######## ifetch_ctrl_flat ########
[src/rtl/ifetch_ctrl_if.sv]
// ifetch_ctrl_if -- fetch-control bundle between the core datapath and ifetch_ctrl.
//
// Signals:
//   ecall            decoder flag: current instruction is ecall
//   continue_button  raw asynchronous board button, active-high
//   step_mode        1 = stop after every executed instruction
//   stall            1 = hold pc this cycle
//   next_pc          target from the next-PC mux
//   pc               current fetch address
//   pc_valid         0 during the boot cycle, 1 afterwards
//   halted           1 while the fetch unit is halted
//   retire_count     pc advances since reset, wraps silently
//
// Modports:
//   master  core / environment side (drives the controls, consumes pc)
//   slave   ifetch_ctrl side
interface ifetch_ctrl_if #(
  parameter int PC_WIDTH    = 32,
  parameter int COUNT_WIDTH = 32
);
  logic                   ecall;
  logic                   continue_button;
  logic                   step_mode;
  logic                   stall;
  logic [PC_WIDTH-1:0]    next_pc;
  logic [PC_WIDTH-1:0]    pc;
  logic                   pc_valid;
  logic                   halted;
  logic [COUNT_WIDTH-1:0] retire_count;

  modport master (
    output ecall, continue_button, step_mode, stall, next_pc,
    input  pc, pc_valid, halted, retire_count
  );

  modport slave (
    input  ecall, continue_button, step_mode, stall, next_pc,
    output pc, pc_valid, halted, retire_count
  );
endinterface

[src/rtl/ifetch_ctrl.sv]
// ifetch_ctrl -- program counter and fetch control for the single-cycle core.
//
// Holds the PC, inserts one boot cycle after reset, halts on ecall or after a
// single step, and resumes on a synchronised, debounced press-and-release of
// the continue button. Counts every pc advance in retire_count.
// All state changes on the falling edge of clock.
//
// Ports:
//   clock  core clock (falling-edge active)
//   reset  asynchronous, active-low reset
//   bus    ifetch_ctrl_if.slave: ecall, continue_button, step_mode, stall,
//          next_pc in; pc, pc_valid, halted, retire_count out
module ifetch_ctrl #(
  parameter int                  PC_WIDTH        = 32,
  parameter logic [PC_WIDTH-1:0] RESET_PC        = '0,
  parameter int                  SYNC_STAGES     = 2,
  parameter int                  DEBOUNCE_CYCLES = 16,
  parameter int                  COUNT_WIDTH     = 32
) (
  input  logic         clock,
  input  logic         reset,
  ifetch_ctrl_if.slave bus
);

  typedef enum logic [1:0] {
    ST_BOOT = 2'd0,
    ST_RUN  = 2'd1,
    ST_HALT = 2'd2
  } state_t;

  // ---------------------------------------------------------------------------
  // Button synchroniser: continue_button enters at bit 0, leaves at the top.
  // ---------------------------------------------------------------------------
  logic [SYNC_STAGES-1:0] sync_reg;
  logic                   sync_out;
  logic                   continue_pulse;

  always_ff @(negedge clock or negedge reset) begin
    if (!reset) begin
      sync_reg <= '0;
    end else begin
      sync_reg <= {sync_reg[SYNC_STAGES-2:0], bus.continue_button};
    end
  end

  assign sync_out = sync_reg[SYNC_STAGES-1];

  // ---------------------------------------------------------------------------
  // Debounce and release detection. The pulse fires on a debounced 1->0
  // transition so a resume needs a full press-and-release.
  // ---------------------------------------------------------------------------
  generate
    if (DEBOUNCE_CYCLES == 0) begin : g_no_debounce
      logic level_d_reg;

      always_ff @(negedge clock or negedge reset) begin
        if (!reset) begin
          level_d_reg <= 1'b0;
        end else begin
          level_d_reg <= sync_out;
        end
      end

      // Combinational edge detect keeps the bypass latency at SYNC_STAGES + 1.
      assign continue_pulse = level_d_reg & ~sync_out;
    end else begin : g_debounce
      localparam int CNT_W = (DEBOUNCE_CYCLES > 1) ? $clog2(DEBOUNCE_CYCLES) : 1;
      localparam logic [CNT_W-1:0] CNT_LAST = CNT_W'(DEBOUNCE_CYCLES - 1);

      logic [CNT_W-1:0] cnt_reg;
      logic             level_reg;
      logic             pulse_reg;

      always_ff @(negedge clock or negedge reset) begin
        if (!reset) begin
          cnt_reg   <= '0;
          level_reg <= 1'b0;
          pulse_reg <= 1'b0;
        end else begin
          pulse_reg <= 1'b0;
          if (sync_out == level_reg) begin
            cnt_reg <= '0;
          end else if (cnt_reg == CNT_LAST) begin
            // This would be the DEBOUNCE_CYCLES-th differing cycle: flip.
            cnt_reg   <= '0;
            level_reg <= sync_out;
            pulse_reg <= level_reg;  // only a 1->0 flip produces a pulse
          end else begin
            cnt_reg <= cnt_reg + CNT_W'(1);
          end
        end
      end

      assign continue_pulse = pulse_reg;
    end
  endgenerate

  // ---------------------------------------------------------------------------
  // Fetch FSM with registered outputs.
  // ---------------------------------------------------------------------------
  state_t                 state_reg;
  logic                   pending_reg;
  logic [PC_WIDTH-1:0]    pc_reg;
  logic                   pc_valid_reg;
  logic                   halted_reg;
  logic [COUNT_WIDTH-1:0] retire_count_reg;

  always_ff @(negedge clock or negedge reset) begin
    if (!reset) begin
      state_reg        <= ST_BOOT;
      pending_reg      <= 1'b0;
      pc_reg           <= RESET_PC;
      pc_valid_reg     <= 1'b0;
      halted_reg       <= 1'b0;
      retire_count_reg <= '0;
    end else begin
      case (state_reg)
        ST_BOOT: begin
          state_reg    <= ST_RUN;
          pc_valid_reg <= 1'b1;
        end

        ST_RUN: begin
          // Pulses seen while running are discarded.
          pending_reg <= 1'b0;
          if (!bus.stall) begin
            if (bus.ecall) begin
              // Stay on the ecall instruction.
              state_reg  <= ST_HALT;
              halted_reg <= 1'b1;
            end else begin
              pc_reg           <= bus.next_pc;
              retire_count_reg <= retire_count_reg + COUNT_WIDTH'(1);
              if (bus.step_mode) begin
                state_reg  <= ST_HALT;
                halted_reg <= 1'b1;
              end
            end
          end
        end

        ST_HALT: begin
          if ((pending_reg || continue_pulse) && !bus.stall) begin
            pc_reg           <= bus.next_pc;
            retire_count_reg <= retire_count_reg + COUNT_WIDTH'(1);
            pending_reg      <= 1'b0;
            if (!bus.step_mode) begin
              state_reg  <= ST_RUN;
              halted_reg <= 1'b0;
            end
          end else if (continue_pulse) begin
            // Remember the request; further pulses collapse into this one.
            pending_reg <= 1'b1;
          end
        end

        default: begin
          state_reg    <= ST_BOOT;
          pending_reg  <= 1'b0;
          pc_valid_reg <= 1'b0;
          halted_reg   <= 1'b0;
        end
      endcase
    end
  end

  assign bus.pc           = pc_reg;
  assign bus.pc_valid     = pc_valid_reg;
  assign bus.halted       = halted_reg;
  assign bus.retire_count = retire_count_reg;

endmodule
[src/flat_wrapper.sv]
// flat-port wrapper written by rule: the top's interface ports become plain ports
module ifetch_ctrl_flat 
#(
  parameter int                  PC_WIDTH        = 32,
  parameter logic [PC_WIDTH-1:0] RESET_PC        = '0,
  parameter int                  SYNC_STAGES     = 2,
  parameter int                  DEBOUNCE_CYCLES = 16,
  parameter int                  COUNT_WIDTH     = 32
)
  (clock, reset, bus_ecall, bus_continue_button, bus_step_mode, bus_stall, bus_next_pc, bus_pc, bus_pc_valid, bus_halted, bus_retire_count);
  ifetch_ctrl_if #(.PC_WIDTH(PC_WIDTH), .COUNT_WIDTH(COUNT_WIDTH)) bus_i ();
  input  logic clock;
  input  logic reset;
  input wire logic [$bits(bus_i.ecall)-1:0] bus_ecall;
  input wire logic [$bits(bus_i.continue_button)-1:0] bus_continue_button;
  input wire logic [$bits(bus_i.step_mode)-1:0] bus_step_mode;
  input wire logic [$bits(bus_i.stall)-1:0] bus_stall;
  input wire logic [$bits(bus_i.next_pc)-1:0] bus_next_pc;
  output wire logic [$bits(bus_i.pc)-1:0] bus_pc;
  output wire logic [$bits(bus_i.pc_valid)-1:0] bus_pc_valid;
  output wire logic [$bits(bus_i.halted)-1:0] bus_halted;
  output wire logic [$bits(bus_i.retire_count)-1:0] bus_retire_count;
  assign bus_i.ecall = bus_ecall;
  assign bus_i.continue_button = bus_continue_button;
  assign bus_i.step_mode = bus_step_mode;
  assign bus_i.stall = bus_stall;
  assign bus_i.next_pc = bus_next_pc;
  assign bus_pc = bus_i.pc;
  assign bus_pc_valid = bus_i.pc_valid;
  assign bus_halted = bus_i.halted;
  assign bus_retire_count = bus_i.retire_count;
  ifetch_ctrl #(.PC_WIDTH(PC_WIDTH), .RESET_PC(RESET_PC), .SYNC_STAGES(SYNC_STAGES), .DEBOUNCE_CYCLES(DEBOUNCE_CYCLES), .COUNT_WIDTH(COUNT_WIDTH)) u_core (.clock(clock), .reset(reset), .bus(bus_i));
endmodule
[config.mk]
export PLATFORM = sky130hd
export DESIGN_NAME = ifetch_ctrl_flat
export DESIGN_NICKNAME = d
export VERILOG_FILES = /design/src/rtl/ifetch_ctrl_if.sv /design/src/rtl/ifetch_ctrl.sv /design/src/flat_wrapper.sv
export SDC_FILE = /design/constraint.sdc
export NUM_CORES = 1
export LEC_CHECK = 0
export ABC_AREA = 0
export CAP_MARGIN = 5
export CORE_MARGIN = 1
export CORE_UTILIZATION = 46
export CTS_BUF_LIST = sky130_fd_sc_hd__clkbuf_4 sky130_fd_sc_hd__clkbuf_8 sky130_fd_sc_hd__clkbuf_16
export CTS_CLUSTER_DIAMETER = 80
export DETAILED_ROUTE_END_ITERATION = 8
export PLACE_DENSITY = 0.76
export RECOVER_POWER = 25
export SETUP_SLACK_MARGIN = 0.4
export SLEW_MARGIN = 40
export SYNTH_ARGS = -nofsm -noshare
export SYNTH_HDL_FRONTEND = slang
export SYNTH_SLANG_ARGS = --single-unit
[constraint.sdc]
create_clock -name clock -period 3.05 [get_ports clock]
set_input_delay 0.7625 -clock clock [delete_from_list [all_inputs] [get_ports clock]]
set_output_delay 0.7625 -clock clock [all_outputs]
set_load 0.01 [all_outputs]
**ifetch_ctrl_flat: sequential cells grouped by signal name**

Scale bar: 20 µm.
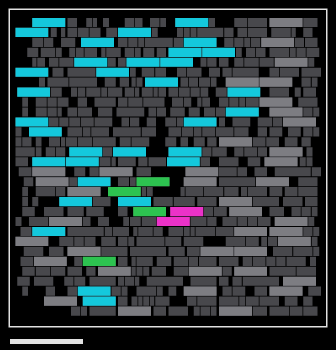
[green] `u_core.g_debounce.cnt_reg` | placed flops: 4 | where: centre
[cyan] `u_core.bus.retire_count` | placed flops: 32
[magenta] `u_core.state_reg` | placed flops: 2
not coloured: 39
Final Util: 85.4%
sequential power: 1520 µW

**ifetch_ctrl_flat: clock distribution**

Scale bar: 20 µm.
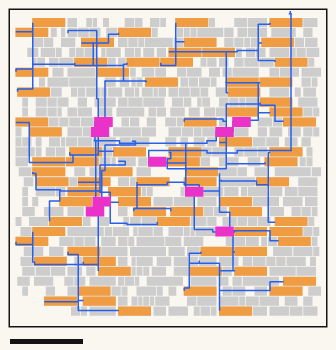
[magenta] clock drivers | count: 9
[orange] flip-flops | count: 77
[blue] clock wires | length: 970 µm
flops lie: spread over the die
clk latency of the worst-skew pair: 0.32 ns
Layout Skew: 0.00604 ns
fraction of power consumed by the clock network: 16.0%
Clk power: 757 µW

**ifetch_ctrl_flat: layout detail**

Window x 50 to 80, y 7 to 37 µm. Cells in grey, sequential cells in the stronger grey; small squares are vias.
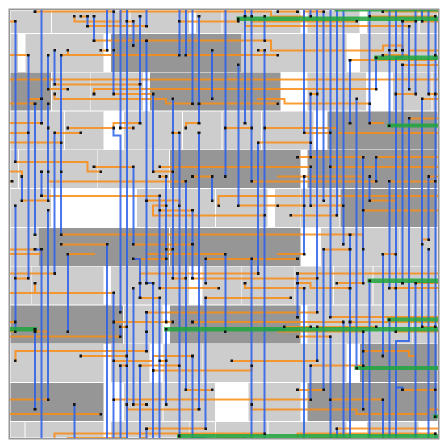
[green] metal 3
[blue] metal 2
[orange] metal 1
netlist names of flops here include: `u_core.bus.pc` (12), `u_core.bus.halted` (1)
sequential cells in the window: 13
most frequent: buf_4 (14), dfrtn_1 (13), mux2_4 (10)
cells with their middle in the window: 59

==> reports/metrics.csv <==
metric,value,unit
chip area,0.00746,mm²
switching part of the total,31.7,%
Synth area leader,dfrtn_1,
"Arr. time, crit path",2.07,ns
WHS Endpoint,u_core.sync_reg[1],
core area,0.00683,mm²
Post-Syn Nets,292,
DRC,0,
cell count after synthesis,249,
Setup WS post-layout,-0.380,ns
H-tree levels,3,
Post-Route WL,10.8,mm
status,finished with violations,
violated checks,setup timing,
cell internal pwr,3240,µW
max incr delay on CP,0.31,ns
Final setup viols,132,
Seq pwr share,32.1,%
flop2flop setup slack,0.66,ns
PortBufs,103,
TritonCTS buffer count,9,
Clock Network Area Fraction,3.37,%
Crit Path Max Fanout,7,
fp_density,47.9,%
Critical path destination,u_core.bus.pc[6],
Die Wd,86.4,µm
dominant logic cell type in the layout,buf_4,
CP Depth,7,
Top cell area share,58.8,%
dpl ws,-1.22,ns
Post-synth seq share,58.8,%
max-cap violations,0,
Synth flops,77,
"Top FF cell, synth",dfrtn_1,
Non-clk bufs,223,
# clk buffers,13,
yosys aoi share,3.13,%
Mapped Avg Cell Area,13.2,µm²
initial antenna violation count,0,
flop count,77,
-- routing by layer --
metal  routed length, µm  global-route usage, %  part of all wire, %
met4                 122                   7.73                  1.1
met1                4300                   31.5                   40
met5                   0                      0                    0
met2                5690                   44.8                   53
met3                 653                   5.43                  6.1
-- what timing repair did --
| action | CTS | global route |
|---|---|---|
| resized | 318 | 27 |
| cloned | 4 | 0 |
| setup endpoints to repair | 134 | 133 |
| setup buffers | 39 | 33 |
| pin swaps | 15 | 18 |
-- worst register-to-register path, delay by kind of cell, from the launching register on --
kind                       cells  cell delay, ns
buffers and inverters          4            0.54
DFF                            1            0.42
AOI/OAI and AO/OA              1            0.40
adders and majority gates      1            0.32
muxes                          1            0.32
and+or+nand+nor                1            0.24
-- stage by stage --
stage | cells | setup TNS [ns]
global placement | 486 | -77.40
global route | 578 | -29.69
CTS | 545 | -22.53
finish | 578 | -25.25
detailed placement | 486 | -78.87
floorplan | 249 | -34.65
-- power by group through the flow --
stage                     registers (µW)  clock network (µW)  logic [µW]
after floorplan                     1630                   0         839
after global placement              1490                   0        1790
after detailed placement            1500                   0        1810
after CTS                           1480                 753        2050
after global routing                1540                 809        2590
final                               1520                 757        2460

######## pulse_stretch_flat ########
**pulse_stretch_flat: layout detail**

Window x 32 to 62, y 11 to 41 µm. Cells in grey, sequential cells in the stronger grey; small squares are vias.
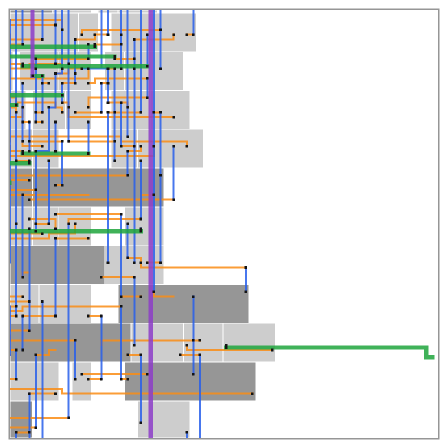
**pulse_stretch_flat: clock distribution**

Scale bar: 20 µm.
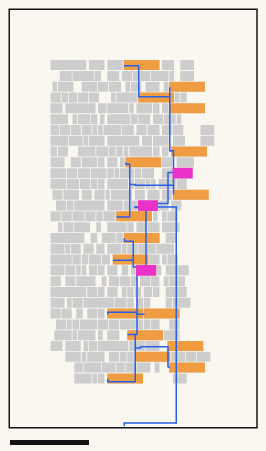
## src/rtl/pulse_stretch_if.sv

```systemverilog
// pulse_stretch_if: control/status bundle for pulse_stretch.
//   pulse_in     trigger strobe (one pulse per high cycle)
//   high_len     high window length in cycles (0 acts as 1)
//   gap_len      minimum low gap after each window (0 = no gap)
//   clr_dropped  clears the sticky dropped flag
//   level_out    stretched level
//   busy         stretcher not idle
//   pending      queued pulse count
//   dropped      sticky: a pulse was discarded
// master drives the strobes and lengths; slave is the stretcher.
interface pulse_stretch_if #(
    parameter int unsigned LEN_W = 8
);
    logic             pulse_in;
    logic [LEN_W-1:0] high_len;
    logic [LEN_W-1:0] gap_len;
    logic             clr_dropped;
    logic             level_out;
    logic             busy;
    logic [3:0]       pending;
    logic             dropped;

    modport master (
        output pulse_in, high_len, gap_len, clr_dropped,
        input  level_out, busy, pending, dropped
    );

    modport slave (
        input  pulse_in, high_len, gap_len, clr_dropped,
        output level_out, busy, pending, dropped
    );
endinterface

```

## src/rtl/pulse_stretch.sv

```systemverilog
// pulse_stretch: turns one-cycle strobes into level windows of high_len cycles
// followed by a low gap of gap_len cycles.
//   clk     clock, rising edge
//   rst_n   asynchronous active-low reset
//   bus_io  pulse_stretch_if slave (strobe, lengths, level/busy/pending/dropped)
// MODE selects what happens to pulses arriving while busy:
//   0 ignore (drop), 1 retrigger during HIGH (drop during GAP), 2 queue, 3 as 0.
// All outputs are registers.
module pulse_stretch #(
    parameter int unsigned LEN_W       = 8,
    parameter logic [1:0]  MODE        = 2'd0,
    parameter int unsigned QUEUE_DEPTH = 4
) (
    input logic             clk,
    input logic             rst_n,
    pulse_stretch_if.slave  bus_io
);

    localparam bit         Retrig = (MODE == 2'd1);
    localparam bit         Queue  = (MODE == 2'd2);
    localparam logic [3:0] QMax   = 4'(QUEUE_DEPTH);

    typedef enum logic [1:0] {StIdle, StHigh, StGap} state_e;

    state_e           state_q, state_d;
    logic [LEN_W-1:0] cnt_q, cnt_d;
    logic             level_q, level_d;
    logic             busy_q, busy_d;
    logic [3:0]       pend_q, pend_d;
    logic             drop_q, drop_d;

    logic [LEN_W-1:0] high_m1;
    logic [LEN_W-1:0] gap_m1;
    logic             pulse;
    logic             avail;
    logic             enq;
    logic             deq;
    logic             drop_evt;

    assign pulse   = bus_io.pulse_in;
    // high_len of 0 behaves as 1, so the reload value saturates at 0
    assign high_m1 = (bus_io.high_len == '0) ? '0 : bus_io.high_len - LEN_W'(1);
    assign gap_m1  = bus_io.gap_len - LEN_W'(1);
    // A window can restart from a queued pulse or, in queue mode, from the pulse
    // arriving this very cycle (which then never touches the counter).
    assign avail   = (pend_q != 4'd0) || (Queue && pulse);

    always_comb begin
        state_d  = state_q;
        cnt_d    = cnt_q;
        enq      = 1'b0;
        deq      = 1'b0;
        drop_evt = 1'b0;

        unique case (state_q)
            StIdle: begin
                if (pulse) begin
                    state_d = StHigh;
                    cnt_d   = high_m1;
                end
            end
            StHigh: begin
                if (Retrig && pulse) begin
                    cnt_d = high_m1;
                end else if (cnt_q != '0) begin
                    cnt_d = cnt_q - LEN_W'(1);
                end else if (bus_io.gap_len != '0) begin
                    state_d = StGap;
                    cnt_d   = gap_m1;
                end else if (avail) begin
                    cnt_d = high_m1;
                    deq   = 1'b1;
                end else begin
                    state_d = StIdle;
                end
                if (pulse && !Retrig) begin
                    if (Queue) enq = 1'b1;
                    else       drop_evt = 1'b1;
                end
            end
            StGap: begin
                if (cnt_q != '0) begin
                    cnt_d = cnt_q - LEN_W'(1);
                end else if (avail) begin
                    state_d = StHigh;
                    cnt_d   = high_m1;
                    deq     = 1'b1;
                end else begin
                    state_d = StIdle;
                end
                if (pulse) begin
                    if (Queue) enq = 1'b1;
                    else       drop_evt = 1'b1;
                end
            end
            default: state_d = StIdle;
        endcase

        // Simultaneous enqueue and dequeue cancel; the pulse is consumed, not dropped.
        pend_d = pend_q;
        if (enq && deq) begin
            pend_d = pend_q;
        end else if (deq) begin
            pend_d = pend_q - 4'd1;
        end else if (enq) begin
            if (pend_q == QMax) drop_evt = 1'b1;
            else                pend_d   = pend_q + 4'd1;
        end

        drop_d  = bus_io.clr_dropped ? 1'b0 : (drop_q | drop_evt);
        level_d = (state_d == StHigh);
        busy_d  = (state_d != StIdle);
    end

    always_ff @(posedge clk or negedge rst_n) begin
        if (!rst_n) begin
            state_q <= StIdle;
            cnt_q   <= '0;
            level_q <= 1'b0;
            busy_q  <= 1'b0;
            pend_q  <= 4'd0;
            drop_q  <= 1'b0;
        end else begin
            state_q <= state_d;
            cnt_q   <= cnt_d;
            level_q <= level_d;
            busy_q  <= busy_d;
            pend_q  <= pend_d;
            drop_q  <= drop_d;
        end
    end

    assign bus_io.level_out = level_q;
    assign bus_io.busy      = busy_q;
    assign bus_io.pending   = pend_q;
    assign bus_io.dropped   = drop_q;

endmodule

```

## src/flat_wrapper.sv

```systemverilog
// flat-port wrapper written by rule: the top's interface ports become plain ports
module pulse_stretch_flat 
#(
    parameter int unsigned LEN_W       = 8,
    parameter logic [1:0]  MODE        = 2'd0,
    parameter int unsigned QUEUE_DEPTH = 4
)
  (clk, rst_n, bus_io_pulse_in, bus_io_high_len, bus_io_gap_len, bus_io_clr_dropped, bus_io_level_out, bus_io_busy, bus_io_pending, bus_io_dropped);
  pulse_stretch_if #(.LEN_W(LEN_W)) bus_io_i ();
  input logic clk;
  input logic rst_n;
  input wire logic [$bits(bus_io_i.pulse_in)-1:0] bus_io_pulse_in;
  input wire logic [$bits(bus_io_i.high_len)-1:0] bus_io_high_len;
  input wire logic [$bits(bus_io_i.gap_len)-1:0] bus_io_gap_len;
  input wire logic [$bits(bus_io_i.clr_dropped)-1:0] bus_io_clr_dropped;
  output wire logic [$bits(bus_io_i.level_out)-1:0] bus_io_level_out;
  output wire logic [$bits(bus_io_i.busy)-1:0] bus_io_busy;
  output wire logic [$bits(bus_io_i.pending)-1:0] bus_io_pending;
  output wire logic [$bits(bus_io_i.dropped)-1:0] bus_io_dropped;
  assign bus_io_i.pulse_in = bus_io_pulse_in;
  assign bus_io_i.high_len = bus_io_high_len;
  assign bus_io_i.gap_len = bus_io_gap_len;
  assign bus_io_i.clr_dropped = bus_io_clr_dropped;
  assign bus_io_level_out = bus_io_i.level_out;
  assign bus_io_busy = bus_io_i.busy;
  assign bus_io_pending = bus_io_i.pending;
  assign bus_io_dropped = bus_io_i.dropped;
  pulse_stretch #(.LEN_W(LEN_W), .MODE(MODE), .QUEUE_DEPTH(QUEUE_DEPTH)) u_core (.clk(clk), .rst_n(rst_n), .bus_io(bus_io_i));
endmodule
```

## config.mk

```make
export PLATFORM = sky130hd
export DESIGN_NAME = pulse_stretch_flat
export DESIGN_NICKNAME = d
export VERILOG_FILES = /design/src/rtl/pulse_stretch_if.sv /design/src/rtl/pulse_stretch.sv /design/src/flat_wrapper.sv
export SDC_FILE = /design/constraint.sdc
export NUM_CORES = 1
export LEC_CHECK = 0
export CORE_AREA = 10 10 52 95
export DETAILED_ROUTE_END_ITERATION = 7
export DIE_AREA = 0 0 62 105
export PLACE_DENSITY = 0.83
export SLEW_MARGIN = 40
export SYNTH_ARGS = -nofsm -noshare
export SYNTH_HDL_FRONTEND = slang
export SYNTH_SLANG_ARGS = --single-unit
```

## constraint.sdc

```tcl
create_clock -name clk -period 2.05 [get_ports clk]
set_input_delay 0.615 -clock clk [delete_from_list [all_inputs] [get_ports clk]]
set_output_delay 0.615 -clock clk [all_outputs]
set_load 0.005 [all_outputs]
```

==> reports/metrics.csv <==
metric,value,unit
Post-Place Cells,319,
final hold vios,0,
Mapped Avg Cell Area,8.17,µm²
Setup WS post-layout,-0.154,ns
buffering overhead,28.0,%
fin nets,315,
cell type taking the most area,combinational gates,
Final setup viols,11,
Top cell area share,26.6,%
WHS Endpoint,u_core.bus_io.pending[3],
"Arr. time, crit path",2.34,ns
Antenna Nets Post-Route,0,
violated checks,setup timing,
status,finished with violations,
Tightest Pin Transition,0.502,ns
## Picture notes: 'layout detail' of pulse_stretch_flat
[blue] metal 2
[green] metal 3
[orange] metal 1
[purple] metal 4
most frequent: clkdlybuf4s50_1 (5), dfrtp_1 (5)
sequential cells in the window: 5
cells with their middle in the window: 33
netlist names of flops here include: `u_core.cnt_q` (2)

## Picture notes: 'clock distribution' of pulse_stretch_flat
[orange] flip-flops | count: 17
[magenta] clock drivers | count: 3
[blue] clock wires | length: 277 µm
routed clock nets: 4
clk latency of the worst-skew pair: 0.25 ns
Clk power: 255 µW
fraction of power consumed by the clock network: 8.7%
Layout Skew: 0.00163 ns

==> sequential cells by signal, indices dropped and copies added (netlist names) <==
register,flops
u_core.bus_io.dropped,1
u_core.bus_io.level_out,1
u_core.state_q,2
u_core.bus_io.busy,1
u_core.bus_io.pending,4
u_core.cnt_q,8
==> logic make-up after synthesis <==
group                      Yosys count  synth area share [%]
and+or+nand+nor                     66                  24.0
AOI/OAI and AO/OA                   62                  25.2
DFF                                 17                  26.6
muxes                                6                  3.91
xor gates and xnor gates            14                  7.66
buffers and inverters               21                  4.92
adders and majority gates           10                  7.81
==> per-layer routing <==
layer | vias to the layer above | share of wire, % | track usage (%)
li1 | 891 | - | -
met1 | 974 | 33 | 19.9
met2 | 173 | 51 | 34.2
met3 | 66 | 7.8 | 3.52
met4 | 0 | 8.5 | 14.0
met5 | - | 0 | 0
==> power by group <==
group          internal [µW]  switching (µW)
Sequential               468            96.5
Combinational            987            1120
Clock                    138             117
==> worst max-delay path, delay by kind of cell <==
family,cells,cell delay [ns]
AND/OR/NAND/NOR,4,1.19
buffers and inverters,2,0.27
AND-OR/OR-AND,2,0.27

######## sop_inverse ########
## src/rtl/sop_pkg.sv

```systemverilog
// Shared definitions for the SOP inverse datapath: FSM encodings, flag bit
// positions and the default sample width.
package sop_pkg;

    localparam int DEFAULT_WIDTH = 4;

    typedef enum logic [1:0] {
        ST_IDLE = 2'd0,
        ST_SUB  = 2'd1,
        ST_DIV  = 2'd2,
        ST_DONE = 2'd3
    } state_e;

    localparam int FLAG_DIV0    = 0;
    localparam int FLAG_NEG     = 1;
    localparam int FLAG_OVF     = 2;
    localparam int FLAG_INEXACT = 3;
    localparam int NUM_FLAGS    = 4;

endpackage

```

## src/rtl/seq_divider.sv

```systemverilog
// Restoring divider, one quotient bit per cycle, MSB first. The first step runs
// on the start edge; done marks the cycle of the final step, when quotient and
// remainder already show that step's result.
module seq_divider
    import sop_pkg::*;
#(
    parameter int width = DEFAULT_WIDTH
) (
    input  logic               CLK,
    input  logic               RESET,
    input  logic               start,
    input  logic [2*width:0]   dividend,
    input  logic [width:0]     divisor,
    output logic               busy,
    output logic               done,
    output logic [2*width:0]   quotient,
    output logic [width:0]     remainder
);

    localparam int NW = 2 * width + 1;
    localparam int DW = width + 1;
    localparam int CW = $clog2(NW + 1);
    localparam logic [CW-1:0] LAST_STEP = CW'(NW - 1);

    logic          busy_q;
    logic [CW-1:0] cnt_q;
    logic [DW-1:0] rem_q;
    logic [DW-1:0] dvs_q;
    logic [NW-1:0] dvd_q;
    logic [NW-1:0] quo_q;

    logic [DW-1:0] src_rem;
    logic [DW-1:0] src_dvs;
    logic [NW-1:0] src_dvd;
    logic [NW-1:0] src_quo;
    logic [DW:0]   trial;
    logic [DW:0]   diff;
    logic          qbit;
    logic [DW-1:0] rem_d;
    logic [NW-1:0] quo_d;
    logic [NW-1:0] dvd_d;

    // NOTE: every always_comb output gets a value on every path so no latch is inferred.
    always_comb begin
        src_rem = start ? '0 : rem_q;
        src_dvs = start ? divisor : dvs_q;
        src_dvd = start ? dividend : dvd_q;
        src_quo = start ? '0 : quo_q;
        trial   = {src_rem, src_dvd[NW-1]};
        diff    = trial - {1'b0, src_dvs};
        qbit    = (trial >= {1'b0, src_dvs});
        // A restored remainder is always below the divisor, so its top bit is zero.
        rem_d   = qbit ? diff[DW-1:0] : trial[DW-1:0];
        quo_d   = {src_quo[NW-2:0], qbit};
        dvd_d   = {src_dvd[NW-2:0], 1'b0};
    end

    // NOTE: sequential state uses non-blocking assignments only.
    always_ff @(posedge CLK or negedge RESET) begin
        if (!RESET) begin
            busy_q <= 1'b0;
            cnt_q  <= '0;
            rem_q  <= '0;
            dvs_q  <= '0;
            dvd_q  <= '0;
            quo_q  <= '0;
        end else begin
            if (start || busy_q) begin
                rem_q <= rem_d;
                dvs_q <= src_dvs;
                dvd_q <= dvd_d;
                quo_q <= quo_d;
            end
            if (start) begin
                busy_q <= 1'b1;
                cnt_q  <= CW'(1);
            end else if (busy_q) begin
                cnt_q <= cnt_q + CW'(1);
                if (cnt_q == LAST_STEP) begin
                    busy_q <= 1'b0;
                end
            end
        end
    end

    assign busy      = busy_q;
    assign done      = busy_q && (cnt_q == LAST_STEP);
    assign quotient  = quo_d;
    assign remainder = rem_d;

endmodule

```

## src/rtl/sop_inverse.sv

```systemverilog
// Recovers x[n] = (y[n] - c1*x[n-1]) / c0 from a 2-tap sum-of-products stream,
// with valid/ready handshakes and status flags for the degenerate cases.
module sop_inverse
    import sop_pkg::*;
#(
    parameter int width = DEFAULT_WIDTH
) (
    input  logic               CLK,
    input  logic               RESET,
    input  logic               clr,
    input  logic               in_valid,
    output logic               in_ready,
    input  logic [2*width:0]   y_in,
    input  logic [width:0]     c0,
    input  logic [width:0]     c1,
    output logic               out_valid,
    input  logic               out_ready,
    output logic [width-1:0]   x_out,
    output logic               f_div0,
    output logic               f_neg,
    output logic               f_ovf,
    output logic               f_inexact
);

    state_e                 state_q;
    logic [2*width:0]       y_q;
    logic [width:0]         c0_q;
    logic [width:0]         c1_q;
    logic [width-1:0]       xprev_q;
    logic [width-1:0]       x_q;
    logic [NUM_FLAGS-1:0]   flags_q;

    logic [2*width:0]       prod;
    logic [2*width+1:0]     residual;
    logic                   res_neg;
    logic                   div_start;
    logic                   div_busy;
    logic                   div_done;
    logic [2*width:0]       div_quotient;
    logic [width:0]         div_remainder;

    // Product of a (width+1)-bit and a width-bit operand always fits 2*width+1 bits.
    assign prod      = {{width{1'b0}}, c1_q} * {{(width + 1){1'b0}}, xprev_q};
    assign residual  = {1'b0, y_q} - {1'b0, prod};
    assign res_neg   = residual[2*width+1];
    assign div_start = (state_q == ST_SUB) && (c0_q != '0) && !res_neg;

    seq_divider #(
        .width (width)
    ) u_div (
        .CLK       (CLK),
        .RESET     (RESET),
        .start     (div_start),
        .dividend  (residual[2*width:0]),
        .divisor   (c0_q),
        .busy      (div_busy),
        .done      (div_done),
        .quotient  (div_quotient),
        .remainder (div_remainder)
    );

    always_ff @(posedge CLK or negedge RESET) begin
        if (!RESET) begin
            state_q <= ST_IDLE;
            y_q     <= '0;
            c0_q    <= '0;
            c1_q    <= '0;
            xprev_q <= '0;
            x_q     <= '0;
            flags_q <= '0;
        end else begin
            case (state_q)
                ST_IDLE: begin
                    if (in_valid && !div_busy) begin
                        y_q     <= y_in;
                        c0_q    <= c0;
                        c1_q    <= c1;
                        flags_q <= '0;
                        state_q <= ST_SUB;
                    end
                end
                ST_SUB: begin
                    if (c0_q == '0) begin
                        x_q                <= '0;
                        flags_q[FLAG_DIV0] <= 1'b1;
                        state_q            <= ST_DONE;
                    end else if (res_neg) begin
                        x_q               <= '0;
                        flags_q[FLAG_NEG] <= 1'b1;
                        state_q           <= ST_DONE;
                    end else begin
                        state_q <= ST_DIV;
                    end
                end
                ST_DIV: begin
                    if (div_done) begin
                        if (|div_quotient[2*width:width]) begin
                            x_q               <= '1;
                            flags_q[FLAG_OVF] <= 1'b1;
                        end else begin
                            x_q <= div_quotient[width-1:0];
                        end
                        flags_q[FLAG_INEXACT] <= |div_remainder;
                        state_q               <= ST_DONE;
                    end
                end
                ST_DONE: begin
                    if (out_ready) begin
                        xprev_q <= x_q;
                        state_q <= ST_IDLE;
                    end
                end
                default: state_q <= ST_IDLE;
            endcase
            // Placed last so a clear wins over a history update on the same edge.
            if (clr) begin
                xprev_q <= '0;
            end
        end
    end

    assign in_ready  = (state_q == ST_IDLE) && !div_busy;
    assign out_valid = (state_q == ST_DONE);
    assign x_out     = x_q;
    assign f_div0    = flags_q[FLAG_DIV0];
    assign f_neg     = flags_q[FLAG_NEG];
    assign f_ovf     = flags_q[FLAG_OVF];
    assign f_inexact = flags_q[FLAG_INEXACT];

endmodule
```

## config.mk

```make
export PLATFORM = sky130hd
export DESIGN_NAME = sop_inverse
export DESIGN_NICKNAME = d
export VERILOG_FILES = /design/src/rtl/sop_pkg.sv /design/src/rtl/seq_divider.sv /design/src/rtl/sop_inverse.sv
export SDC_FILE = /design/constraint.sdc
export NUM_CORES = 1
export LEC_CHECK = 0
export ABC_AREA = 1
export CAP_MARGIN = 0
export CORE_MARGIN = 2
export CORE_UTILIZATION = 30
export DETAILED_ROUTE_END_ITERATION = 10
export HOLD_SLACK_MARGIN = 0.06
export PLACE_DENSITY = 0.53
export SYNTH_ARGS = -nofsm -noshare
export SYNTH_HDL_FRONTEND = slang
export SYNTH_SLANG_ARGS = --single-unit
```

## constraint.sdc

```tcl
create_clock -name CLK -period 5.98 [get_ports CLK]
set_input_delay 1.196 -clock CLK [delete_from_list [all_inputs] [get_ports CLK]]
set_output_delay 1.196 -clock CLK [all_outputs]
set_load 0.005 [all_outputs]
```

**sop_inverse: layout detail**

Window x 76 to 106, y 15 to 45 µm. Cells in grey, sequential cells in the stronger grey; small squares are vias.
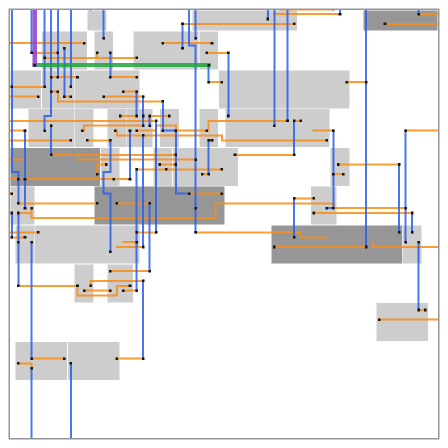
[green] metal 3
[blue] metal 2
[orange] metal 1
[purple] metal 4
most frequent: inv_1 (7), dfrtp_1 (4)
sequential cells in the window: 4
cells with their middle in the window: 35
netlist names of flops here include: `y_q` (4)

==> reports/metrics.csv <==
metric,value,unit
max-slew violations,0,
status,"finished, final reports clean",
Antenna Nets Post-Route,0,
Post-Route WL,9.09,mm
Synth area leader,dfrtp_1,
Top delay family on crit path,adder cells,
Synth mux share,2.47,%
Layout Skew,0.00736,ns
TritonCTS buffer count,9,
vias per inst,4.53,
switching part of the total,44.1,%
Post-Syn Area,0.00411,mm²
synth top area cells,"dfrtp_1, inv_1, ha_1, nand2_1, fa_1",
switching pwr,1350,µW
DP Area,0.00462,mm²
and+or+nand+nor area frac,17.3,%
chip area in the Yosys report,0.00411,mm²
Adder Area Share,14.9,%
crit path DRT,6.21,ns
H-tree levels,3,
fin nets,592,
fillcell total,1382,
Die Wd,121,µm
Crit Path Max Fanout,8,
CTS tree,done,
TritonRoute pass-1 iters,4,
Largest Pwr Group,combinational logic,
ys async rst share,100,%
cell count after synthesis,487,
Row Count,42,
Reg2Reg Depth,35,
dpl ws,0.513,ns
comb pwr,1700,µW
"EDFF count, synth",0,
-- routing by layer --
metal | wire (µm) | part of all wire [%] | track usage (%)
met1 | 4260 | 47 | 17.7
met2 | 4390 | 48 | 22.6
met3 | 329 | 3.6 | 3.71
met4 | 112 | 1.2 | 4.94
met5 | 0 | 0 | 0
-- registers in the layout, summed over array words and instances (netlist names) --
register,cells
u_div.rem_q,5
c1_q,5
xprev_q,4
u_div.busy,1
u_div.dvs_q,5
u_div.quo_q,8
state_q,2
c0_q,5
flags_q,4
u_div.cnt_q,4
u_div.dvd_q,8
y_q,9
x_out,4
-- cell type report --
cell class	count	area, µm²	area share, %
clock buffers	9	225	4.54
inverters	104	393	7.92
flip-flops and latches	64	1600	32.3
clock inverters	7	103	2.07
repair buffers	39	370	7.46
well taps	176	220	4.44
multi-input cells	309	2050	41.3
-- path summary, 6_finish.rpt --
path,from,to,slack [ns]
worst max-delay path,xprev_q[3],flags_q[3],0.52
worst min-delay path,u_div.quo_q[6],u_div.quo_q[7],0.48
max in group asynchronous,RESET,u_div.dvs_q[4],4.39
min in group asynchronous,RESET,y_q[2],1.05
worst min register to register,u_div.quo_q[6],u_div.quo_q[7],0.48
worst max register to register,xprev_q[3],flags_q[3],0.52

######## intr_ctrl ########
**intr_ctrl: sequential cells grouped by signal name**

Scale bar: 20 µm.
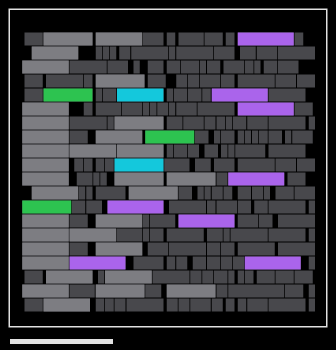
**intr_ctrl: clock routing**

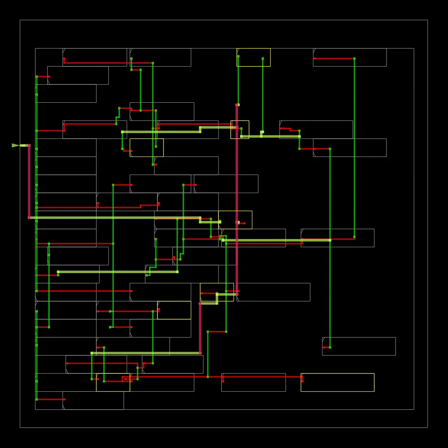
## src/rtl/intr_ctrl.sv

```systemverilog
// Interrupt controller feeding the core INT line.
// Sync + edge detect, pending/mask, req/ack/eoi.
module intr_ctrl #(
  parameter int N_SRC       = 8,
  parameter int ID_W        = 3,
  parameter int SYNC_STAGES = 2
) (
  input  logic             clk,
  input  logic             rst,
  input  logic [N_SRC-1:0] irq_in,
  input  logic             mask_wr,
  input  logic [N_SRC-1:0] mask_data,
  input  logic             int_ack,
  input  logic             eoi,
  output logic             int_out,
  output logic [ID_W-1:0]  int_id,
  output logic [N_SRC-1:0] pending,
  output logic [N_SRC-1:0] mask,
  output logic             in_service
);

  typedef enum logic [1:0] {
    S_IDLE,
    S_REQ,
    S_SVC
  } state_t;

  state_t           state_q, state_d;
  logic [N_SRC-1:0] sync_q [SYNC_STAGES];
  logic [N_SRC-1:0] sync_d [SYNC_STAGES];
  logic [N_SRC-1:0] hist_q, hist_d;
  logic [N_SRC-1:0] pend_q, pend_d;
  logic [N_SRC-1:0] mask_q, mask_d;
  logic [ID_W-1:0]  id_q, id_d;

  logic [N_SRC-1:0] rise;
  logic [N_SRC-1:0] elig;
  logic [N_SRC-1:0] clr;
  logic [ID_W-1:0]  sel_id;
  logic             take;

  // Synchroniser chain and edge history.
  always_comb begin
    sync_d[0] = irq_in;
    for (int s = 1; s < SYNC_STAGES; s++) begin
      sync_d[s] = sync_q[s-1];
    end
    hist_d = sync_q[SYNC_STAGES-1];
    rise   = sync_q[SYNC_STAGES-1] & ~hist_q;
  end

  // Fixed-priority pick, lowest index wins.
  always_comb begin
    elig   = pend_q & ~mask_q;
    sel_id = '0;
    for (int i = N_SRC - 1; i >= 0; i--) begin
      if (elig[i]) sel_id = ID_W'(i);
    end
  end

  // Handshake FSM: next state and latched id.
  always_comb begin
    state_d = state_q;
    id_d    = id_q;
    take    = 1'b0;
    unique case (state_q)
      S_IDLE: begin
        if (|elig) begin
          state_d = S_REQ;
          id_d    = sel_id;
        end
      end
      S_REQ: begin
        if (int_ack) begin
          state_d = S_SVC;
          take    = 1'b1;
        end
      end
      S_SVC: begin
        if (eoi) state_d = S_IDLE;
      end
      default: state_d = S_IDLE;
    endcase
  end

  // Pending: a fresh rise beats the ack clear.
  always_comb begin
    clr    = take ? (N_SRC'(1) << id_q) : '0;
    pend_d = (pend_q & ~clr) | rise;
    mask_d = mask_wr ? mask_data : mask_q;
  end

  // State registers.
  always_ff @(posedge clk or negedge rst) begin
    if (!rst) begin
      for (int s = 0; s < SYNC_STAGES; s++) begin
        sync_q[s] <= '0;
      end
      hist_q  <= '0;
      pend_q  <= '0;
      mask_q  <= '1;
      id_q    <= '0;
      state_q <= S_IDLE;
    end else begin
      for (int s = 0; s < SYNC_STAGES; s++) begin
        sync_q[s] <= sync_d[s];
      end
      hist_q  <= hist_d;
      pend_q  <= pend_d;
      mask_q  <= mask_d;
      id_q    <= id_d;
      state_q <= state_d;
    end
  end

  assign int_out    = (state_q == S_REQ);
  assign in_service = (state_q == S_SVC);
  assign int_id     = id_q;
  assign pending    = pend_q;
  assign mask       = mask_q;

endmodule

```

## config.mk

```make
export PLATFORM = sky130hd
export DESIGN_NAME = intr_ctrl
export DESIGN_NICKNAME = d
export VERILOG_FILES = /design/src/rtl/intr_ctrl.sv
export SDC_FILE = /design/constraint.sdc
export NUM_CORES = 1
export LEC_CHECK = 0
export ABC_AREA = 1
export CAP_MARGIN = 10
export CORE_MARGIN = 2
export CORE_UTILIZATION = 49
export CTS_BUF_LIST = sky130_fd_sc_hd__clkbuf_8
export CTS_CLUSTER_SIZE = 12
export DETAILED_ROUTE_END_ITERATION = 6
export PLACE_DENSITY = 0.92
export SYNTH_ARGS = -nofsm -noshare
export SYNTH_HDL_FRONTEND = slang
export SYNTH_SLANG_ARGS = --single-unit
```

## constraint.sdc

```tcl
create_clock -name clk -period 1.3 [get_ports clk]
set_input_delay 0.325 -clock clk [delete_from_list [all_inputs] [get_ports clk]]
set_output_delay 0.325 -clock clk [all_outputs]
set_load 0.1 [all_outputs]
```

==> reports/metrics.csv <==
metric,value,unit
cell count after synthesis,149,
CTS hold repair buffers,1,
Final setup viols,30,
Tcrit/Tclk final,128,%
class of the worst hold path,reg2reg,
peak supply drop,1.69,mV
Post-Route WL,7.80,mm
yosys aoi share,9.46,%
total tool warning count,29,
Final HPWL DP,2.92,mm
CTS tree,done,
Root Driver,clkbuf_8,
RR Endpoint,int_id[1],
DRT met1 WL,2.62,mm
Layout Skew,0.0197,ns
hold depth,0,
"Top FF cell, synth",dfrtp_1,
Setup crit end kind,flip-flop,
"Arr. time, crit path",1.86,ns
total power,6970,µW
Highest Signal Layer,met4,
fp_density,52.0,%
fillcell total,80,
Final Cell Area,0.00295,mm²
cell type taking the most area,flip-flops and latches,
Tightest Pin Transition,0.682,ns
violated checks,setup timing,
Top cell area share,57.4,%
status,finished with violations,
Tot GR Track Use,37.0,%
Adder Area Share,0,%
Setup WS post-layout,-0.370,ns
chip area,0.00377,mm²
FMAX,0.599,GHz
I/O Pins,42,
Synth flops,45,
combinational share of cell area,18.1,%
vias per inst,5.90,
Post-synth seq share,70.4,%
reg2reg start,mask[7],
"EDFF count, synth",0,
initial antenna violation count,0,
most numerous logic cells after layout,"dfrtp_1, buf_12, buf_4, clkdlybuf4s50_1, nand2_2",
Top non-seq family,simple AND/OR/NAND/NOR gates,
About 'sequential cells grouped by signal name' of intr_ctrl:
[green] `int_id` | placed flops: 3
[purple] `mask` | placed flops: 8
[cyan] `state_q` | placed flops: 2
sequential power: 1990 µW
sequential share of cell area: 40.0%
Seq. cell area: 0.00118 mm²
Final Util: 95.1%

About 'clock routing' of intr_ctrl:
Sink Count: 45
# clk buffers: 6
flop count: 45
Clk power: 1200 µW

==> critical path, delay by kind of cell (launching register included) <==
family,cells,cell delay [ns]
AOI/OAI and AO/OA,3,0.57
buffers and inverters,3,0.27
DFF,1,0.64
and+or+nand+nor,1,0.08
==> routing by layer <==
| layer | vias up | track usage (%) |
|---|---|---|
| li1 | 628 | - |
| met1 | 796 | 42.2 |
| met3 | 61 | 8.82 |
| met4 | 0 | 22.8 |
| met5 | - | 0 |
| met2 | 156 | 62.9 |
==> state kept, by name, indices dropped and copies added, names as in the netlist <==
name,count
int_id,3
pending,8
sync_d,8
state_q,2
mask,8
hist_q,8
hist_d,8
==> cell families after synthesis <==
logic type / count (synthesis)
compound gates: 30
flops: 45
buf+inv: 25
simple gates: 49
==> power by group through the flow <==
stage	clock network [µW]	registers [µW]	logic, µW
3_5_place_dp	0	1950	2790
3_3_place_gp	0	1920	2690
4_1_cts	1120	1930	3230
5_1_grt	1240	1990	3840
2_1_floorplan	0	2790	756
6_report	1200	1990	3770

######## semaforo_n ########
### src/rtl/semaforo_n.sv
// Round-robin traffic light controller for N_WAYS ways, with a pedestrian walk phase and a night flash mode.
// All outputs are registered from the next-state decode. The async active-low reset loads the way 0 green image.
module semaforo_n #(
  parameter int unsigned N_WAYS      = 2,
  parameter int unsigned CW          = 8,
  parameter int unsigned T_GREEN     = 3,
  parameter int unsigned T_YELLOW    = 1,
  parameter int unsigned T_ALLRED    = 1,
  parameter int unsigned T_WALK      = 2,
  parameter int unsigned T_MIN_GREEN = 1
) (
  input  logic                  clk,
  input  logic                  rst,
  input  logic                  bt,
  input  logic                  flash,
  output logic [3*N_WAYS-1:0]   lights,
  output logic                  walk,
  output logic [2:0]            way,
  output logic                  req_pending
);

  localparam int unsigned LW = 3 * N_WAYS;

  localparam logic [CW-1:0] GREEN_END  = CW'(T_GREEN - 1);
  localparam logic [CW-1:0] YELLOW_END = CW'(T_YELLOW - 1);
  localparam logic [CW-1:0] ALLRED_END = CW'(T_ALLRED - 1);
  localparam logic [CW-1:0] WALK_END   = CW'(T_WALK - 1);
  localparam logic [CW-1:0] MIN_GREEN  = CW'(T_MIN_GREEN);
  localparam logic [2:0]    LAST_WAY   = 3'(N_WAYS - 1);

  localparam logic [2:0] LAMP_G = 3'b001;
  localparam logic [2:0] LAMP_Y = 3'b010;
  localparam logic [2:0] LAMP_R = 3'b100;
  localparam logic [2:0] LAMP_D = 3'b000;

  typedef enum logic [2:0] {
    S_GREEN,
    S_YELLOW,
    S_ALLRED,
    S_WALK,
    S_FLASH
  } state_t;

  state_t          r_state;
  logic [CW-1:0]   r_cnt;
  logic [2:0]      r_way;
  logic            r_req;
  logic            r_blink;
  logic [LW-1:0]   r_lights;
  logic            r_walk;

  state_t          w_state_nxt;
  logic [CW-1:0]   w_cnt_nxt;
  logic [2:0]      w_way_nxt;
  logic            w_req_nxt;
  logic            w_blink_nxt;
  logic [2:0]      w_way_inc;

  // Lamp image for a given phase; blink selects the dark half of the flash cycle.
  function automatic logic [LW-1:0] lamps(input state_t s, input logic [2:0] w, input logic blink);
    logic [LW-1:0] v;
    logic [2:0]    lamp;
    v = '0;
    for (int unsigned k = 0; k < N_WAYS; k++) begin
      case (s)
        S_GREEN:  lamp = (3'(k) == w) ? LAMP_G : LAMP_R;
        S_YELLOW: lamp = (3'(k) == w) ? LAMP_Y : LAMP_R;
        S_FLASH:  lamp = blink ? LAMP_D : LAMP_Y;
        default:  lamp = LAMP_R;
      endcase
      v[3*k +: 3] = lamp;
    end
    return v;
  endfunction

  assign w_way_inc = (r_way == LAST_WAY) ? 3'd0 : r_way + 3'd1;

  // Next-state, counter, way and request decode.
  always_comb begin
    w_state_nxt = r_state;
    w_way_nxt   = r_way;
    w_req_nxt   = r_req;
    w_cnt_nxt   = r_cnt + CW'(1);
    w_blink_nxt = 1'b0;

    if (r_state != S_WALK && bt) w_req_nxt = 1'b1;

    if (flash) begin
      w_state_nxt = S_FLASH;
      w_way_nxt   = LAST_WAY;
    end else begin
      case (r_state)
        S_GREEN:
          if (r_cnt == GREEN_END || (r_req && (r_cnt + CW'(1)) >= MIN_GREEN))
            w_state_nxt = S_YELLOW;
        S_YELLOW:
          if (r_cnt == YELLOW_END) w_state_nxt = S_ALLRED;
        S_ALLRED:
          if (r_cnt == ALLRED_END) begin
            if (r_req) begin
              w_state_nxt = S_WALK;
            end else begin
              w_state_nxt = S_GREEN;
              w_way_nxt   = w_way_inc;
            end
          end
        S_WALK:
          if (r_cnt == WALK_END) begin
            w_state_nxt = S_GREEN;
            w_way_nxt   = w_way_inc;
          end
        S_FLASH:
          w_state_nxt = S_ALLRED;
        default:
          w_state_nxt = S_GREEN;
      endcase
    end

    // Entering WALK consumes the request even if bt is still held.
    if (w_state_nxt == S_WALK && r_state != S_WALK) w_req_nxt = 1'b0;

    // Flash has no timed exit, so its counter is frozen rather than left to wrap.
    if (w_state_nxt != r_state)   w_cnt_nxt = '0;
    else if (r_state == S_FLASH)  w_cnt_nxt = r_cnt;

    if (r_state == S_FLASH && w_state_nxt == S_FLASH) w_blink_nxt = ~r_blink;
  end

  always_ff @(posedge clk or negedge rst) begin
    if (!rst) begin
      r_state  <= S_GREEN;
      r_cnt    <= '0;
      r_way    <= 3'd0;
      r_req    <= 1'b0;
      r_blink  <= 1'b0;
      r_lights <= lamps(S_GREEN, 3'd0, 1'b0);
      r_walk   <= 1'b0;
    end else begin
      r_state  <= w_state_nxt;
      r_cnt    <= w_cnt_nxt;
      r_way    <= w_way_nxt;
      r_req    <= w_req_nxt;
      r_blink  <= w_blink_nxt;
      r_lights <= lamps(w_state_nxt, w_way_nxt, w_blink_nxt);
      r_walk   <= (w_state_nxt == S_WALK);
    end
  end

  assign lights      = r_lights;
  assign walk        = r_walk;
  assign way         = r_way;
  assign req_pending = r_req;

endmodule

### config.mk
export PLATFORM = sky130hd
export DESIGN_NAME = semaforo_n
export DESIGN_NICKNAME = d
export VERILOG_FILES = /design/src/rtl/semaforo_n.sv
export SDC_FILE = /design/constraint.sdc
export NUM_CORES = 1
export LEC_CHECK = 0
export ABC_AREA = 1
export CORE_ASPECT_RATIO = 0.6
export CORE_UTILIZATION = 60
export CTS_BUF_LIST = sky130_fd_sc_hd__clkbuf_4
export CTS_CLUSTER_SIZE = 40
export DETAILED_ROUTE_END_ITERATION = 8
export PLACE_DENSITY = 0.83
export REMOVE_ABC_BUFFERS = 1
export SETUP_SLACK_MARGIN = 0.02
export SLEW_MARGIN = 40
export SYNTH_ARGS = -nofsm -noshare
export SYNTH_HDL_FRONTEND = slang
export SYNTH_SLANG_ARGS = --single-unit
### constraint.sdc
create_clock -name clk -period 5.5 [get_ports clk]
set_clock_uncertainty 0.05 [all_clocks]
set_input_delay 1.1 -clock clk [delete_from_list [all_inputs] [get_ports clk]]
set_output_delay 1.1 -clock clk [all_outputs]
set_load 0.05 [all_outputs]
**semaforo_n: sequential cells grouped by signal name**

Scale bar: 20 µm.
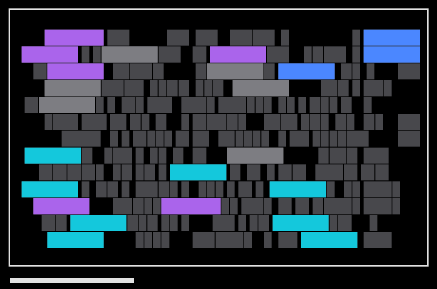
[cyan] `r_cnt` | placed flops: 8
[purple] `lights` | placed flops: 6
[blue] `way` | placed flops: 3
not coloured: 6

**semaforo_n: M2 wires**

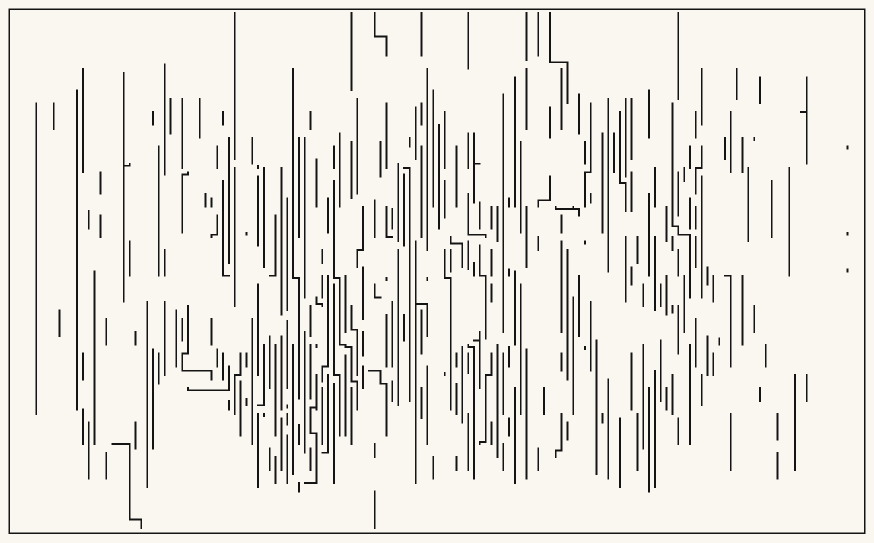
main direction: vertical
wire length on this layer: 1400 µm
share of all routed wire: 42%
longest straight run: 25.2 µm
nets with wire on the layer: 188
routed vias: 1339
Post-Route WL: 3.34 mm
met2 usage: 43.0%

-- worst paths after layout --
check,from,end,slack (ns)
max in group asynchronous,rst,lights[0],4.35
min,r_blink,r_blink,0.37
max reg2reg,r_cnt[0],lights[1],3.35
min reg2reg,r_blink,r_blink,0.37
max,req_pending,req_pending,2.68
min in group asynchronous,rst,r_cnt[7],0.68
-- through the flow --
| stage | instance area (µm²) | std cells |
|---|---|---|
| CTS | 1730 | 247 |
| global route | 1730 | 247 |
| global placement | 1710 | 243 |
| floorplan | 1530 | 199 |
| detailed placement | 1700 | 243 |
| finish | 1730 | 247 |
-- synth_stat cells (all sizes together) --
master | number | area, µm²
clkbuf | 2 | 7.51
xnor2 | 1 | 8.76
o21bai | 1 | 7.51
inv | 32 | 120
xor2 | 4 | 35.0
dfstp | 2 | 52.6
nor2 | 32 | 178
ha | 6 | 75.1
nor3b | 1 | 7.51
dfrtp | 21 | 526
nor3 | 6 | 35.0
nand4 | 3 | 25.0
o21ai | 14 | 77.6
nand3b | 1 | 7.51
nand2 | 54 | 233
nand3 | 19 | 128
o211ai | 1 | 7.51
a21oi | 1 | 5.00
==> reports/metrics.csv <==
metric,value,unit
Ys Warns,0,
max-cap violations,0,
CTS hold repair buffers,0,
Top delay family on crit path,buffers and inverters,
clk latency of the worst-skew pair,0.32,ns
Die Wd,67.3,µm
Logic area,832,µm²
chip area in the Yosys report,0.00154,mm²
Worst-path clk slew,0.13,ns
chip area,0.00277,mm²
sequential share of cell area,33.4,%
Final setup viols,0,
Seq pwr share,37.0,%
# Cells Yosys,201,
most numerous logic cells after layout,"nand2_1, inv_1, dfrtp_1, nor2_2, nand3_1",
Tightest Pin Transition,0.511,ns
Top Usage Layer GRT,met2,
I/O Pins,15,
die height,41.2,µm
hold depth,1,
fp_density,66.9,%
First DRT Iteration DRCs,84,
Synth flops,23,
max-slew violations,0,
dpl ws,2.74,ns
Max clock buf depth,2,
Placer Congestion,0.889,
Bufs and invs on worst path,1,
dominant logic cell type in the layout,nand2_1,
Met3 Wirelength,233,µm
switching part of the total,46.8,%
final hold vios,0,
Sink Count,23,
Crit Path Max Fanout,5,
Lkg Pwr,0.000871,µW
Row Count,13,
GRT overflow,0,
fin crit period,2.82,ns
fin nets,228,
Clk power,85.4,µW
worst setup path category,reg2out,
Synth mux share,0,%
CP max stage cell,clkdlybuf4s50_1,
cell type taking the most area,combinational gates,
cell chain of the critical path,clkdlybuf4s50_1,
status,"finished, final reports clean",
Logic inverters,32,
Top non-seq family,simple AND/OR/NAND/NOR gates,
Gate power share,49.1,%
Adder Area Share,4.89,%
max reg flops,8,
post-CTS sizing,0,
Root Driver,clkbuf_4,
"Most flops, register",r_cnt,
Clock Network Area Fraction,1.73,%
combinational share of cell area,48.0,%
comb pwr,302,µW
Seq. cell area,578,µm²
fraction of power consumed by the clock network,13.9,%
Final HPWL DP,2.67,mm
crit path DRT,4.35,ns
switching pwr,287,µW
Non-clk bufs,14,
PortBufs,14,
Tapcell Cnt,30,
MI comb cells,144,
FMAX,0.355,GHz
Slew headroom,65.8,%
post-CTS setup buffers,0,

######## mantissa_divider_flat ########
### config.mk
export PLATFORM = sky130hd
export DESIGN_NAME = mantissa_divider_flat
export DESIGN_NICKNAME = d
export VERILOG_FILES = /design/src/rtl/mantissa_divider_if.sv /design/src/rtl/mantissa_divider.sv /design/src/flat_wrapper.sv
export SDC_FILE = /design/constraint.sdc
export NUM_CORES = 1
export LEC_CHECK = 0
export ABC_AREA = 0
export CORE_MARGIN = 3
export CORE_UTILIZATION = 42
export DETAILED_ROUTE_END_ITERATION = 16
export GPL_ROUTABILITY_DRIVEN = 0
export PLACE_DENSITY = 0.64
export REMOVE_ABC_BUFFERS = 1
export SLEW_MARGIN = 15
export SYNTH_ARGS = -nofsm -noshare
export SYNTH_HDL_FRONTEND = slang
export SYNTH_SLANG_ARGS = --single-unit
### constraint.sdc
create_clock -name clk -period 5.1 [get_ports clk]
set_clock_uncertainty 0.2 [all_clocks]
set_input_delay 1.02 -clock clk [delete_from_list [all_inputs] [get_ports clk]]
set_output_delay 1.02 -clock clk [all_outputs]
set_load 0.1 [all_outputs]
### src/rtl/mantissa_divider_if.sv
// Handshake/data bundle for mantissa_divider.
//   start            request (level, sampled only while the divider is idle)
//   x, y             dividend / divisor mantissas (W bits, hidden bit included)
//   q, rem           registered quotient (W+1 bits) and remainder (W bits)
//   div_zero, ovf    status of the last completed op
//   busy, out_en     engine active / one-cycle result-valid pulse
interface mantissa_divider_if #(parameter int W = 24);
    logic         start;
    logic [W-1:0] x;
    logic [W-1:0] y;
    logic [W:0]   q;
    logic [W-1:0] rem;
    logic         div_zero;
    logic         ovf;
    logic         busy;
    logic         out_en;

    modport master (output start, x, y,
                    input  q, rem, div_zero, ovf, busy, out_en);
    modport slave  (input  start, x, y,
                    output q, rem, div_zero, ovf, busy, out_en);
endinterface

### src/rtl/mantissa_divider.sv
// Sequential restoring divider for FP mantissas.
// Computes q = floor(x * 2^W / y) and rem = x * 2^W - q * y, one quotient bit
// per clock (W+1 iterations). y == 0 and x >= 2y are resolved in one cycle with
// a saturated quotient and the matching flag.
// Ports:
//   clk    rising-edge clock
//   reset  asynchronous, active-low reset
//   bus    mantissa_divider_if.slave (start/x/y in; q/rem/flags/busy/out_en out)
module mantissa_divider #(
    parameter int W = 24
) (
    input  logic                 clk,
    input  logic                 reset,
    mantissa_divider_if.slave    bus
);
    localparam int CW = $clog2(W + 1);

    typedef enum logic [1:0] {IDLE, CALC, DONE} state_t;

    state_t        state;
    logic [W:0]    r_q;      // partial remainder, always < 2*y
    logic [W-1:0]  y_q;      // latched divisor
    logic [W-1:0]  qsh;      // quotient bits produced so far (shifted in at LSB)
    logic [CW-1:0] cnt;      // iteration index k, W down to 0

    logic [W:0]    q_r;
    logic [W-1:0]  rem_r;
    logic          dz_r;
    logic          ovf_r;
    logic          busy_r;
    logic          out_en_r;

    logic [W:0]    diff;
    logic          qbit;
    logic [W:0]    r_sel;
    logic [W:0]    qsh_nxt;

    // One restoring step: subtract if it fits, keep R otherwise.
    always_comb begin
        diff    = r_q - {1'b0, y_q};
        qbit    = (r_q >= {1'b0, y_q});
        r_sel   = qbit ? diff : r_q;
        qsh_nxt = {qsh, qbit};
    end

    always_ff @(posedge clk or negedge reset) begin
        if (!reset) begin
            state    <= IDLE;
            r_q      <= '0;
            y_q      <= '0;
            qsh      <= '0;
            cnt      <= '0;
            q_r      <= '0;
            rem_r    <= '0;
            dz_r     <= 1'b0;
            ovf_r    <= 1'b0;
            busy_r   <= 1'b0;
            out_en_r <= 1'b0;
        end else begin
            out_en_r <= 1'b0;
            case (state)
                IDLE: begin
                    if (bus.start) begin
                        y_q    <= bus.y;
                        busy_r <= 1'b1;
                        if (bus.y == '0) begin
                            state    <= DONE;
                            q_r      <= '1;
                            rem_r    <= '0;
                            dz_r     <= 1'b1;
                            ovf_r    <= 1'b0;
                            out_en_r <= 1'b1;
                        end else if ({1'b0, bus.x} >= {bus.y, 1'b0}) begin
                            // quotient would need W+2 bits
                            state    <= DONE;
                            q_r      <= '1;
                            rem_r    <= '0;
                            dz_r     <= 1'b0;
                            ovf_r    <= 1'b1;
                            out_en_r <= 1'b1;
                        end else begin
                            state <= CALC;
                            r_q   <= {1'b0, bus.x};
                            qsh   <= '0;
                            cnt   <= CW'(W);
                        end
                    end
                end
                CALC: begin
                    qsh <= qsh_nxt[W-1:0];
                    // R < y after the step, so the shift cannot lose bit W
                    r_q <= r_sel << 1;
                    if (cnt == '0) begin
                        q_r      <= qsh_nxt;
                        rem_r    <= r_sel[W-1:0];
                        dz_r     <= 1'b0;
                        ovf_r    <= 1'b0;
                        out_en_r <= 1'b1;
                        state    <= DONE;
                    end else begin
                        cnt <= cnt - 1'b1;
                    end
                end
                DONE: begin
                    state  <= IDLE;
                    busy_r <= 1'b0;
                end
                default: begin
                    state  <= IDLE;
                    busy_r <= 1'b0;
                end
            endcase
        end
    end

    assign bus.q        = q_r;
    assign bus.rem      = rem_r;
    assign bus.div_zero = dz_r;
    assign bus.ovf      = ovf_r;
    assign bus.busy     = busy_r;
    assign bus.out_en   = out_en_r;
endmodule

### src/flat_wrapper.sv
// flat-port wrapper written by rule: the top's interface ports become plain ports
module mantissa_divider_flat 
#(
    parameter int W = 24
)
  (clk, reset, bus_start, bus_x, bus_y, bus_q, bus_rem, bus_div_zero, bus_ovf, bus_busy, bus_out_en);
  mantissa_divider_if #(.W(W)) bus_i ();
  input  logic clk;
  input  logic reset;
  input wire logic [$bits(bus_i.start)-1:0] bus_start;
  input wire logic [$bits(bus_i.x)-1:0] bus_x;
  input wire logic [$bits(bus_i.y)-1:0] bus_y;
  output wire logic [$bits(bus_i.q)-1:0] bus_q;
  output wire logic [$bits(bus_i.rem)-1:0] bus_rem;
  output wire logic [$bits(bus_i.div_zero)-1:0] bus_div_zero;
  output wire logic [$bits(bus_i.ovf)-1:0] bus_ovf;
  output wire logic [$bits(bus_i.busy)-1:0] bus_busy;
  output wire logic [$bits(bus_i.out_en)-1:0] bus_out_en;
  assign bus_i.start = bus_start;
  assign bus_i.x = bus_x;
  assign bus_i.y = bus_y;
  assign bus_q = bus_i.q;
  assign bus_rem = bus_i.rem;
  assign bus_div_zero = bus_i.div_zero;
  assign bus_ovf = bus_i.ovf;
  assign bus_busy = bus_i.busy;
  assign bus_out_en = bus_i.out_en;
  mantissa_divider #(.W(W)) u_core (.clk(clk), .reset(reset), .bus(bus_i));
endmodule
**mantissa_divider_flat: drive-strength map**

Scale bar: 50 µm.
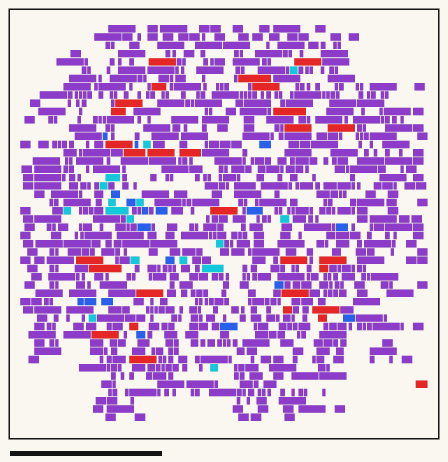
[red] _6 and larger | cells: 29 | most used: clkbuf_16
[cyan] _3 and _4 cells | cells: 16 | most used: buf_4
[purple] _0 and _1 cells | cells: 893 | most used: nand2_1
[blue] _2 cells | cells: 18 | most used: mux2_2

==> reports/metrics.csv <==
metric,value,unit
yosys aoi share,17.3,%
antenna cells,0,
Final HPWL DP,14.4,mm
Non-clk bufs,113,
crit path DRT,5.21,ns
met3 Use GR,5.12,%
Tot GR Track Use,21.2,%
and+or+nand+nor area frac,17.5,%
Synth area leader,dfrtp_1,
Top non-seq family,simple AND/OR/NAND/NOR gates,
Commonest cells post-synth,"nand2_1, dfrtp_1, o21ai_0",
layout cell share with drive strength beyond 1,6.59,%
cell type taking the most area,combinational gates,
Ys Warns,0,
Max clock buf depth,2,
chip area,0.0198,mm²
max incr delay on CP,0.53,ns
grt met1 use,30.7,%
Root Driver,clkbuf_16,
ys async rst share,100,%
First DRT Iteration DRCs,445,
Die Wd,141,µm
GRT overflow,0,
Tapcell Cnt,225,
status,"finished, final reports clean",
Logic inverters,63,
CP startpoint,bus_y[1],
DRT met1 WL,9.72,mm
Tightest Pin Transition,0.990,ns
DP Area,0.00888,mm²
RSZ-0062 raised after global routing,no,
class of the worst hold path,reg2reg,
total tool warning count,27,
I/O Pins,104,
Setup crit end kind,flip-flop,
FMAX,0.247,GHz
Adder Area Share,8.13,%
TritonRoute pass-1 iters,4,
largest net degree at the start of global routing,106,
**mantissa_divider_flat: clock routing**

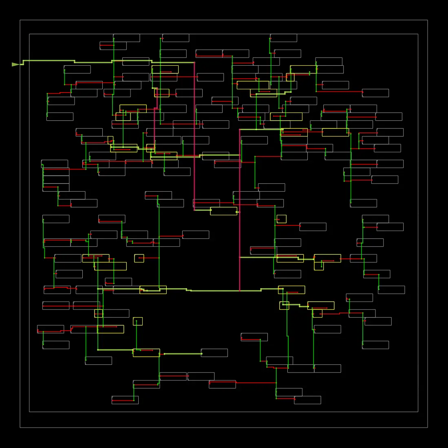
flop count: 133
Sink Count: 133
# clk buffers: 19
TritonCTS buffer count: 17

## stage by stage
step | cells | setup WS [ns] | hold WS [ns] | utilization, %
after floorplan | 811 | 0.373 | 0.252 | -
after CTS | 1181 | 1.06 | 0.284 | 54.2
final | 1181 | 1.05 | 0.275 | 54.2
after global routing | 1181 | 0.895 | 0.304 | 54.2
after global placement | 1149 | 0.724 | 0.262 | 50.6
after detailed placement | 1149 | 0.617 | 0.270 | 50.6
## worst register-to-register path, cell delays in order, from the launching register on
cell and delay [ns]:
dfrtp_1 0.42, ha_1 0.42, and3_1 0.30, and3_1 0.23, a311oi_1 0.28, a21oi_1 0.19
a211oi_4 0.66, buf_4 0.32, a31o_2 0.13, a21boi_0 0.32, a221oi_1 0.13
## state kept, by name (all words and copies together), names as in the netlist
signal and count:
u_core.bus.busy 1, u_core.bus.div_zero 1, u_core.bus.out_en 1, u_core.bus.ovf 1, u_core.bus.q 25, u_core.bus.rem 24
u_core.cnt 5, u_core.qsh 24, u_core.r_q 25, u_core.state 2, u_core.y_q 24

######## line_prefetcher ########
--- config.mk ---
export PLATFORM = sky130hd
export DESIGN_NAME = line_prefetcher
export DESIGN_NICKNAME = d
export VERILOG_FILES = /design/src/rtl/video_pkg.sv /design/src/rtl/line_prefetcher_sync2.sv /design/src/rtl/line_prefetcher.sv
export SDC_FILE = /design/constraint.sdc
export NUM_CORES = 1
export LEC_CHECK = 0
export ABC_CLOCK_PERIOD_IN_PS = 7030
export CAP_MARGIN = 25
export CORE_ASPECT_RATIO = 1.4
export CORE_MARGIN = 2
export CORE_UTILIZATION = 41
export DETAILED_ROUTE_END_ITERATION = 10
export HOLD_SLACK_MARGIN = 0.06
export PLACE_DENSITY = 0.72
export RECOVER_POWER = 50
export SETUP_SLACK_MARGIN = 0.05
export SLEW_MARGIN = 20
export SYNTH_ARGS = -nofsm -noshare
export SYNTH_HDL_FRONTEND = slang
export SYNTH_SLANG_ARGS = --single-unit
--- constraint.sdc ---
create_clock -name clk100 -period 7.03 [get_ports clk100]
set_input_delay 1.7575 -clock clk100 [delete_from_list [all_inputs] [get_ports clk100]]
set_output_delay 1.7575 -clock clk100 [all_outputs]
set_load 0.02 [all_outputs]
--- src/rtl/video_pkg.sv ---
// Shared constants and FSM state type for the line prefetcher.
// Latency: n/a (definitions only).
// Backpressure: n/a (definitions only).
package video_pkg;
    localparam int PIXEL_W    = 16;
    localparam int ADDR_W     = 20;
    localparam int SKID_DEPTH = 4;
    localparam int VPOS_W     = 10;
    localparam int IDX_W      = ADDR_W - VPOS_W;
    localparam int SKID_PTR_W = $clog2(SKID_DEPTH);

    typedef enum logic [1:0] {
        ST_IDLE  = 2'd0,
        ST_FETCH = 2'd1,
        ST_DRAIN = 2'd2
    } state_t;
endpackage

--- src/rtl/line_prefetcher_sync2.sv ---
// Two-flop synchronizer, width-parameterized (module sync2).
// Latency: 2 i_clk cycles from input change to o_q.
// Backpressure: none.
// Ports: i_clk, i_rst (sync active-high), i_d (async in), o_q (synchronized out).
module sync2 #(
    parameter int W = 1
) (
    input  logic         i_clk,
    input  logic         i_rst,
    input  logic [W-1:0] i_d,
    output logic [W-1:0] o_q
);
    logic [W-1:0] r_meta;
    logic [W-1:0] r_sync;

    always_ff @(posedge i_clk) begin
        if (i_rst) begin
            r_meta <= '0;
            r_sync <= '0;
        end else begin
            r_meta <= i_d;
            r_sync <= r_meta;
        end
    end

    assign o_q = r_sync;
endmodule

--- src/rtl/line_prefetcher.sv ---
// Fetches one video line of pixel words from memory into a dual-clock FIFO on each hsync.
// Latency: first memRdReq 3 clk100 cycles after hsync reaches the synchronizer input.
// Backpressure: fifoFull stalls the 4-entry skid; requests are throttled so inflight+skid <= 4.
// Ports: clk100/rst (sync active-high); hsync, nextFrameActive, nextVPos (async video side);
//        memAddr/memRdReq -> memRdData/memRdValid (fixed MEM_LATENCY); fifoData/fifoWrreq/fifoFull;
//        busy (line in progress), overrun (one-cycle pulse on an ignored trigger).
// Build option: TEST_PATTERN_EN replaces memory reads with a (pixel + line) mod 1024 pattern.
module line_prefetcher
    import video_pkg::*;
#(
    parameter int LINE_PIXELS = 800,
    parameter int MEM_LATENCY = 2
) (
    input  logic               clk100,
    input  logic               rst,
    input  logic               hsync,
    input  logic               nextFrameActive,
    input  logic [VPOS_W-1:0]  nextVPos,
    output logic [ADDR_W-1:0]  memAddr,
    output logic               memRdReq,
    input  logic [PIXEL_W-1:0] memRdData,
    input  logic               memRdValid,
    output logic [PIXEL_W-1:0] fifoData,
    output logic               fifoWrreq,
    input  logic               fifoFull,
    output logic               busy,
    output logic               overrun
);
    logic [1:0]            w_ctl_s;
    logic [VPOS_W-1:0]     w_vpos_s;
    logic                  r_hs_d;
    logic                  w_trig;

    state_t                r_state;
    state_t                w_state_nxt;
    logic [VPOS_W-1:0]     r_vline;
    logic [IDX_W-1:0]      r_req_idx;
    logic [SKID_PTR_W:0]   r_inflight;
    logic [MEM_LATENCY-1:0] r_rd_pipe;

    logic [PIXEL_W-1:0]    r_skid [SKID_DEPTH];
    logic [SKID_PTR_W-1:0] r_wr_ptr;
    logic [SKID_PTR_W-1:0] r_rd_ptr;
    logic [SKID_PTR_W:0]   r_skid_cnt;

    logic [SKID_PTR_W+1:0] w_occ;
    logic                  w_issue;
    logic                  w_mem_req;
    logic                  w_accept;
    logic                  w_push;
    logic [PIXEL_W-1:0]    w_push_dat;
    logic                  w_pop;
    logic                  w_done;

    sync2 #(.W(2)) u_sync_ctl (
        .i_clk (clk100),
        .i_rst (rst),
        .i_d   ({hsync, nextFrameActive}),
        .o_q   (w_ctl_s)
    );

    sync2 #(.W(VPOS_W)) u_sync_vpos (
        .i_clk (clk100),
        .i_rst (rst),
        .i_d   (nextVPos),
        .o_q   (w_vpos_s)
    );

    assign w_trig = w_ctl_s[1] & ~r_hs_d & w_ctl_s[0];

    // Reserve a skid slot for every outstanding read so returning data never overflows.
    assign w_occ   = {1'b0, r_inflight} + {1'b0, r_skid_cnt};
    assign w_issue = (r_state == ST_FETCH) && (w_occ < (SKID_PTR_W+2)'(SKID_DEPTH));

    // Only returns lining up with a request tracked since the last reset are accepted,
    // so reads launched before a reset are dropped on arrival.
    assign w_accept = memRdValid & r_rd_pipe[MEM_LATENCY-1];

`ifdef TEST_PATTERN_EN
    logic [IDX_W-1:0] w_pat;
    assign w_pat      = r_req_idx + IDX_W'(r_vline);
    assign w_mem_req  = 1'b0;
    assign w_push     = w_issue;
    assign w_push_dat = PIXEL_W'(w_pat);
`else
    assign w_mem_req  = w_issue;
    assign w_push     = w_accept;
    assign w_push_dat = memRdData;
`endif

    assign w_pop  = (r_skid_cnt != '0) && !fifoFull && !rst;
    assign w_done = (r_inflight == '0) && (r_skid_cnt == '0);

    assign memRdReq  = w_mem_req & ~rst;
    assign memAddr   = memRdReq ? {r_vline, r_req_idx} : '0;
    assign fifoWrreq = w_pop;
    assign fifoData  = w_pop ? r_skid[r_rd_ptr] : '0;

    always_comb begin
        w_state_nxt = r_state;
        busy        = 1'b0;
        overrun     = 1'b0;
        case (r_state)
            ST_IDLE: begin
                if (w_trig) w_state_nxt = ST_FETCH;
            end
            ST_FETCH: begin
                busy    = 1'b1;
                overrun = w_trig;
                if (w_issue && (r_req_idx == IDX_W'(LINE_PIXELS - 1))) w_state_nxt = ST_DRAIN;
            end
            ST_DRAIN: begin
                busy    = !w_done;
                overrun = w_trig;
                if (w_done) w_state_nxt = ST_IDLE;
            end
            default: w_state_nxt = ST_IDLE;
        endcase
        if (rst) begin
            busy    = 1'b0;
            overrun = 1'b0;
        end
    end

    always_ff @(posedge clk100) begin
        if (rst) begin
            r_state    <= ST_IDLE;
            r_hs_d     <= 1'b0;
            r_vline    <= '0;
            r_req_idx  <= '0;
            r_inflight <= '0;
            r_rd_pipe  <= '0;
            r_wr_ptr   <= '0;
            r_rd_ptr   <= '0;
            r_skid_cnt <= '0;
        end else begin
            r_state <= w_state_nxt;
            r_hs_d  <= w_ctl_s[1];

            if ((r_state == ST_IDLE) && w_trig) begin
                r_vline   <= w_vpos_s;
                r_req_idx <= '0;
            end else if (w_issue) begin
                r_req_idx <= r_req_idx + 1'b1;
            end

            r_rd_pipe[0] <= w_mem_req;
            for (int i = 1; i < MEM_LATENCY; i++) r_rd_pipe[i] <= r_rd_pipe[i-1];

            case ({w_mem_req, w_accept})
                2'b10:   r_inflight <= r_inflight + 1'b1;
                2'b01:   r_inflight <= r_inflight - 1'b1;
                default: r_inflight <= r_inflight;
            endcase

            if (w_push) begin
                r_skid[r_wr_ptr] <= w_push_dat;
                r_wr_ptr         <= r_wr_ptr + 1'b1;
            end
            if (w_pop) r_rd_ptr <= r_rd_ptr + 1'b1;

            case ({w_push, w_pop})
                2'b10:   r_skid_cnt <= r_skid_cnt + 1'b1;
                2'b01:   r_skid_cnt <= r_skid_cnt - 1'b1;
                default: r_skid_cnt <= r_skid_cnt;
            endcase
        end
    end
endmodule

**line_prefetcher: sequential cells grouped by signal name**

Scale bar: 20 µm.
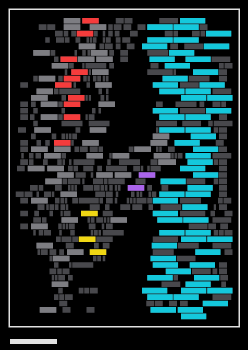
[red] `u_sync_vpos.o_q` | placed flops: 10 | where: upper left
[cyan] `r_skid` | placed flops: 64 | where: a column on the right
[yellow] `r_inflight` | placed flops: 3
[purple] `r_wr_ptr` | placed flops: 2

==> reports/metrics.csv <==
metric,value,unit
status,"finished, final reports clean",
WHS Endpoint,u_sync_ctl.o_q[1],
reg2reg start,r_skid_cnt[0],
area grow syn2layout,29.4,%
fin nets,498,
Placer Congestion,0.734,
cell chain of the critical path,dlygate4sd3_1 -> or3_1 -> nor2b_1 -> clkdlybuf4s50_1,
CP Depth,4,
max reg flops,64,
Worst-path clk slew,0.05,ns
Sink Count,125,
Setup WS post-layout,1.47,ns
Fin Setup TNS,0,ns
Layout Skew,0.00954,ns
total tool warning count,32,
Setup crit end kind,primary output,
peak supply drop,0.167,mV
fin crit period,5.56,ns
hold_ws,0.433,ns
max incr delay on CP,0.63,ns
Post-Syn Area,0.00493,mm²
dpl ws,1.55,ns
TritonCTS buffer count,17,
antenna cells,0,
CP startpoint,fifoFull,
Ys Warns,0,
Slew headroom,41.6,%
post-CTS sizing,0,
DP Area,0.00576,mm²
chip area in the Yosys report,0.00493,mm²
pwr dens,288,mW/mm²
CTS tree,done,
start point of the worst hold path,u_sync_ctl.r_meta[1],
Commonest cells post-synth,"edfxtp_1, dfxtp_1, nor2b_1",
GRT overflow,0,
cell count after synthesis,378,
Tightest Pin Transition,0.876,ns
CP max stage cell,or3_1,
largest net degree at the start of global routing,57,
worst setup path category,in2out,
crit path DRT,5.27,ns
Row Count,47,
crit start category,primary input,
ys async rst share,0,%
Root Driver,clkbuf_16,
# Cells Yosys,378,
dominant logic cell type in the layout,edfxtp_1,
synth top area cells,"edfxtp_1, dfxtp_1, mux4_2, nor2b_1, ha_1",
most numerous logic cells after layout,"edfxtp_1, dfxtp_1, clkdlybuf4s50_1, nor2b_1",
**line_prefetcher: drive-strength map**

Scale bar: 20 µm.
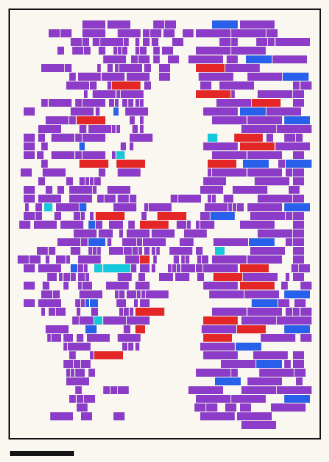
[purple] _0 and _1 cells | cells: 408 | most used: edfxtp_1
[red] _6 and larger | cells: 23 | most used: clkbuf_16
[cyan] _3 and _4 cells | cells: 7 | most used: clkinvlp_4
[blue] _2 cells | cells: 26 | most used: mux4_2

metrics by stage:
stage / std cells / utilization [%]
CTS: 611 / 54.2
global route: 611 / 54.2
global placement: 579 / 48.9
floorplan: 378 / -
finish: 611 / 54.2
detailed placement: 579 / 48.9
layer usage:
metal	share of wire, %	global-route usage, %
met5	0	0
met4	0.66	6.10
met3	3.8	4.67
met2	52	23.8
met1	43	16.2
cell type report:
class,instances,share of cell area [%]
Clock buffer,17,6.67
Timing Repair Buffer,72,11.2
Multi-Input combinational cell,221,26.1
Clock inverter,15,3.06
Tap cell,147,2.88
Sequential cell,125,49.3
Inverter,14,0.824
logic make-up after synthesis:
group	count (synthesis)	share of synthesized area (%)
and+or+nand+nor	152	16.8
DFF	125	63.8
buffers and inverters	32	2.54
AOI/OAI and AO/OA	20	2.28
muxes	18	7.72
xor gates and xnor gates	16	2.84
adders and majority gates	15	4.11
where the power goes:
group          internal (µW)  switching, µW  leakage [µW]
clock network            592            310      0.000295
logic                   61.0           69.2      0.000795
registers                786           16.0       0.00107
total                   1440            395       0.00216

######## seq_det_prog ########
[src/rtl/seq_det_prog.sv]
// Programmable serial bit-sequence detector: run-time pattern of up to MAX_LEN bits,
// optional overlap, registered detect pulse and saturating match counter.
module seq_det_prog #(
    parameter  int MAX_LEN = 8,
    parameter  int CNT_W   = 8,
    localparam int LEN_W   = $clog2(MAX_LEN + 1)
) (
    input  logic               clk,
    input  logic               reset_n,
    input  logic               cfg_load,
    input  logic [MAX_LEN-1:0] cfg_pattern,
    input  logic [LEN_W-1:0]   cfg_len,
    input  logic               cfg_overlap,
    input  logic               din_valid,
    input  logic               din,
    input  logic               cnt_clr,
    output logic               det,
    output logic [CNT_W-1:0]   match_count,
    output logic               busy
);

    logic [MAX_LEN-1:0] pat_q;
    logic [LEN_W-1:0]   len_q;
    logic               ovl_q;
    logic [MAX_LEN-1:0] hist;
    logic [LEN_W-1:0]   fill;

    logic [LEN_W-1:0]   cfg_eff_len;
    logic               shift;
    logic [MAX_LEN-1:0] next_hist;
    logic [LEN_W-1:0]   shift_fill;
    logic [LEN_W-1:0]   next_fill;
    logic [LEN_W-1:0]   next_len;
    logic [MAX_LEN-1:0] len_mask;
    logic               match;

    // Lengths below 2 are forced to 2 and anything beyond MAX_LEN clamps to MAX_LEN.
    always_comb begin
        cfg_eff_len = cfg_len;
        if (cfg_len < LEN_W'(2)) begin
            cfg_eff_len = LEN_W'(2);
        end else if (cfg_len > LEN_W'(MAX_LEN)) begin
            cfg_eff_len = LEN_W'(MAX_LEN);
        end
    end

    // Match is evaluated on the post-edge history so det needs no extra cycle.
    always_comb begin
        shift      = din_valid & ~cfg_load;
        next_hist  = shift ? {hist[MAX_LEN-2:0], din} : hist;
        shift_fill = (fill < len_q) ? fill + LEN_W'(1) : fill;

        len_mask = '0;
        for (int i = 0; i < MAX_LEN; i++) begin
            len_mask[i] = (i < int'(len_q));
        end

        match = shift && (shift_fill == len_q) &&
                (((next_hist ^ pat_q) & len_mask) == '0);

        next_fill = fill;
        if (cfg_load) begin
            next_fill = '0;
        end else if (shift) begin
            next_fill = (match && !ovl_q) ? '0 : shift_fill;
        end

        next_len = cfg_load ? cfg_eff_len : len_q;
    end

    always_ff @(posedge clk or negedge reset_n) begin
        if (!reset_n) begin
            pat_q       <= '0;
            len_q       <= LEN_W'(MAX_LEN);
            ovl_q       <= 1'b0;
            hist        <= '0;
            fill        <= '0;
            det         <= 1'b0;
            match_count <= '0;
            busy        <= 1'b1;
        end else begin
            if (cfg_load) begin
                pat_q <= cfg_pattern;
                len_q <= cfg_eff_len;
                ovl_q <= cfg_overlap;
            end
            hist <= next_hist;
            fill <= next_fill;
            det  <= match;
            busy <= (next_fill < next_len);
            // A clear wins over a simultaneous match; the count never wraps.
            if (cnt_clr) begin
                match_count <= '0;
            end else if (match && (match_count != {CNT_W{1'b1}})) begin
                match_count <= match_count + CNT_W'(1);
            end
        end
    end

endmodule

[config.mk]
export PLATFORM = sky130hd
export DESIGN_NAME = seq_det_prog
export DESIGN_NICKNAME = d
export VERILOG_FILES = /design/src/rtl/seq_det_prog.sv
export SDC_FILE = /design/constraint.sdc
export NUM_CORES = 1
export LEC_CHECK = 0
export CORE_UTILIZATION = 40
export CTS_CLUSTER_DIAMETER = 50
export CTS_CLUSTER_SIZE = 16
export DETAILED_ROUTE_END_ITERATION = 8
export GPL_ROUTABILITY_DRIVEN = 0
export MAX_ROUTING_LAYER = met4
export PLACE_DENSITY_LB_ADDON = 0.3
export SLEW_MARGIN = 20
export SYNTH_ARGS = -nofsm -noshare
export SYNTH_HDL_FRONTEND = slang
export SYNTH_SLANG_ARGS = --single-unit
[constraint.sdc]
create_clock -name clk -period 3.65 [get_ports clk]
set_input_delay 0.5475 -clock clk [delete_from_list [all_inputs] [get_ports clk]]
set_output_delay 0.5475 -clock clk [all_outputs]
set_load 0.1 [all_outputs]
**seq_det_prog: sequential cells grouped by signal name**

Scale bar: 20 µm.
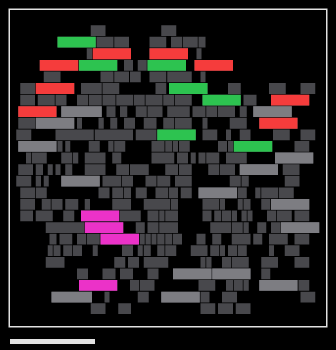
[red] `pat_q` | placed flops: 8
[magenta] `fill` | placed flops: 4
[green] `hist` | placed flops: 7

**seq_det_prog: layout detail**

Window x 41 to 71, y 4 to 34 µm. Cells in grey, sequential cells in the stronger grey; small squares are vias.
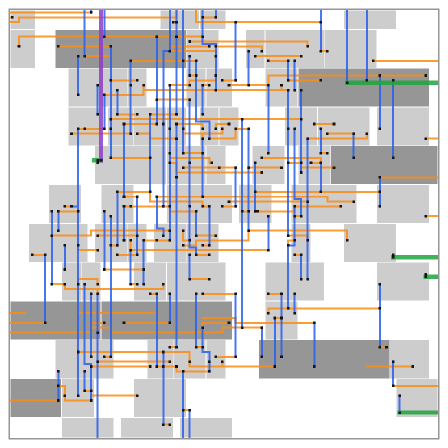
[green] metal 3
[orange] metal 1
[purple] metal 4
[blue] metal 2
cells with their middle in the window: 61
netlist names of flops here include: `match_count` (6)
most frequent: clkdlybuf4s50_1 (10), nor2_1 (7)
sequential cells in the window: 6

==> reports/metrics.csv <==
metric,value,unit
FMAX,0.285,GHz
Final setup viols,0,
Top Usage Layer GRT,met2,
peak supply drop,0.275,mV
fp_density,42.7,%
Layout Skew,0.00681,ns
post-CTS setup buffers,1,
max-slew violations,0,
Largest Pwr Group,registers,
Non-clk bufs,56,
Lkg Pwr,0.00120,µW
cell internal pwr,789,µW
Setup crit end kind,flip-flop,
Gate power share,34.9,%
Clk power,290,µW
Root Driver,clkbuf_8,
Row Count,25,
synth top area cells,"dfrtp_1, mux2_2, ha_1, xnor2_1, mux2_1",
start point of the worst hold path,hist[1],
Top cell area share,38.4,%
comb pwr,408,µW
# Cells Yosys,207,
area grow syn2layout,34.3,%
Seq pwr share,40.3,%
post-CTS sizing,10,
fin nets,290,
cell count after synthesis,207,
total tool warning count,26,
Sink Count,34,
buffering overhead,17.7,%
TritonRoute pass-1 iters,4,
vias in the first global route,1679,
max-cap violations,0,
Final HPWL DP,3.32,mm
status,"finished, final reports clean",
WHS Endpoint,hist[1],
Post-Syn Nets,234,
die height,74.2,µm
first-pass GRT wire length,7.56,mm
Seq. cell area,853,µm²
GRT overflow,0,
routed vias,1751,
"Arr. time, crit path",3.72,ns
dpl ws,-0.491,ns
Worst-path clk slew,0.07,ns
Logic area,0.00123,mm²
MI comb cells,154,
Crit Path Max Fanout,6,
met2 WL,2.23,mm
cell type taking the most area,combinational gates,
TritonCTS buffer count,5,
DRC,0,
sequential power,471,µW
Routed WL per cell,13.7,µm
Synth flops,34,
fin crit period,3.51,ns
Tapcell Cnt,67,
antenna cells,0,
met3 Use GR,4.20,%
Reg2Reg Depth,16,
fraction of power consumed by the clock network,24.8,%
Final Util,57.4,%
## worst max-delay path: stages
cell and delay, ns:
dlygate4sd2_1 0.28, nor2b_4 0.22, buf_6 0.14, mux2_2 0.34, xnor2_1 0.14, o221a_2 0.23, nand3_1 0.10, or4_4 0.56
a22o_4 0.25, ha_4 0.22, o221a_2 0.12, o21ai_2 0.14, nand2b_1 0.08, a21oi_2 0.11, o21ai_1 0.07, a31oi_1 0.16
## logic make-up (layout without fill, tap and decap cells)
kind of cell    after synthesis  count (layout)  synth area share (%)
mux                          26              26                  13.9
xor+xnor                     12              12                  5.04
compound gates               37              37                  12.2
fa+ha+maj                     8               8                  4.80
buf+inv                      19              76                  4.02
flops                        34              34                  40.9
simple gates                 71              71                  19.0
## placed cells by master (no fill, tap or decap), types with 4 or more instances in the layout
cell type         n
a21oi_1           6
buf_4            26
clkbuf_8          6
clkdlybuf4s50_1  26
dfrtp_1          32
ha_1              5
inv_1            10
mux2_1            5
mux2_2           14
mux2i_1           5
nand2_1          13
nand2b_1          5
nand3_1           6
nand4_1           4
nor2_1           14
nor2b_1           8
nor4_1            5
xnor2_1           9

######## ctrl_sequencer ########
`src/rtl/ctrl_sequencer.sv`:
```
// ctrl_sequencer: registered, multi-cycle instruction sequencer that sits between IF/ID and EX.
// Each accepted LC-3b/LC-3X instruction is expanded into one or more micro-ops.
// LDI/STI issue an address-fetch micro-op followed by a final-phase micro-op.
// MUL/DIV keep the sequencer busy for a parametrised number of EX cycles.
// The module uses a valid/ready handshake on both sides, with stall and flush.

`timescale 1ns/1ps

module ctrl_sequencer #(
    parameter int MUL_LAT = 4,
    parameter int DIV_LAT = 16
) (
    input  logic        clk,
    input  logic        reset_n,
    input  logic        in_valid,
    output logic        in_ready,
    input  logic [3:0]  in_opcode,
    input  logic [11:0] in_ir,
    input  logic        flush,
    output logic        out_valid,
    input  logic        out_ready,
    output logic [3:0]  out_opcode,
    output logic [3:0]  out_aluop,
    output logic        out_load_rf,
    output logic        out_load_cc,
    output logic        out_mem_rd,
    output logic        out_mem_wr,
    output logic [1:0]  out_byte_en,
    output logic        out_ind_ph,
    output logic        out_is_nop,
    output logic        busy
);

    localparam int MAX_LAT = (MUL_LAT > DIV_LAT) ? MUL_LAT : DIV_LAT;
    localparam int CNT_W   = $clog2(MAX_LAT + 1);

    // The busy counter is loaded with LAT-1, so a latency of 1 loads zero.
    localparam logic [CNT_W-1:0] MUL_CNT = CNT_W'(MUL_LAT - 1);
    localparam logic [CNT_W-1:0] DIV_CNT = CNT_W'(DIV_LAT - 1);

    // LC-3b opcode map (IR[15:12])
    localparam logic [3:0] OP_BR   = 4'h0;
    localparam logic [3:0] OP_ADD  = 4'h1;
    localparam logic [3:0] OP_LDB  = 4'h2;
    localparam logic [3:0] OP_STB  = 4'h3;
    localparam logic [3:0] OP_JSR  = 4'h4;
    localparam logic [3:0] OP_AND  = 4'h5;
    localparam logic [3:0] OP_LDR  = 4'h6;
    localparam logic [3:0] OP_STR  = 4'h7;
    localparam logic [3:0] OP_NOT  = 4'h9;
    localparam logic [3:0] OP_LDI  = 4'hA;
    localparam logic [3:0] OP_STI  = 4'hB;
    localparam logic [3:0] OP_JMP  = 4'hC;
    localparam logic [3:0] OP_SHF  = 4'hD;
    localparam logic [3:0] OP_LEA  = 4'hE;
    localparam logic [3:0] OP_TRAP = 4'hF;

    // lc3b_aluop encoding
    localparam logic [3:0] ALU_ADD  = 4'd0;
    localparam logic [3:0] ALU_AND  = 4'd1;
    localparam logic [3:0] ALU_NOT  = 4'd2;
    localparam logic [3:0] ALU_SUB  = 4'd3;
    localparam logic [3:0] ALU_OR   = 4'd4;
    localparam logic [3:0] ALU_XOR  = 4'd5;
    localparam logic [3:0] ALU_NAND = 4'd6;
    localparam logic [3:0] ALU_SLL  = 4'd7;
    localparam logic [3:0] ALU_SRL  = 4'd8;
    localparam logic [3:0] ALU_SRA  = 4'd9;
    localparam logic [3:0] ALU_MUL  = 4'd10;
    localparam logic [3:0] ALU_DIV  = 4'd11;

    typedef enum logic [1:0] {
        ST_RUN    = 2'd0,
        ST_IND    = 2'd1,
        ST_MDWAIT = 2'd2
    } state_t;

    state_t           state;
    logic [CNT_W-1:0] cnt;
    logic             ind_is_sti;

    logic [3:0]       dec_aluop;
    logic             dec_load_rf;
    logic             dec_load_cc;
    logic             dec_mem_rd;
    logic             dec_mem_wr;
    logic [1:0]       dec_byte_en;
    logic             dec_is_nop;
    logic             dec_ind;
    logic             dec_md;
    logic [CNT_W-1:0] dec_cnt;
    logic             accept;
    logic [1:0]       lc3x;
    logic             unused_ir;

    // Register fields that only EX looks at; the sequencer does not need them.
    assign unused_ir = ^{in_ir[8:6], in_ir[3:1]};

    assign lc3x     = in_ir[5:4];
    assign in_ready = (state == ST_RUN) & ~flush & (~out_valid | out_ready);
    assign accept   = in_valid & in_ready;
    assign busy     = (state != ST_RUN);

    // Decode the presented instruction into its first micro-op and its sequencing needs.
    // LC-3X repurposes IR[5:4] of ADD/AND, so that field alone selects the ALU operation.
    always_comb begin
        dec_aluop   = ALU_ADD;
        dec_load_rf = 1'b0;
        dec_load_cc = 1'b0;
        dec_mem_rd  = 1'b0;
        dec_mem_wr  = 1'b0;
        dec_byte_en = 2'b11;
        dec_is_nop  = 1'b0;
        dec_ind     = 1'b0;
        dec_md      = 1'b0;
        dec_cnt     = '0;
        unique case (in_opcode)
            OP_ADD: begin
                dec_load_rf = 1'b1;
                dec_load_cc = 1'b1;
                unique case (lc3x)
                    2'b00: dec_aluop = ALU_ADD;
                    2'b01: begin
                        dec_aluop = ALU_DIV;
                        dec_md    = 1'b1;
                        dec_cnt   = DIV_CNT;
                    end
                    2'b10: begin
                        dec_aluop = ALU_MUL;
                        dec_md    = 1'b1;
                        dec_cnt   = MUL_CNT;
                    end
                    default: dec_aluop = ALU_SUB;
                endcase
            end
            OP_AND: begin
                dec_load_rf = 1'b1;
                dec_load_cc = 1'b1;
                unique case (lc3x)
                    2'b00:   dec_aluop = ALU_AND;
                    2'b01:   dec_aluop = ALU_OR;
                    2'b10:   dec_aluop = ALU_XOR;
                    default: dec_aluop = ALU_NAND;
                endcase
            end
            OP_NOT: begin
                dec_aluop   = ALU_NOT;
                dec_load_rf = 1'b1;
                dec_load_cc = 1'b1;
            end
            OP_SHF: begin
                dec_load_rf = 1'b1;
                dec_load_cc = 1'b1;
                if (!in_ir[4])
                    dec_aluop = ALU_SLL;
                else if (!in_ir[5])
                    dec_aluop = ALU_SRL;
                else
                    dec_aluop = ALU_SRA;
            end
            OP_LDR: begin
                dec_mem_rd  = 1'b1;
                dec_load_rf = 1'b1;
                dec_load_cc = 1'b1;
            end
            OP_STR: dec_mem_wr = 1'b1;
            OP_LDB: begin
                dec_mem_rd  = 1'b1;
                dec_load_rf = 1'b1;
                dec_load_cc = 1'b1;
                dec_byte_en = in_ir[0] ? 2'b10 : 2'b01;
            end
            OP_STB: begin
                dec_mem_wr  = 1'b1;
                dec_byte_en = in_ir[0] ? 2'b10 : 2'b01;
            end
            OP_LEA:  dec_load_rf = 1'b1;
            OP_JSR:  dec_load_rf = 1'b1;
            OP_JMP:  dec_load_rf = 1'b0;
            OP_TRAP: begin
                dec_mem_rd  = 1'b1;
                dec_load_rf = 1'b1;
            end
            OP_LDI, OP_STI: begin
                dec_mem_rd = 1'b1;
                dec_ind    = 1'b1;
            end
            OP_BR: dec_is_nop = (in_ir[11:9] == 3'b000);
            default: dec_is_nop = 1'b1;
        endcase
    end

    // Sequencer FSM and micro-op register: flush wins, then accept, hold or phase advance.
    always_ff @(posedge clk or negedge reset_n) begin
        if (!reset_n) begin
            state       <= ST_RUN;
            cnt         <= '0;
            ind_is_sti  <= 1'b0;
            out_valid   <= 1'b0;
            out_opcode  <= 4'h0;
            out_aluop   <= 4'h0;
            out_load_rf <= 1'b0;
            out_load_cc <= 1'b0;
            out_mem_rd  <= 1'b0;
            out_mem_wr  <= 1'b0;
            out_byte_en <= 2'b11;
            out_ind_ph  <= 1'b0;
            out_is_nop  <= 1'b0;
        end else if (flush) begin
            state     <= ST_RUN;
            cnt       <= '0;
            out_valid <= 1'b0;
        end else begin
            unique case (state)
                ST_RUN: begin
                    if (accept) begin
                        out_valid   <= 1'b1;
                        out_opcode  <= in_opcode;
                        out_aluop   <= dec_aluop;
                        out_load_rf <= dec_load_rf;
                        out_load_cc <= dec_load_cc;
                        out_mem_rd  <= dec_mem_rd;
                        out_mem_wr  <= dec_mem_wr;
                        out_byte_en <= dec_byte_en;
                        out_ind_ph  <= 1'b0;
                        out_is_nop  <= dec_is_nop;
                        if (dec_ind) begin
                            state      <= ST_IND;
                            ind_is_sti <= (in_opcode == OP_STI);
                        end else if (dec_md && (dec_cnt != '0)) begin
                            state <= ST_MDWAIT;
                            cnt   <= dec_cnt;
                        end
                    end else if (out_ready) begin
                        out_valid <= 1'b0;
                    end
                end
                ST_IND: begin
                    if (!out_valid) begin
                        state <= ST_RUN;
                    end else if (out_ready) begin
                        out_ind_ph  <= 1'b1;
                        out_mem_rd  <= ~ind_is_sti;
                        out_mem_wr  <= ind_is_sti;
                        out_load_rf <= ~ind_is_sti;
                        out_load_cc <= ~ind_is_sti;
                        state       <= ST_RUN;
                    end
                end
                ST_MDWAIT: begin
                    if (!out_valid || out_ready) begin
                        out_valid <= 1'b0;
                        if (cnt == '0)
                            state <= ST_RUN;
                        else
                            cnt <= cnt - 1'b1;
                    end
                end
                default: state <= ST_RUN;
            endcase
        end
    end

endmodule

```
`config.mk`:
```
export PLATFORM = sky130hd
export DESIGN_NAME = ctrl_sequencer
export DESIGN_NICKNAME = d
export VERILOG_FILES = /design/src/rtl/ctrl_sequencer.sv
export SDC_FILE = /design/constraint.sdc
export NUM_CORES = 1
export LEC_CHECK = 0
export ABC_AREA = 1
export CELL_PAD_IN_SITES_DETAIL_PLACEMENT = 0
export CELL_PAD_IN_SITES_GLOBAL_PLACEMENT = 1
export CORE_ASPECT_RATIO = 2
export CORE_MARGIN = 2
export CORE_UTILIZATION = 37
export DETAILED_ROUTE_END_ITERATION = 10
export GPL_ROUTABILITY_DRIVEN = 0
export GPL_TIMING_DRIVEN = 0
export PLACE_DENSITY = 0.85
export SETUP_SLACK_MARGIN = 0.2
export SYNTH_ARGS = -nofsm -noshare
export SYNTH_HDL_FRONTEND = slang
export SYNTH_SLANG_ARGS = --single-unit
```
`constraint.sdc`:
```
create_clock -name clk -period 3.1 [get_ports clk]
set_input_delay 0.62 -clock clk [delete_from_list [all_inputs] [get_ports clk]]
set_output_delay 0.62 -clock clk [all_outputs]
set_load 0.02 [all_outputs]
```
**ctrl_sequencer: drive-strength map**

Scale bar: 20 µm.
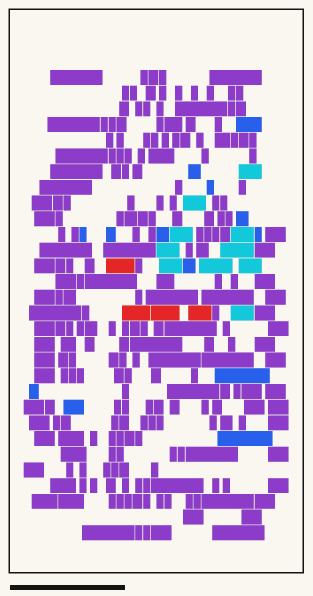
[red] _6 and larger | cells: 4 | most used: clkbuf_8
[cyan] _3 and _4 cells | cells: 10
[purple] _0 and _1 cells | cells: 230 | most used: nand2_1
[blue] _2 cells | cells: 13

==> reports/metrics.csv <==
metric,value,unit
first-pass GRT wire length,6.24,mm
post-CTS sizing,0,
DRC,0,
fp_density,37.9,%
Post-Syn Area,0.00161,mm²
Finished Layout Cells,311,
core area,0.00425,mm²
vias in the first global route,1455,
"Top FF cell, synth",dfrtp_1,
Sink Count,25,
"EDFF count, synth",0,
largest net degree at the start of global routing,26,
GRT overflow,0,
FMAX,0.356,GHz
routed vias,1461,
Adder Area Share,4.65,%
Final Util,48.1,%
Final HPWL DP,2.74,mm
Mapped Avg Cell Area,7.30,µm²
crit start category,primary input,
CTS hold repair buffers,0,
hold depth,2,
max-slew violations,0,
total power,1480,µW
status,"finished, final reports clean",
Synth flops,25,
Final setup viols,0,
Layout Skew,0.00465,ns
"Arr. time, crit path",2.19,ns
class of the worst hold path,reg2reg,
Post-synth seq share,38.9,%
Reg2Reg Depth,6,
PortBufs,32,
crit path DRT,2.48,ns
Post-Route WL,3.45,mm
area grow syn2layout,26.9,%
Critical path destination,in_ready,
**ctrl_sequencer: layout detail**

Window x 21 to 51, y 9 to 39 µm. Cells in grey, sequential cells in the stronger grey; small squares are vias.
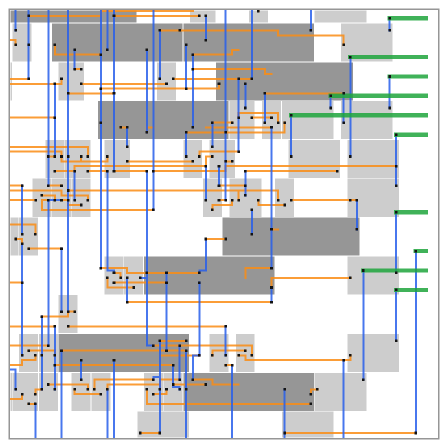
[orange] metal 1
[green] metal 3
[blue] metal 2
sequential cells in the window: 8
netlist names of flops here include: `out_opcode` (3), `out_aluop` (2), `out_byte_en` (2)
cells with their middle in the window: 49
most frequent: nand2_1 (18), clkdlybuf4s50_1 (11), dfrtp_1 (6)

[metrics by stage]
stage	setup WS [ns]	area, µm²
after floorplan	1.52	1610
after global routing	0.227	2050
after CTS	0.282	2050
after global placement	0.302	2000
after detailed placement	0.287	2000
final	0.293	2050
[area by class of cell]
| class | instances | area [µm²] |
|---|---|---|
| Inverter | 26 | 97.6 |
| Fill cell | 442 | 2210 |
| Buffer | 2 | 16.3 |
| Sequential cell | 25 | 628 |
| Multi-Input combinational cell | 168 | 871 |
| Timing Repair Buffer | 32 | 320 |
| Clock buffer | 3 | 41.3 |
| Clock inverter | 1 | 5.00 |
| Tap cell | 54 | 67.6 |
[where the power goes]
part / total (µW) / switching, µW / internal, µW
Sequential: 529 / 83.4 / 446
Combinational: 759 / 433 / 326
Clock: 188 / 98.0 / 89.6
[per-layer routing]
layer	track usage, %	wire length [µm]	vias to the layer above
met5	0	0	-
met1	21.5	1720	650
li1	-	-	775
met3	1.69	132	2
met4	3.74	31	0
met2	26.0	1570	34
[critical path: cells and delay by family]
family	cells	cell delay (ns)
AND/OR/NAND/NOR	2	0.22
buffers and inverters	3	1.34

######## rf_writeback ########
File: config.mk
export PLATFORM = sky130hd
export DESIGN_NAME = rf_writeback
export DESIGN_NICKNAME = d
export VERILOG_FILES = /design/src/rtl/rf_writeback_pkg.sv /design/src/rtl/rf_writeback_wb_fifo.sv /design/src/rtl/rf_writeback.sv
export SDC_FILE = /design/constraint.sdc
export NUM_CORES = 1
export LEC_CHECK = 0
export CELL_PAD_IN_SITES_DETAIL_PLACEMENT = 2
export CELL_PAD_IN_SITES_GLOBAL_PLACEMENT = 2
export CORE_MARGIN = 5
export CORE_UTILIZATION = 33
export CTS_BUF_LIST = sky130_fd_sc_hd__clkbuf_8
export DETAILED_ROUTE_END_ITERATION = 8
export GPL_ROUTABILITY_DRIVEN = 0
export GPL_TIMING_DRIVEN = 0
export PLACE_DENSITY = 0.95
export SYNTH_ARGS = -nofsm -noshare
export SYNTH_HDL_FRONTEND = slang
export SYNTH_SLANG_ARGS = --single-unit
File: constraint.sdc
create_clock -name clk -period 7.5 [get_ports clk]
set_input_delay 1.875 -clock clk [delete_from_list [all_inputs] [get_ports clk]]
set_output_delay 1.875 -clock clk [all_outputs]
set_load 0.01 [all_outputs]
File: src/rtl/rf_writeback_pkg.sv
// Shared definitions for the register-file writeback path.
// Default geometry, the hard-wired zero register, and the queue entry width.
// Pure declarations; no logic.
`ifndef RF_WRITEBACK_DEFS_SVH
`define RF_WRITEBACK_DEFS_SVH
// Width of one queued writeback entry: {destination address, result data}.
`define RFWB_ENTRY_W(rfw, dw) ((rfw) + (dw))
`endif

package rf_writeback_pkg;

  localparam int RFW_DEF   = 5;
  localparam int DW_DEF    = 32;
  localparam int DEPTH_DEF = 2;
  localparam int CNTW_DEF  = 16;

  // Register 0 is hard-wired; writes to it are dropped and it never forwards.
  localparam int REG_ZERO  = 0;

endpackage

File: src/rtl/rf_writeback_wb_fifo.sv
// In-order writeback queue: DEPTH x W storage with count, pointers and per-entry valid bits.
// Latency: a push is visible at the head/outputs the cycle after the push edge.
// Backpressure: none internally; the caller must not push when full or pop when empty.
module wb_fifo
  import rf_writeback_pkg::*;
#(
  parameter int DEPTH = DEPTH_DEF,
  parameter int W     = `RFWB_ENTRY_W(RFW_DEF, DW_DEF),
  localparam int PW   = $clog2(DEPTH),
  localparam int CW   = PW + 1
) (
  input  logic                    clk,
  input  logic                    start,
  input  logic                    push,
  input  logic                    pop,
  input  logic [W-1:0]            push_dat,
  output logic [DEPTH-1:0][W-1:0] mem_o,
  output logic [DEPTH-1:0]        vld_o,
  output logic [PW-1:0]           rd_ptr_o,
  output logic [CW-1:0]           count_o
);

  logic [DEPTH-1:0][W-1:0] mem_q, mem_d;
  logic [DEPTH-1:0]        vld_q, vld_d;
  logic [PW-1:0]           rd_ptr_q, rd_ptr_d;
  logic [PW-1:0]           wr_ptr_q, wr_ptr_d;
  logic [CW-1:0]           count_q, count_d;

  // Next-state: push writes at the tail, pop retires the head; pointers wrap naturally.
  always_comb begin
    mem_d    = mem_q;
    vld_d    = vld_q;
    rd_ptr_d = rd_ptr_q;
    wr_ptr_d = wr_ptr_q;
    count_d  = count_q + CW'(push) - CW'(pop);
    if (pop) begin
      vld_d[rd_ptr_q] = 1'b0;
      rd_ptr_d        = rd_ptr_q + PW'(1);
    end
    if (push) begin
      mem_d[wr_ptr_q] = push_dat;
      vld_d[wr_ptr_q] = 1'b1;
      wr_ptr_d        = wr_ptr_q + PW'(1);
    end
  end

  // Control state; reset discards everything queued.
  always_ff @(posedge clk) begin
    if (start) begin
      vld_q    <= '0;
      rd_ptr_q <= '0;
      wr_ptr_q <= '0;
      count_q  <= '0;
    end else begin
      vld_q    <= vld_d;
      rd_ptr_q <= rd_ptr_d;
      wr_ptr_q <= wr_ptr_d;
      count_q  <= count_d;
    end
  end

  // Entry payload; qualified by the valid bits, so it needs no reset.
  always_ff @(posedge clk) begin
    mem_q <= mem_d;
  end

  assign mem_o    = mem_q;
  assign vld_o    = vld_q;
  assign rd_ptr_o = rd_ptr_q;
  assign count_o  = count_q;

endmodule

File: src/rtl/rf_writeback.sv
// RF write side: queues execute results, drains one per cycle into the RF write port, forwards pending writes.
// Latency: accept at edge N drives rf_we after edge N; commits at the first later edge with rf_ready.
// Backpressure: in_ready drops when the queue is full; rf_ready low holds the head with no loss.
module rf_writeback
  import rf_writeback_pkg::*;
#(
  parameter int RFW   = RFW_DEF,
  parameter int DW    = DW_DEF,
  parameter int DEPTH = DEPTH_DEF,
  parameter int CNTW  = CNTW_DEF,
  localparam int PW   = $clog2(DEPTH),
  localparam int CW   = PW + 1
) (
  input  logic            clk,
  input  logic            start,
  input  logic            in_valid,
  output logic            in_ready,
  input  logic            in_we,
  input  logic [RFW-1:0]  in_rd,
  input  logic [DW-1:0]   in_data,
  output logic            rf_we,
  output logic [RFW-1:0]  rf_waddr,
  output logic [DW-1:0]   rf_wdata,
  input  logic            rf_ready,
  input  logic [RFW-1:0]  fwd_addrA,
  input  logic [RFW-1:0]  fwd_addrB,
  output logic            fwd_hitA,
  output logic            fwd_hitB,
  output logic [DW-1:0]   fwd_dataA,
  output logic [DW-1:0]   fwd_dataB,
  output logic [CW-1:0]   pending,
  output logic [CNTW-1:0] retired
);

  localparam int W = `RFWB_ENTRY_W(RFW, DW);

  logic [DEPTH-1:0][W-1:0] mem;
  logic [DEPTH-1:0]        vld;
  logic [PW-1:0]           rd_ptr;
  logic [CW-1:0]           count;
  logic [W-1:0]            head;

  logic accept, do_push, discard, do_pop;
  logic [CNTW-1:0] retired_q, retired_d;

  // Ready depends only on occupancy, so a pop this cycle frees the slot next cycle.
  assign in_ready = (count < CW'(DEPTH));
  assign accept   = in_valid && in_ready;
  assign do_push  = accept && in_we && (in_rd != RFW'(REG_ZERO));
  assign discard  = accept && !do_push;
  assign rf_we    = (count != '0);
  assign do_pop   = rf_we && rf_ready;

  wb_fifo #(.DEPTH(DEPTH), .W(W)) u_fifo (
    .clk      (clk),
    .start    (start),
    .push     (do_push),
    .pop      (do_pop),
    .push_dat ({in_rd, in_data}),
    .mem_o    (mem),
    .vld_o    (vld),
    .rd_ptr_o (rd_ptr),
    .count_o  (count)
  );

  assign head     = mem[rd_ptr];
  assign rf_waddr = rf_we ? head[W-1:DW] : '0;
  assign rf_wdata = rf_we ? head[DW-1:0] : '0;
  assign pending  = count;

  // Every result retires once: either dropped at accept or committed at pop.
  always_comb begin
    retired_d = retired_q + CNTW'(discard) + CNTW'(do_pop);
  end

  // Retired counter, wraps naturally.
  always_ff @(posedge clk) begin
    if (start) retired_q <= '0;
    else       retired_q <= retired_d;
  end

  assign retired = retired_q;

  logic [PW-1:0] idx;
  logic [W-1:0]  ent;

  // Walk entries oldest to youngest so the youngest match overrides earlier ones.
  always_comb begin
    fwd_hitA  = 1'b0;
    fwd_hitB  = 1'b0;
    fwd_dataA = '0;
    fwd_dataB = '0;
    idx       = '0;
    ent       = '0;
    for (int k = 0; k < DEPTH; k++) begin
      idx = rd_ptr + PW'(k);
      ent = mem[idx];
      if (vld[idx] && (ent[W-1:DW] == fwd_addrA) && (fwd_addrA != RFW'(REG_ZERO))) begin
        fwd_hitA  = 1'b1;
        fwd_dataA = ent[DW-1:0];
      end
      if (vld[idx] && (ent[W-1:DW] == fwd_addrB) && (fwd_addrB != RFW'(REG_ZERO))) begin
        fwd_hitB  = 1'b1;
        fwd_dataB = ent[DW-1:0];
      end
    end
  end

endmodule

**rf_writeback: drive-strength map**

Scale bar: 50 µm.
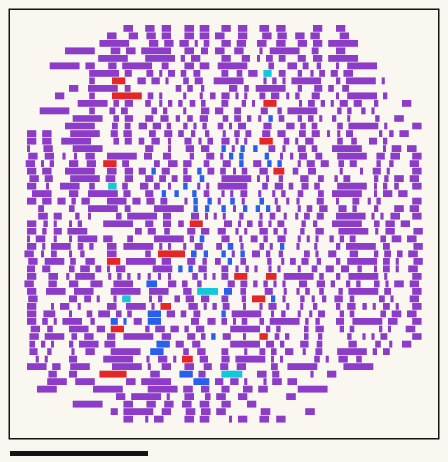
[blue] _2 cells | cells: 50 | most used: buf_2
[cyan] _3 and _4 cells | cells: 5 | most used: clkinv_4
[red] _6 and larger | cells: 17 | most used: clkbuf_8
[purple] _0 and _1 cells | cells: 907 | most used: clkdlybuf4s50_1
area grow syn2layout: 33.8%
Setup WS post-layout: 0.196 ns

==> reports/metrics.csv <==
metric,value,unit
most frequent cell after synthesis,nand2_1,
fin crit period,7.30,ns
DRC,0,
chip area,0.0240,mm²
Fin Setup TNS,0,ns
and+or+nand+nor area frac,19.5,%
CP startpoint,fwd_addrB[1],
antenna cells,0,
pwr dens,255,mW/mm²
Reg2Reg Depth,8,
Seq pwr share,27.5,%
Post-Route WL,35.4,mm
"EDFF count, synth",74,
crit start category,primary input,
Post-Syn Area,0.00692,mm²
FMAX,0.137,GHz
flop2flop setup slack,4.82,ns
Ys Warns,0,
Tcrit/Tclk final,97.4,%
Setup crit end kind,primary output,
# Cells Yosys,788,
Largest Pwr Group,combinational logic,
CTS hold repair buffers,0,
RSZ-0062 raised after global routing,no,
peak supply drop,0.110,mV
fraction of power consumed by the clock network,16.4,%
Final setup viols,0,
vias per inst,6.63,
fin nets,1030,
core area,0.0208,mm²
Routed WL per cell,28.3,µm
Top cell area share,32.1,%
Gate power share,56.1,%
comb pwr,1320,µW
PortBufs,173,
RR Endpoint,u_fifo.vld_o[1],
cell internal pwr,1260,µW
status,"finished, final reports clean",
TritonCTS buffer count,9,
Netlist cell types,45,
initial antenna violation count,0,
Tightest Pin Transition,0.848,ns
**rf_writeback: layout detail**

Window x 101 to 131, y 24 to 54 µm. Cells in grey, sequential cells in the stronger grey; small squares are vias.
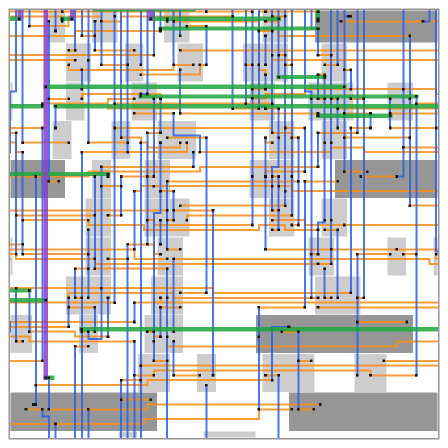
[blue] metal 2
[orange] metal 1
[purple] metal 4
[green] metal 3
sequential cells in the window: 5
netlist names of flops here include: `u_fifo.mem_o` (5)
cells with their middle in the window: 44
most frequent: nor3_1 (15), nand2_1 (7), o221ai_1 (6)

[stage by stage]
| step | util, % | power, µW | cell area (µm²) | setup slack [ns] | instances |
|---|---|---|---|---|---|
| floorplan | - | 1290 | 6920 | 2.17 | 788 |
| global placement | 43.2 | 1890 | 9000 | 0.376 | 1236 |
| detailed placement | 43.5 | 1940 | 9060 | 0.354 | 1238 |
| CTS | 44.5 | 2340 | 9270 | 0.333 | 1254 |
| global route | 44.5 | 2450 | 9270 | 0.154 | 1254 |
| finish | 44.5 | 2360 | 9270 | 0.196 | 1254 |
[registers in the layout, indices dropped and copies added, names as in the netlist]
name,cells
u_fifo.wr_ptr_q,1
u_fifo.mem_o,74
u_fifo.vld_o,2
u_fifo.count_o,2
retired,16
u_fifo.rd_ptr_o,1
[cell type report]
cell class | instances | area [µm²]
fillers | 2339 | 11600
inverters | 7 | 26.3
flip-flops and latches | 96 | 2660
clock inverters | 7 | 87.6
repair buffers | 175 | 1790
multi-input cells | 589 | 3810
well taps | 275 | 344
plain buffers | 96 | 423
clock buffers | 9 | 124
[metal layers]
metal,GRT usage [%],part of all wire (%)
met4,14.3,4.9
met2,47.6,48
met5,0,0
met3,5.56,9.5
met1,35.4,38

######## pbc_frame_ctrl ########
<file path="src/rtl/pbc_frame_ctrl.sv">
// Frame sequencer for the 4-bit even-parity checker: accepts FRAME_LEN nibble+parity
// words over valid/ready, counts parity errors per frame. Optional macro: PBC_ABORT_EN.
module pbc_frame_ctrl #(
    parameter int FRAME_LEN = 8,
    parameter int ERR_W     = 4,
    localparam int WCW      = $clog2(FRAME_LEN + 1)
) (
    input  logic             clk,
    input  logic             rst,
    input  logic             start,
    input  logic             in_valid,
    output logic             in_ready,
    input  logic [3:0]       DIN,
    input  logic             PIN,
    output logic             PEC,
    output logic             pec_valid,
    output logic [ERR_W-1:0] err_cnt,
    output logic             busy,
    output logic             done,
    output logic             frame_err,
    output logic [1:0]       dbg_state
);

    // Handshake: a word transfers on a rising edge where in_valid && in_ready;
    // in_ready is decoded from state alone and never looks at in_valid.
    typedef enum logic [1:0] {
        S_IDLE = 2'd0,
        S_RUN  = 2'd1,
        S_DONE = 2'd2
    } state_t;

    state_t           state, state_nx;
    logic [WCW-1:0]   wcnt;
    logic             pec_next;
    logic             accept;
    logic             abort_hit;
    logic             last_word;
    logic             frame_end;
    logic [ERR_W-1:0] err_sum;

    assign pec_next = DIN[3] ^ DIN[2] ^ DIN[1] ^ DIN[0] ^ PIN;
    assign accept   = in_valid && (state == S_RUN);

`ifdef PBC_ABORT_EN
    assign abort_hit = pec_next;
`else
    assign abort_hit = 1'b0;
`endif

    assign last_word = (wcnt == WCW'(FRAME_LEN - 1));
    assign frame_end = accept && (last_word || abort_hit);

    // Saturating add: once all-ones, further errors are dropped.
    assign err_sum = (pec_next && (err_cnt != {ERR_W{1'b1}})) ? err_cnt + ERR_W'(1) : err_cnt;

    always_ff @(posedge clk) begin
        if (rst) begin
            state <= S_IDLE;
        end else begin
            state <= state_nx;
        end
    end

    always_comb begin
        state_nx = state;
        case (state)
            S_IDLE: if (start) state_nx = S_RUN;
            S_RUN:  if (frame_end) state_nx = S_DONE;
            S_DONE: state_nx = S_IDLE;
            default: state_nx = S_IDLE;
        endcase
    end

    always_comb begin
        in_ready  = 1'b0;
        busy      = 1'b0;
        done      = 1'b0;
        dbg_state = state;
        case (state)
            S_RUN: begin
                in_ready = 1'b1;
                busy     = 1'b1;
            end
            S_DONE: begin
                busy = 1'b1;
                done = 1'b1;
            end
            default: ;
        endcase
    end

    always_ff @(posedge clk) begin
        if (rst) begin
            PEC       <= 1'b0;
            pec_valid <= 1'b0;
            err_cnt   <= '0;
            frame_err <= 1'b0;
            wcnt      <= '0;
        end else begin
            pec_valid <= accept;
            if (state == S_IDLE && start) begin
                err_cnt   <= '0;
                frame_err <= 1'b0;
                wcnt      <= '0;
            end
            if (accept) begin
                PEC     <= pec_next;
                err_cnt <= err_sum;
                wcnt    <= wcnt + WCW'(1);
            end
            // frame_err must include the final word, so use the post-add count.
            if (frame_end) begin
                frame_err <= (err_sum != '0);
            end
        end
    end

endmodule

</file>
<file path="config.mk">
export PLATFORM = sky130hd
export DESIGN_NAME = pbc_frame_ctrl
export DESIGN_NICKNAME = d
export VERILOG_FILES = /design/src/rtl/pbc_frame_ctrl.sv
export SDC_FILE = /design/constraint.sdc
export NUM_CORES = 1
export LEC_CHECK = 0
export CORE_MARGIN = 4
export CORE_UTILIZATION = 52
export CTS_BUF_LIST = sky130_fd_sc_hd__clkbuf_8
export DETAILED_ROUTE_END_ITERATION = 8
export PLACE_DENSITY = 0.95
export SYNTH_ARGS = -nofsm -noshare
export SYNTH_HDL_FRONTEND = slang
export SYNTH_SLANG_ARGS = --single-unit
</file>
<file path="constraint.sdc">
create_clock -name clk -period 4.1 [get_ports clk]
set_input_delay 0.82 -clock clk [delete_from_list [all_inputs] [get_ports clk]]
set_output_delay 0.82 -clock clk [all_outputs]
set_load 0.01 [all_outputs]
</file>
**pbc_frame_ctrl: clock distribution**

Scale bar: 10 µm.
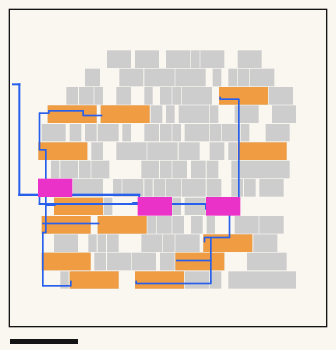
[orange] flip-flops | count: 13
[blue] clock wires | length: 177 µm
[magenta] clock drivers | count: 3
routed clock nets: 4
clk latency of the worst-skew pair: 0.24 ns
Clk power: 114 µW
fraction of power consumed by the clock network: 22.8%
Layout Skew: 0.000442 ns

==> reports/metrics.csv <==
metric,value,unit
status,"finished, final reports clean",
FMAX,0.417,GHz
largest net degree at the start of global routing,16,
Adder Area Share,11.3,%
Lkg Pwr,0.000412,µW
RSZ-0062 raised after global routing,no,
cell chain of the critical path,inv_1 -> ha_1 -> clkdlybuf4s50_1,
antenna cells,0,
final hold vios,0,
synth top area cells,"dfxtp_1, ha_1, a21oi_1, nor2_1, mux2i_1",
and+or+nand+nor area frac,26.5,%
Critical path destination,busy,
hold depth,2,
Post-Place Cells,123,
Post-synth seq share,33.4,%
H-tree levels,1,
crit path DRT,3.28,ns
Finished Layout Cells,127,
post-CTS setup buffers,0,
"Top FF cell, synth",dfxtp_1,
most numerous logic cells after layout,"clkdlybuf4s50_1, dfxtp_1, nor2_1, a21oi_1, ha_1",
Synth mux share,3.86,%
CP max stage cell,clkdlybuf4s50_1,
Post-Syn Nets,106,
Setup crit end kind,primary output,
sequential power,156,µW
flop2flop setup slack,2.20,ns
chip area,0.00218,mm²
Seq pwr share,31.4,%
**pbc_frame_ctrl: layout detail**

Window x 17 to 47, y 0 to 30 µm. Cells in grey, sequential cells in the stronger grey; small squares are vias.
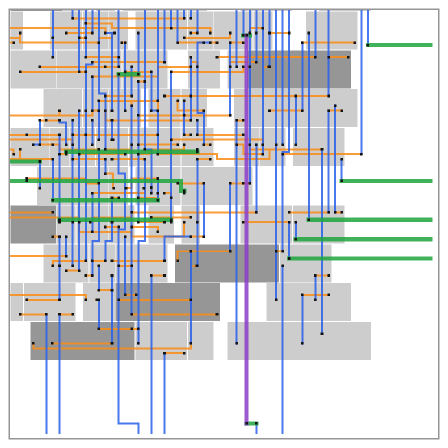
[orange] metal 1
[green] metal 3
[blue] metal 2
[purple] metal 4
sequential cells in the window: 4
netlist names of flops here include: `err_cnt` (3), `frame_err` (1)
most frequent: clkdlybuf4s50_1 (9)
cells with their middle in the window: 54

[cell type report]
type	instances	share of cell area [%]
clock buffer	3	3.99
clock inverter	1	0.483
inverter	3	1.09
multi-input combinational	72	48.2
sequential	13	25.1
tap	15	1.81
timing repair buffer	20	19.3
[state kept, by name (all words and copies together) (netlist names)]
register   flops
pec_valid      1
err_cnt        4
PEC            1
dbg_state      2
wcnt           4
frame_err      1
[worst min-delay path by stage]
stage             from  slack, ns  endpoint
2_1_floorplan  wcnt[3]       0.45   wcnt[3]
3_3_place_gp       PEC       0.44       PEC
3_5_place_dp       PEC       0.46       PEC
4_1_cts            PEC       0.47       PEC
5_1_grt        wcnt[3]       0.51   wcnt[3]
6_report           PEC       0.47       PEC
[metal layers]
| metal | GRT usage, % | wire length (µm) | vias up |
|---|---|---|---|
| met3 | 7.03 | 127 | 6 |
| met4 | 7.73 | 50 | 0 |
| met5 | 0 | 0 | - |
| li1 | - | - | 358 |
| met2 | 39.3 | 992 | 33 |
| met1 | 21.4 | 754 | 338 |
[critical path: cells and delay by family (launching register included)]
family,cells,cell delay (ns)
fa+ha+maj,1,0.30
buf+inv,2,0.65
flops,1,0.39


==> notes/layouts.md <==
Pictures saved along the way, in no particular order.

Clock routing.
shot_01.png
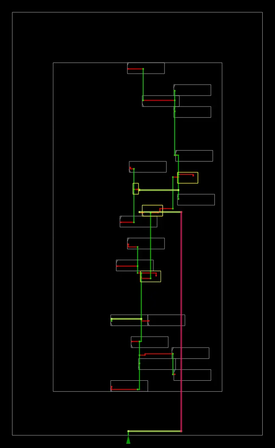
shot_02.png
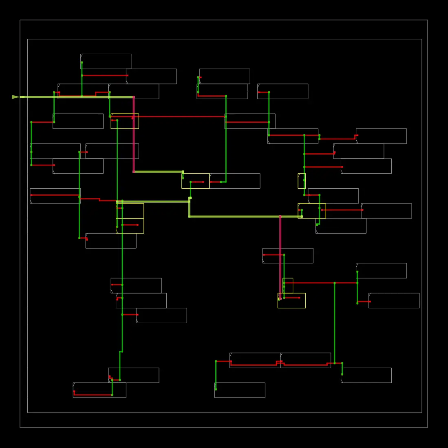
shot_03.png
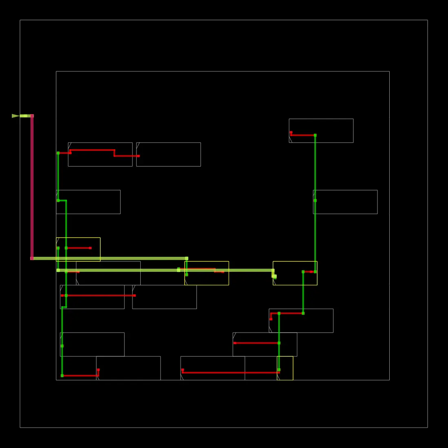
shot_04.png
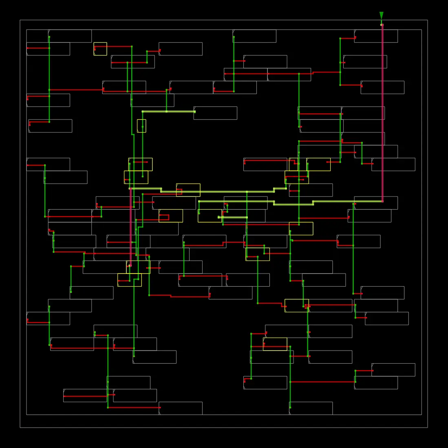
shot_05.png
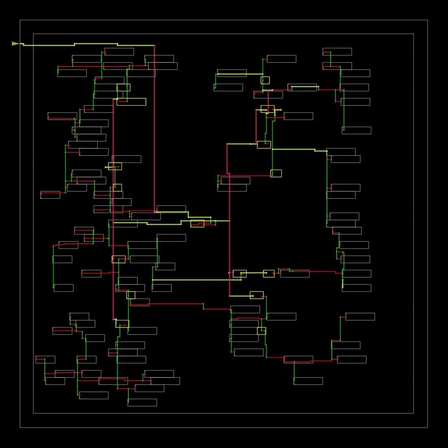
shot_06.png
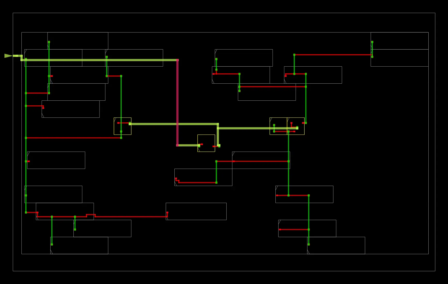
| picture | from |
|---|---|
| shot_03.png | pbc_frame_ctrl |
| shot_01.png | pulse_stretch_flat |
| shot_06.png | semaforo_n |
| shot_02.png | seq_det_prog |
| shot_05.png | rf_writeback |
| shot_04.png | ifetch_ctrl_flat |


## Gallery

Layout detail.
Plate I
Window x 91 to 121, y 20 to 50 µm. Cells in grey, sequential cells in the stronger grey; small squares are vias.
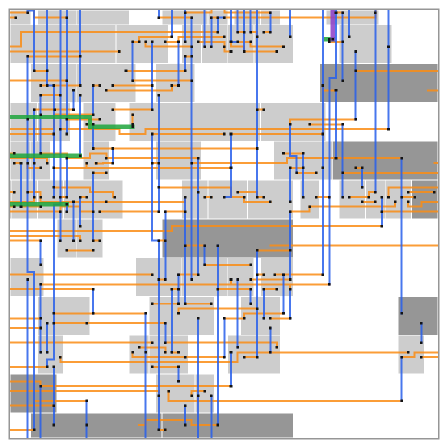
Plate II
Window x 31 to 61, y 0 to 30 µm. Cells in grey, sequential cells in the stronger grey; small squares are vias.
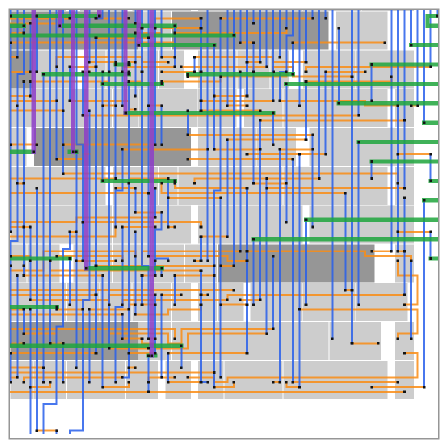
Plate III
Window x 58 to 88, y 18 to 48 µm. Cells in grey, sequential cells in the stronger grey; small squares are vias.
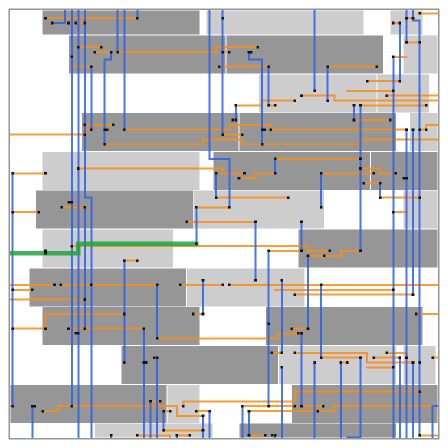
For line_prefetcher, see Plate III.
For mantissa_divider_flat, see Plate I.
For intr_ctrl, see Plate II.

No activity file was given, so power comes from the tool's default toggle rates.
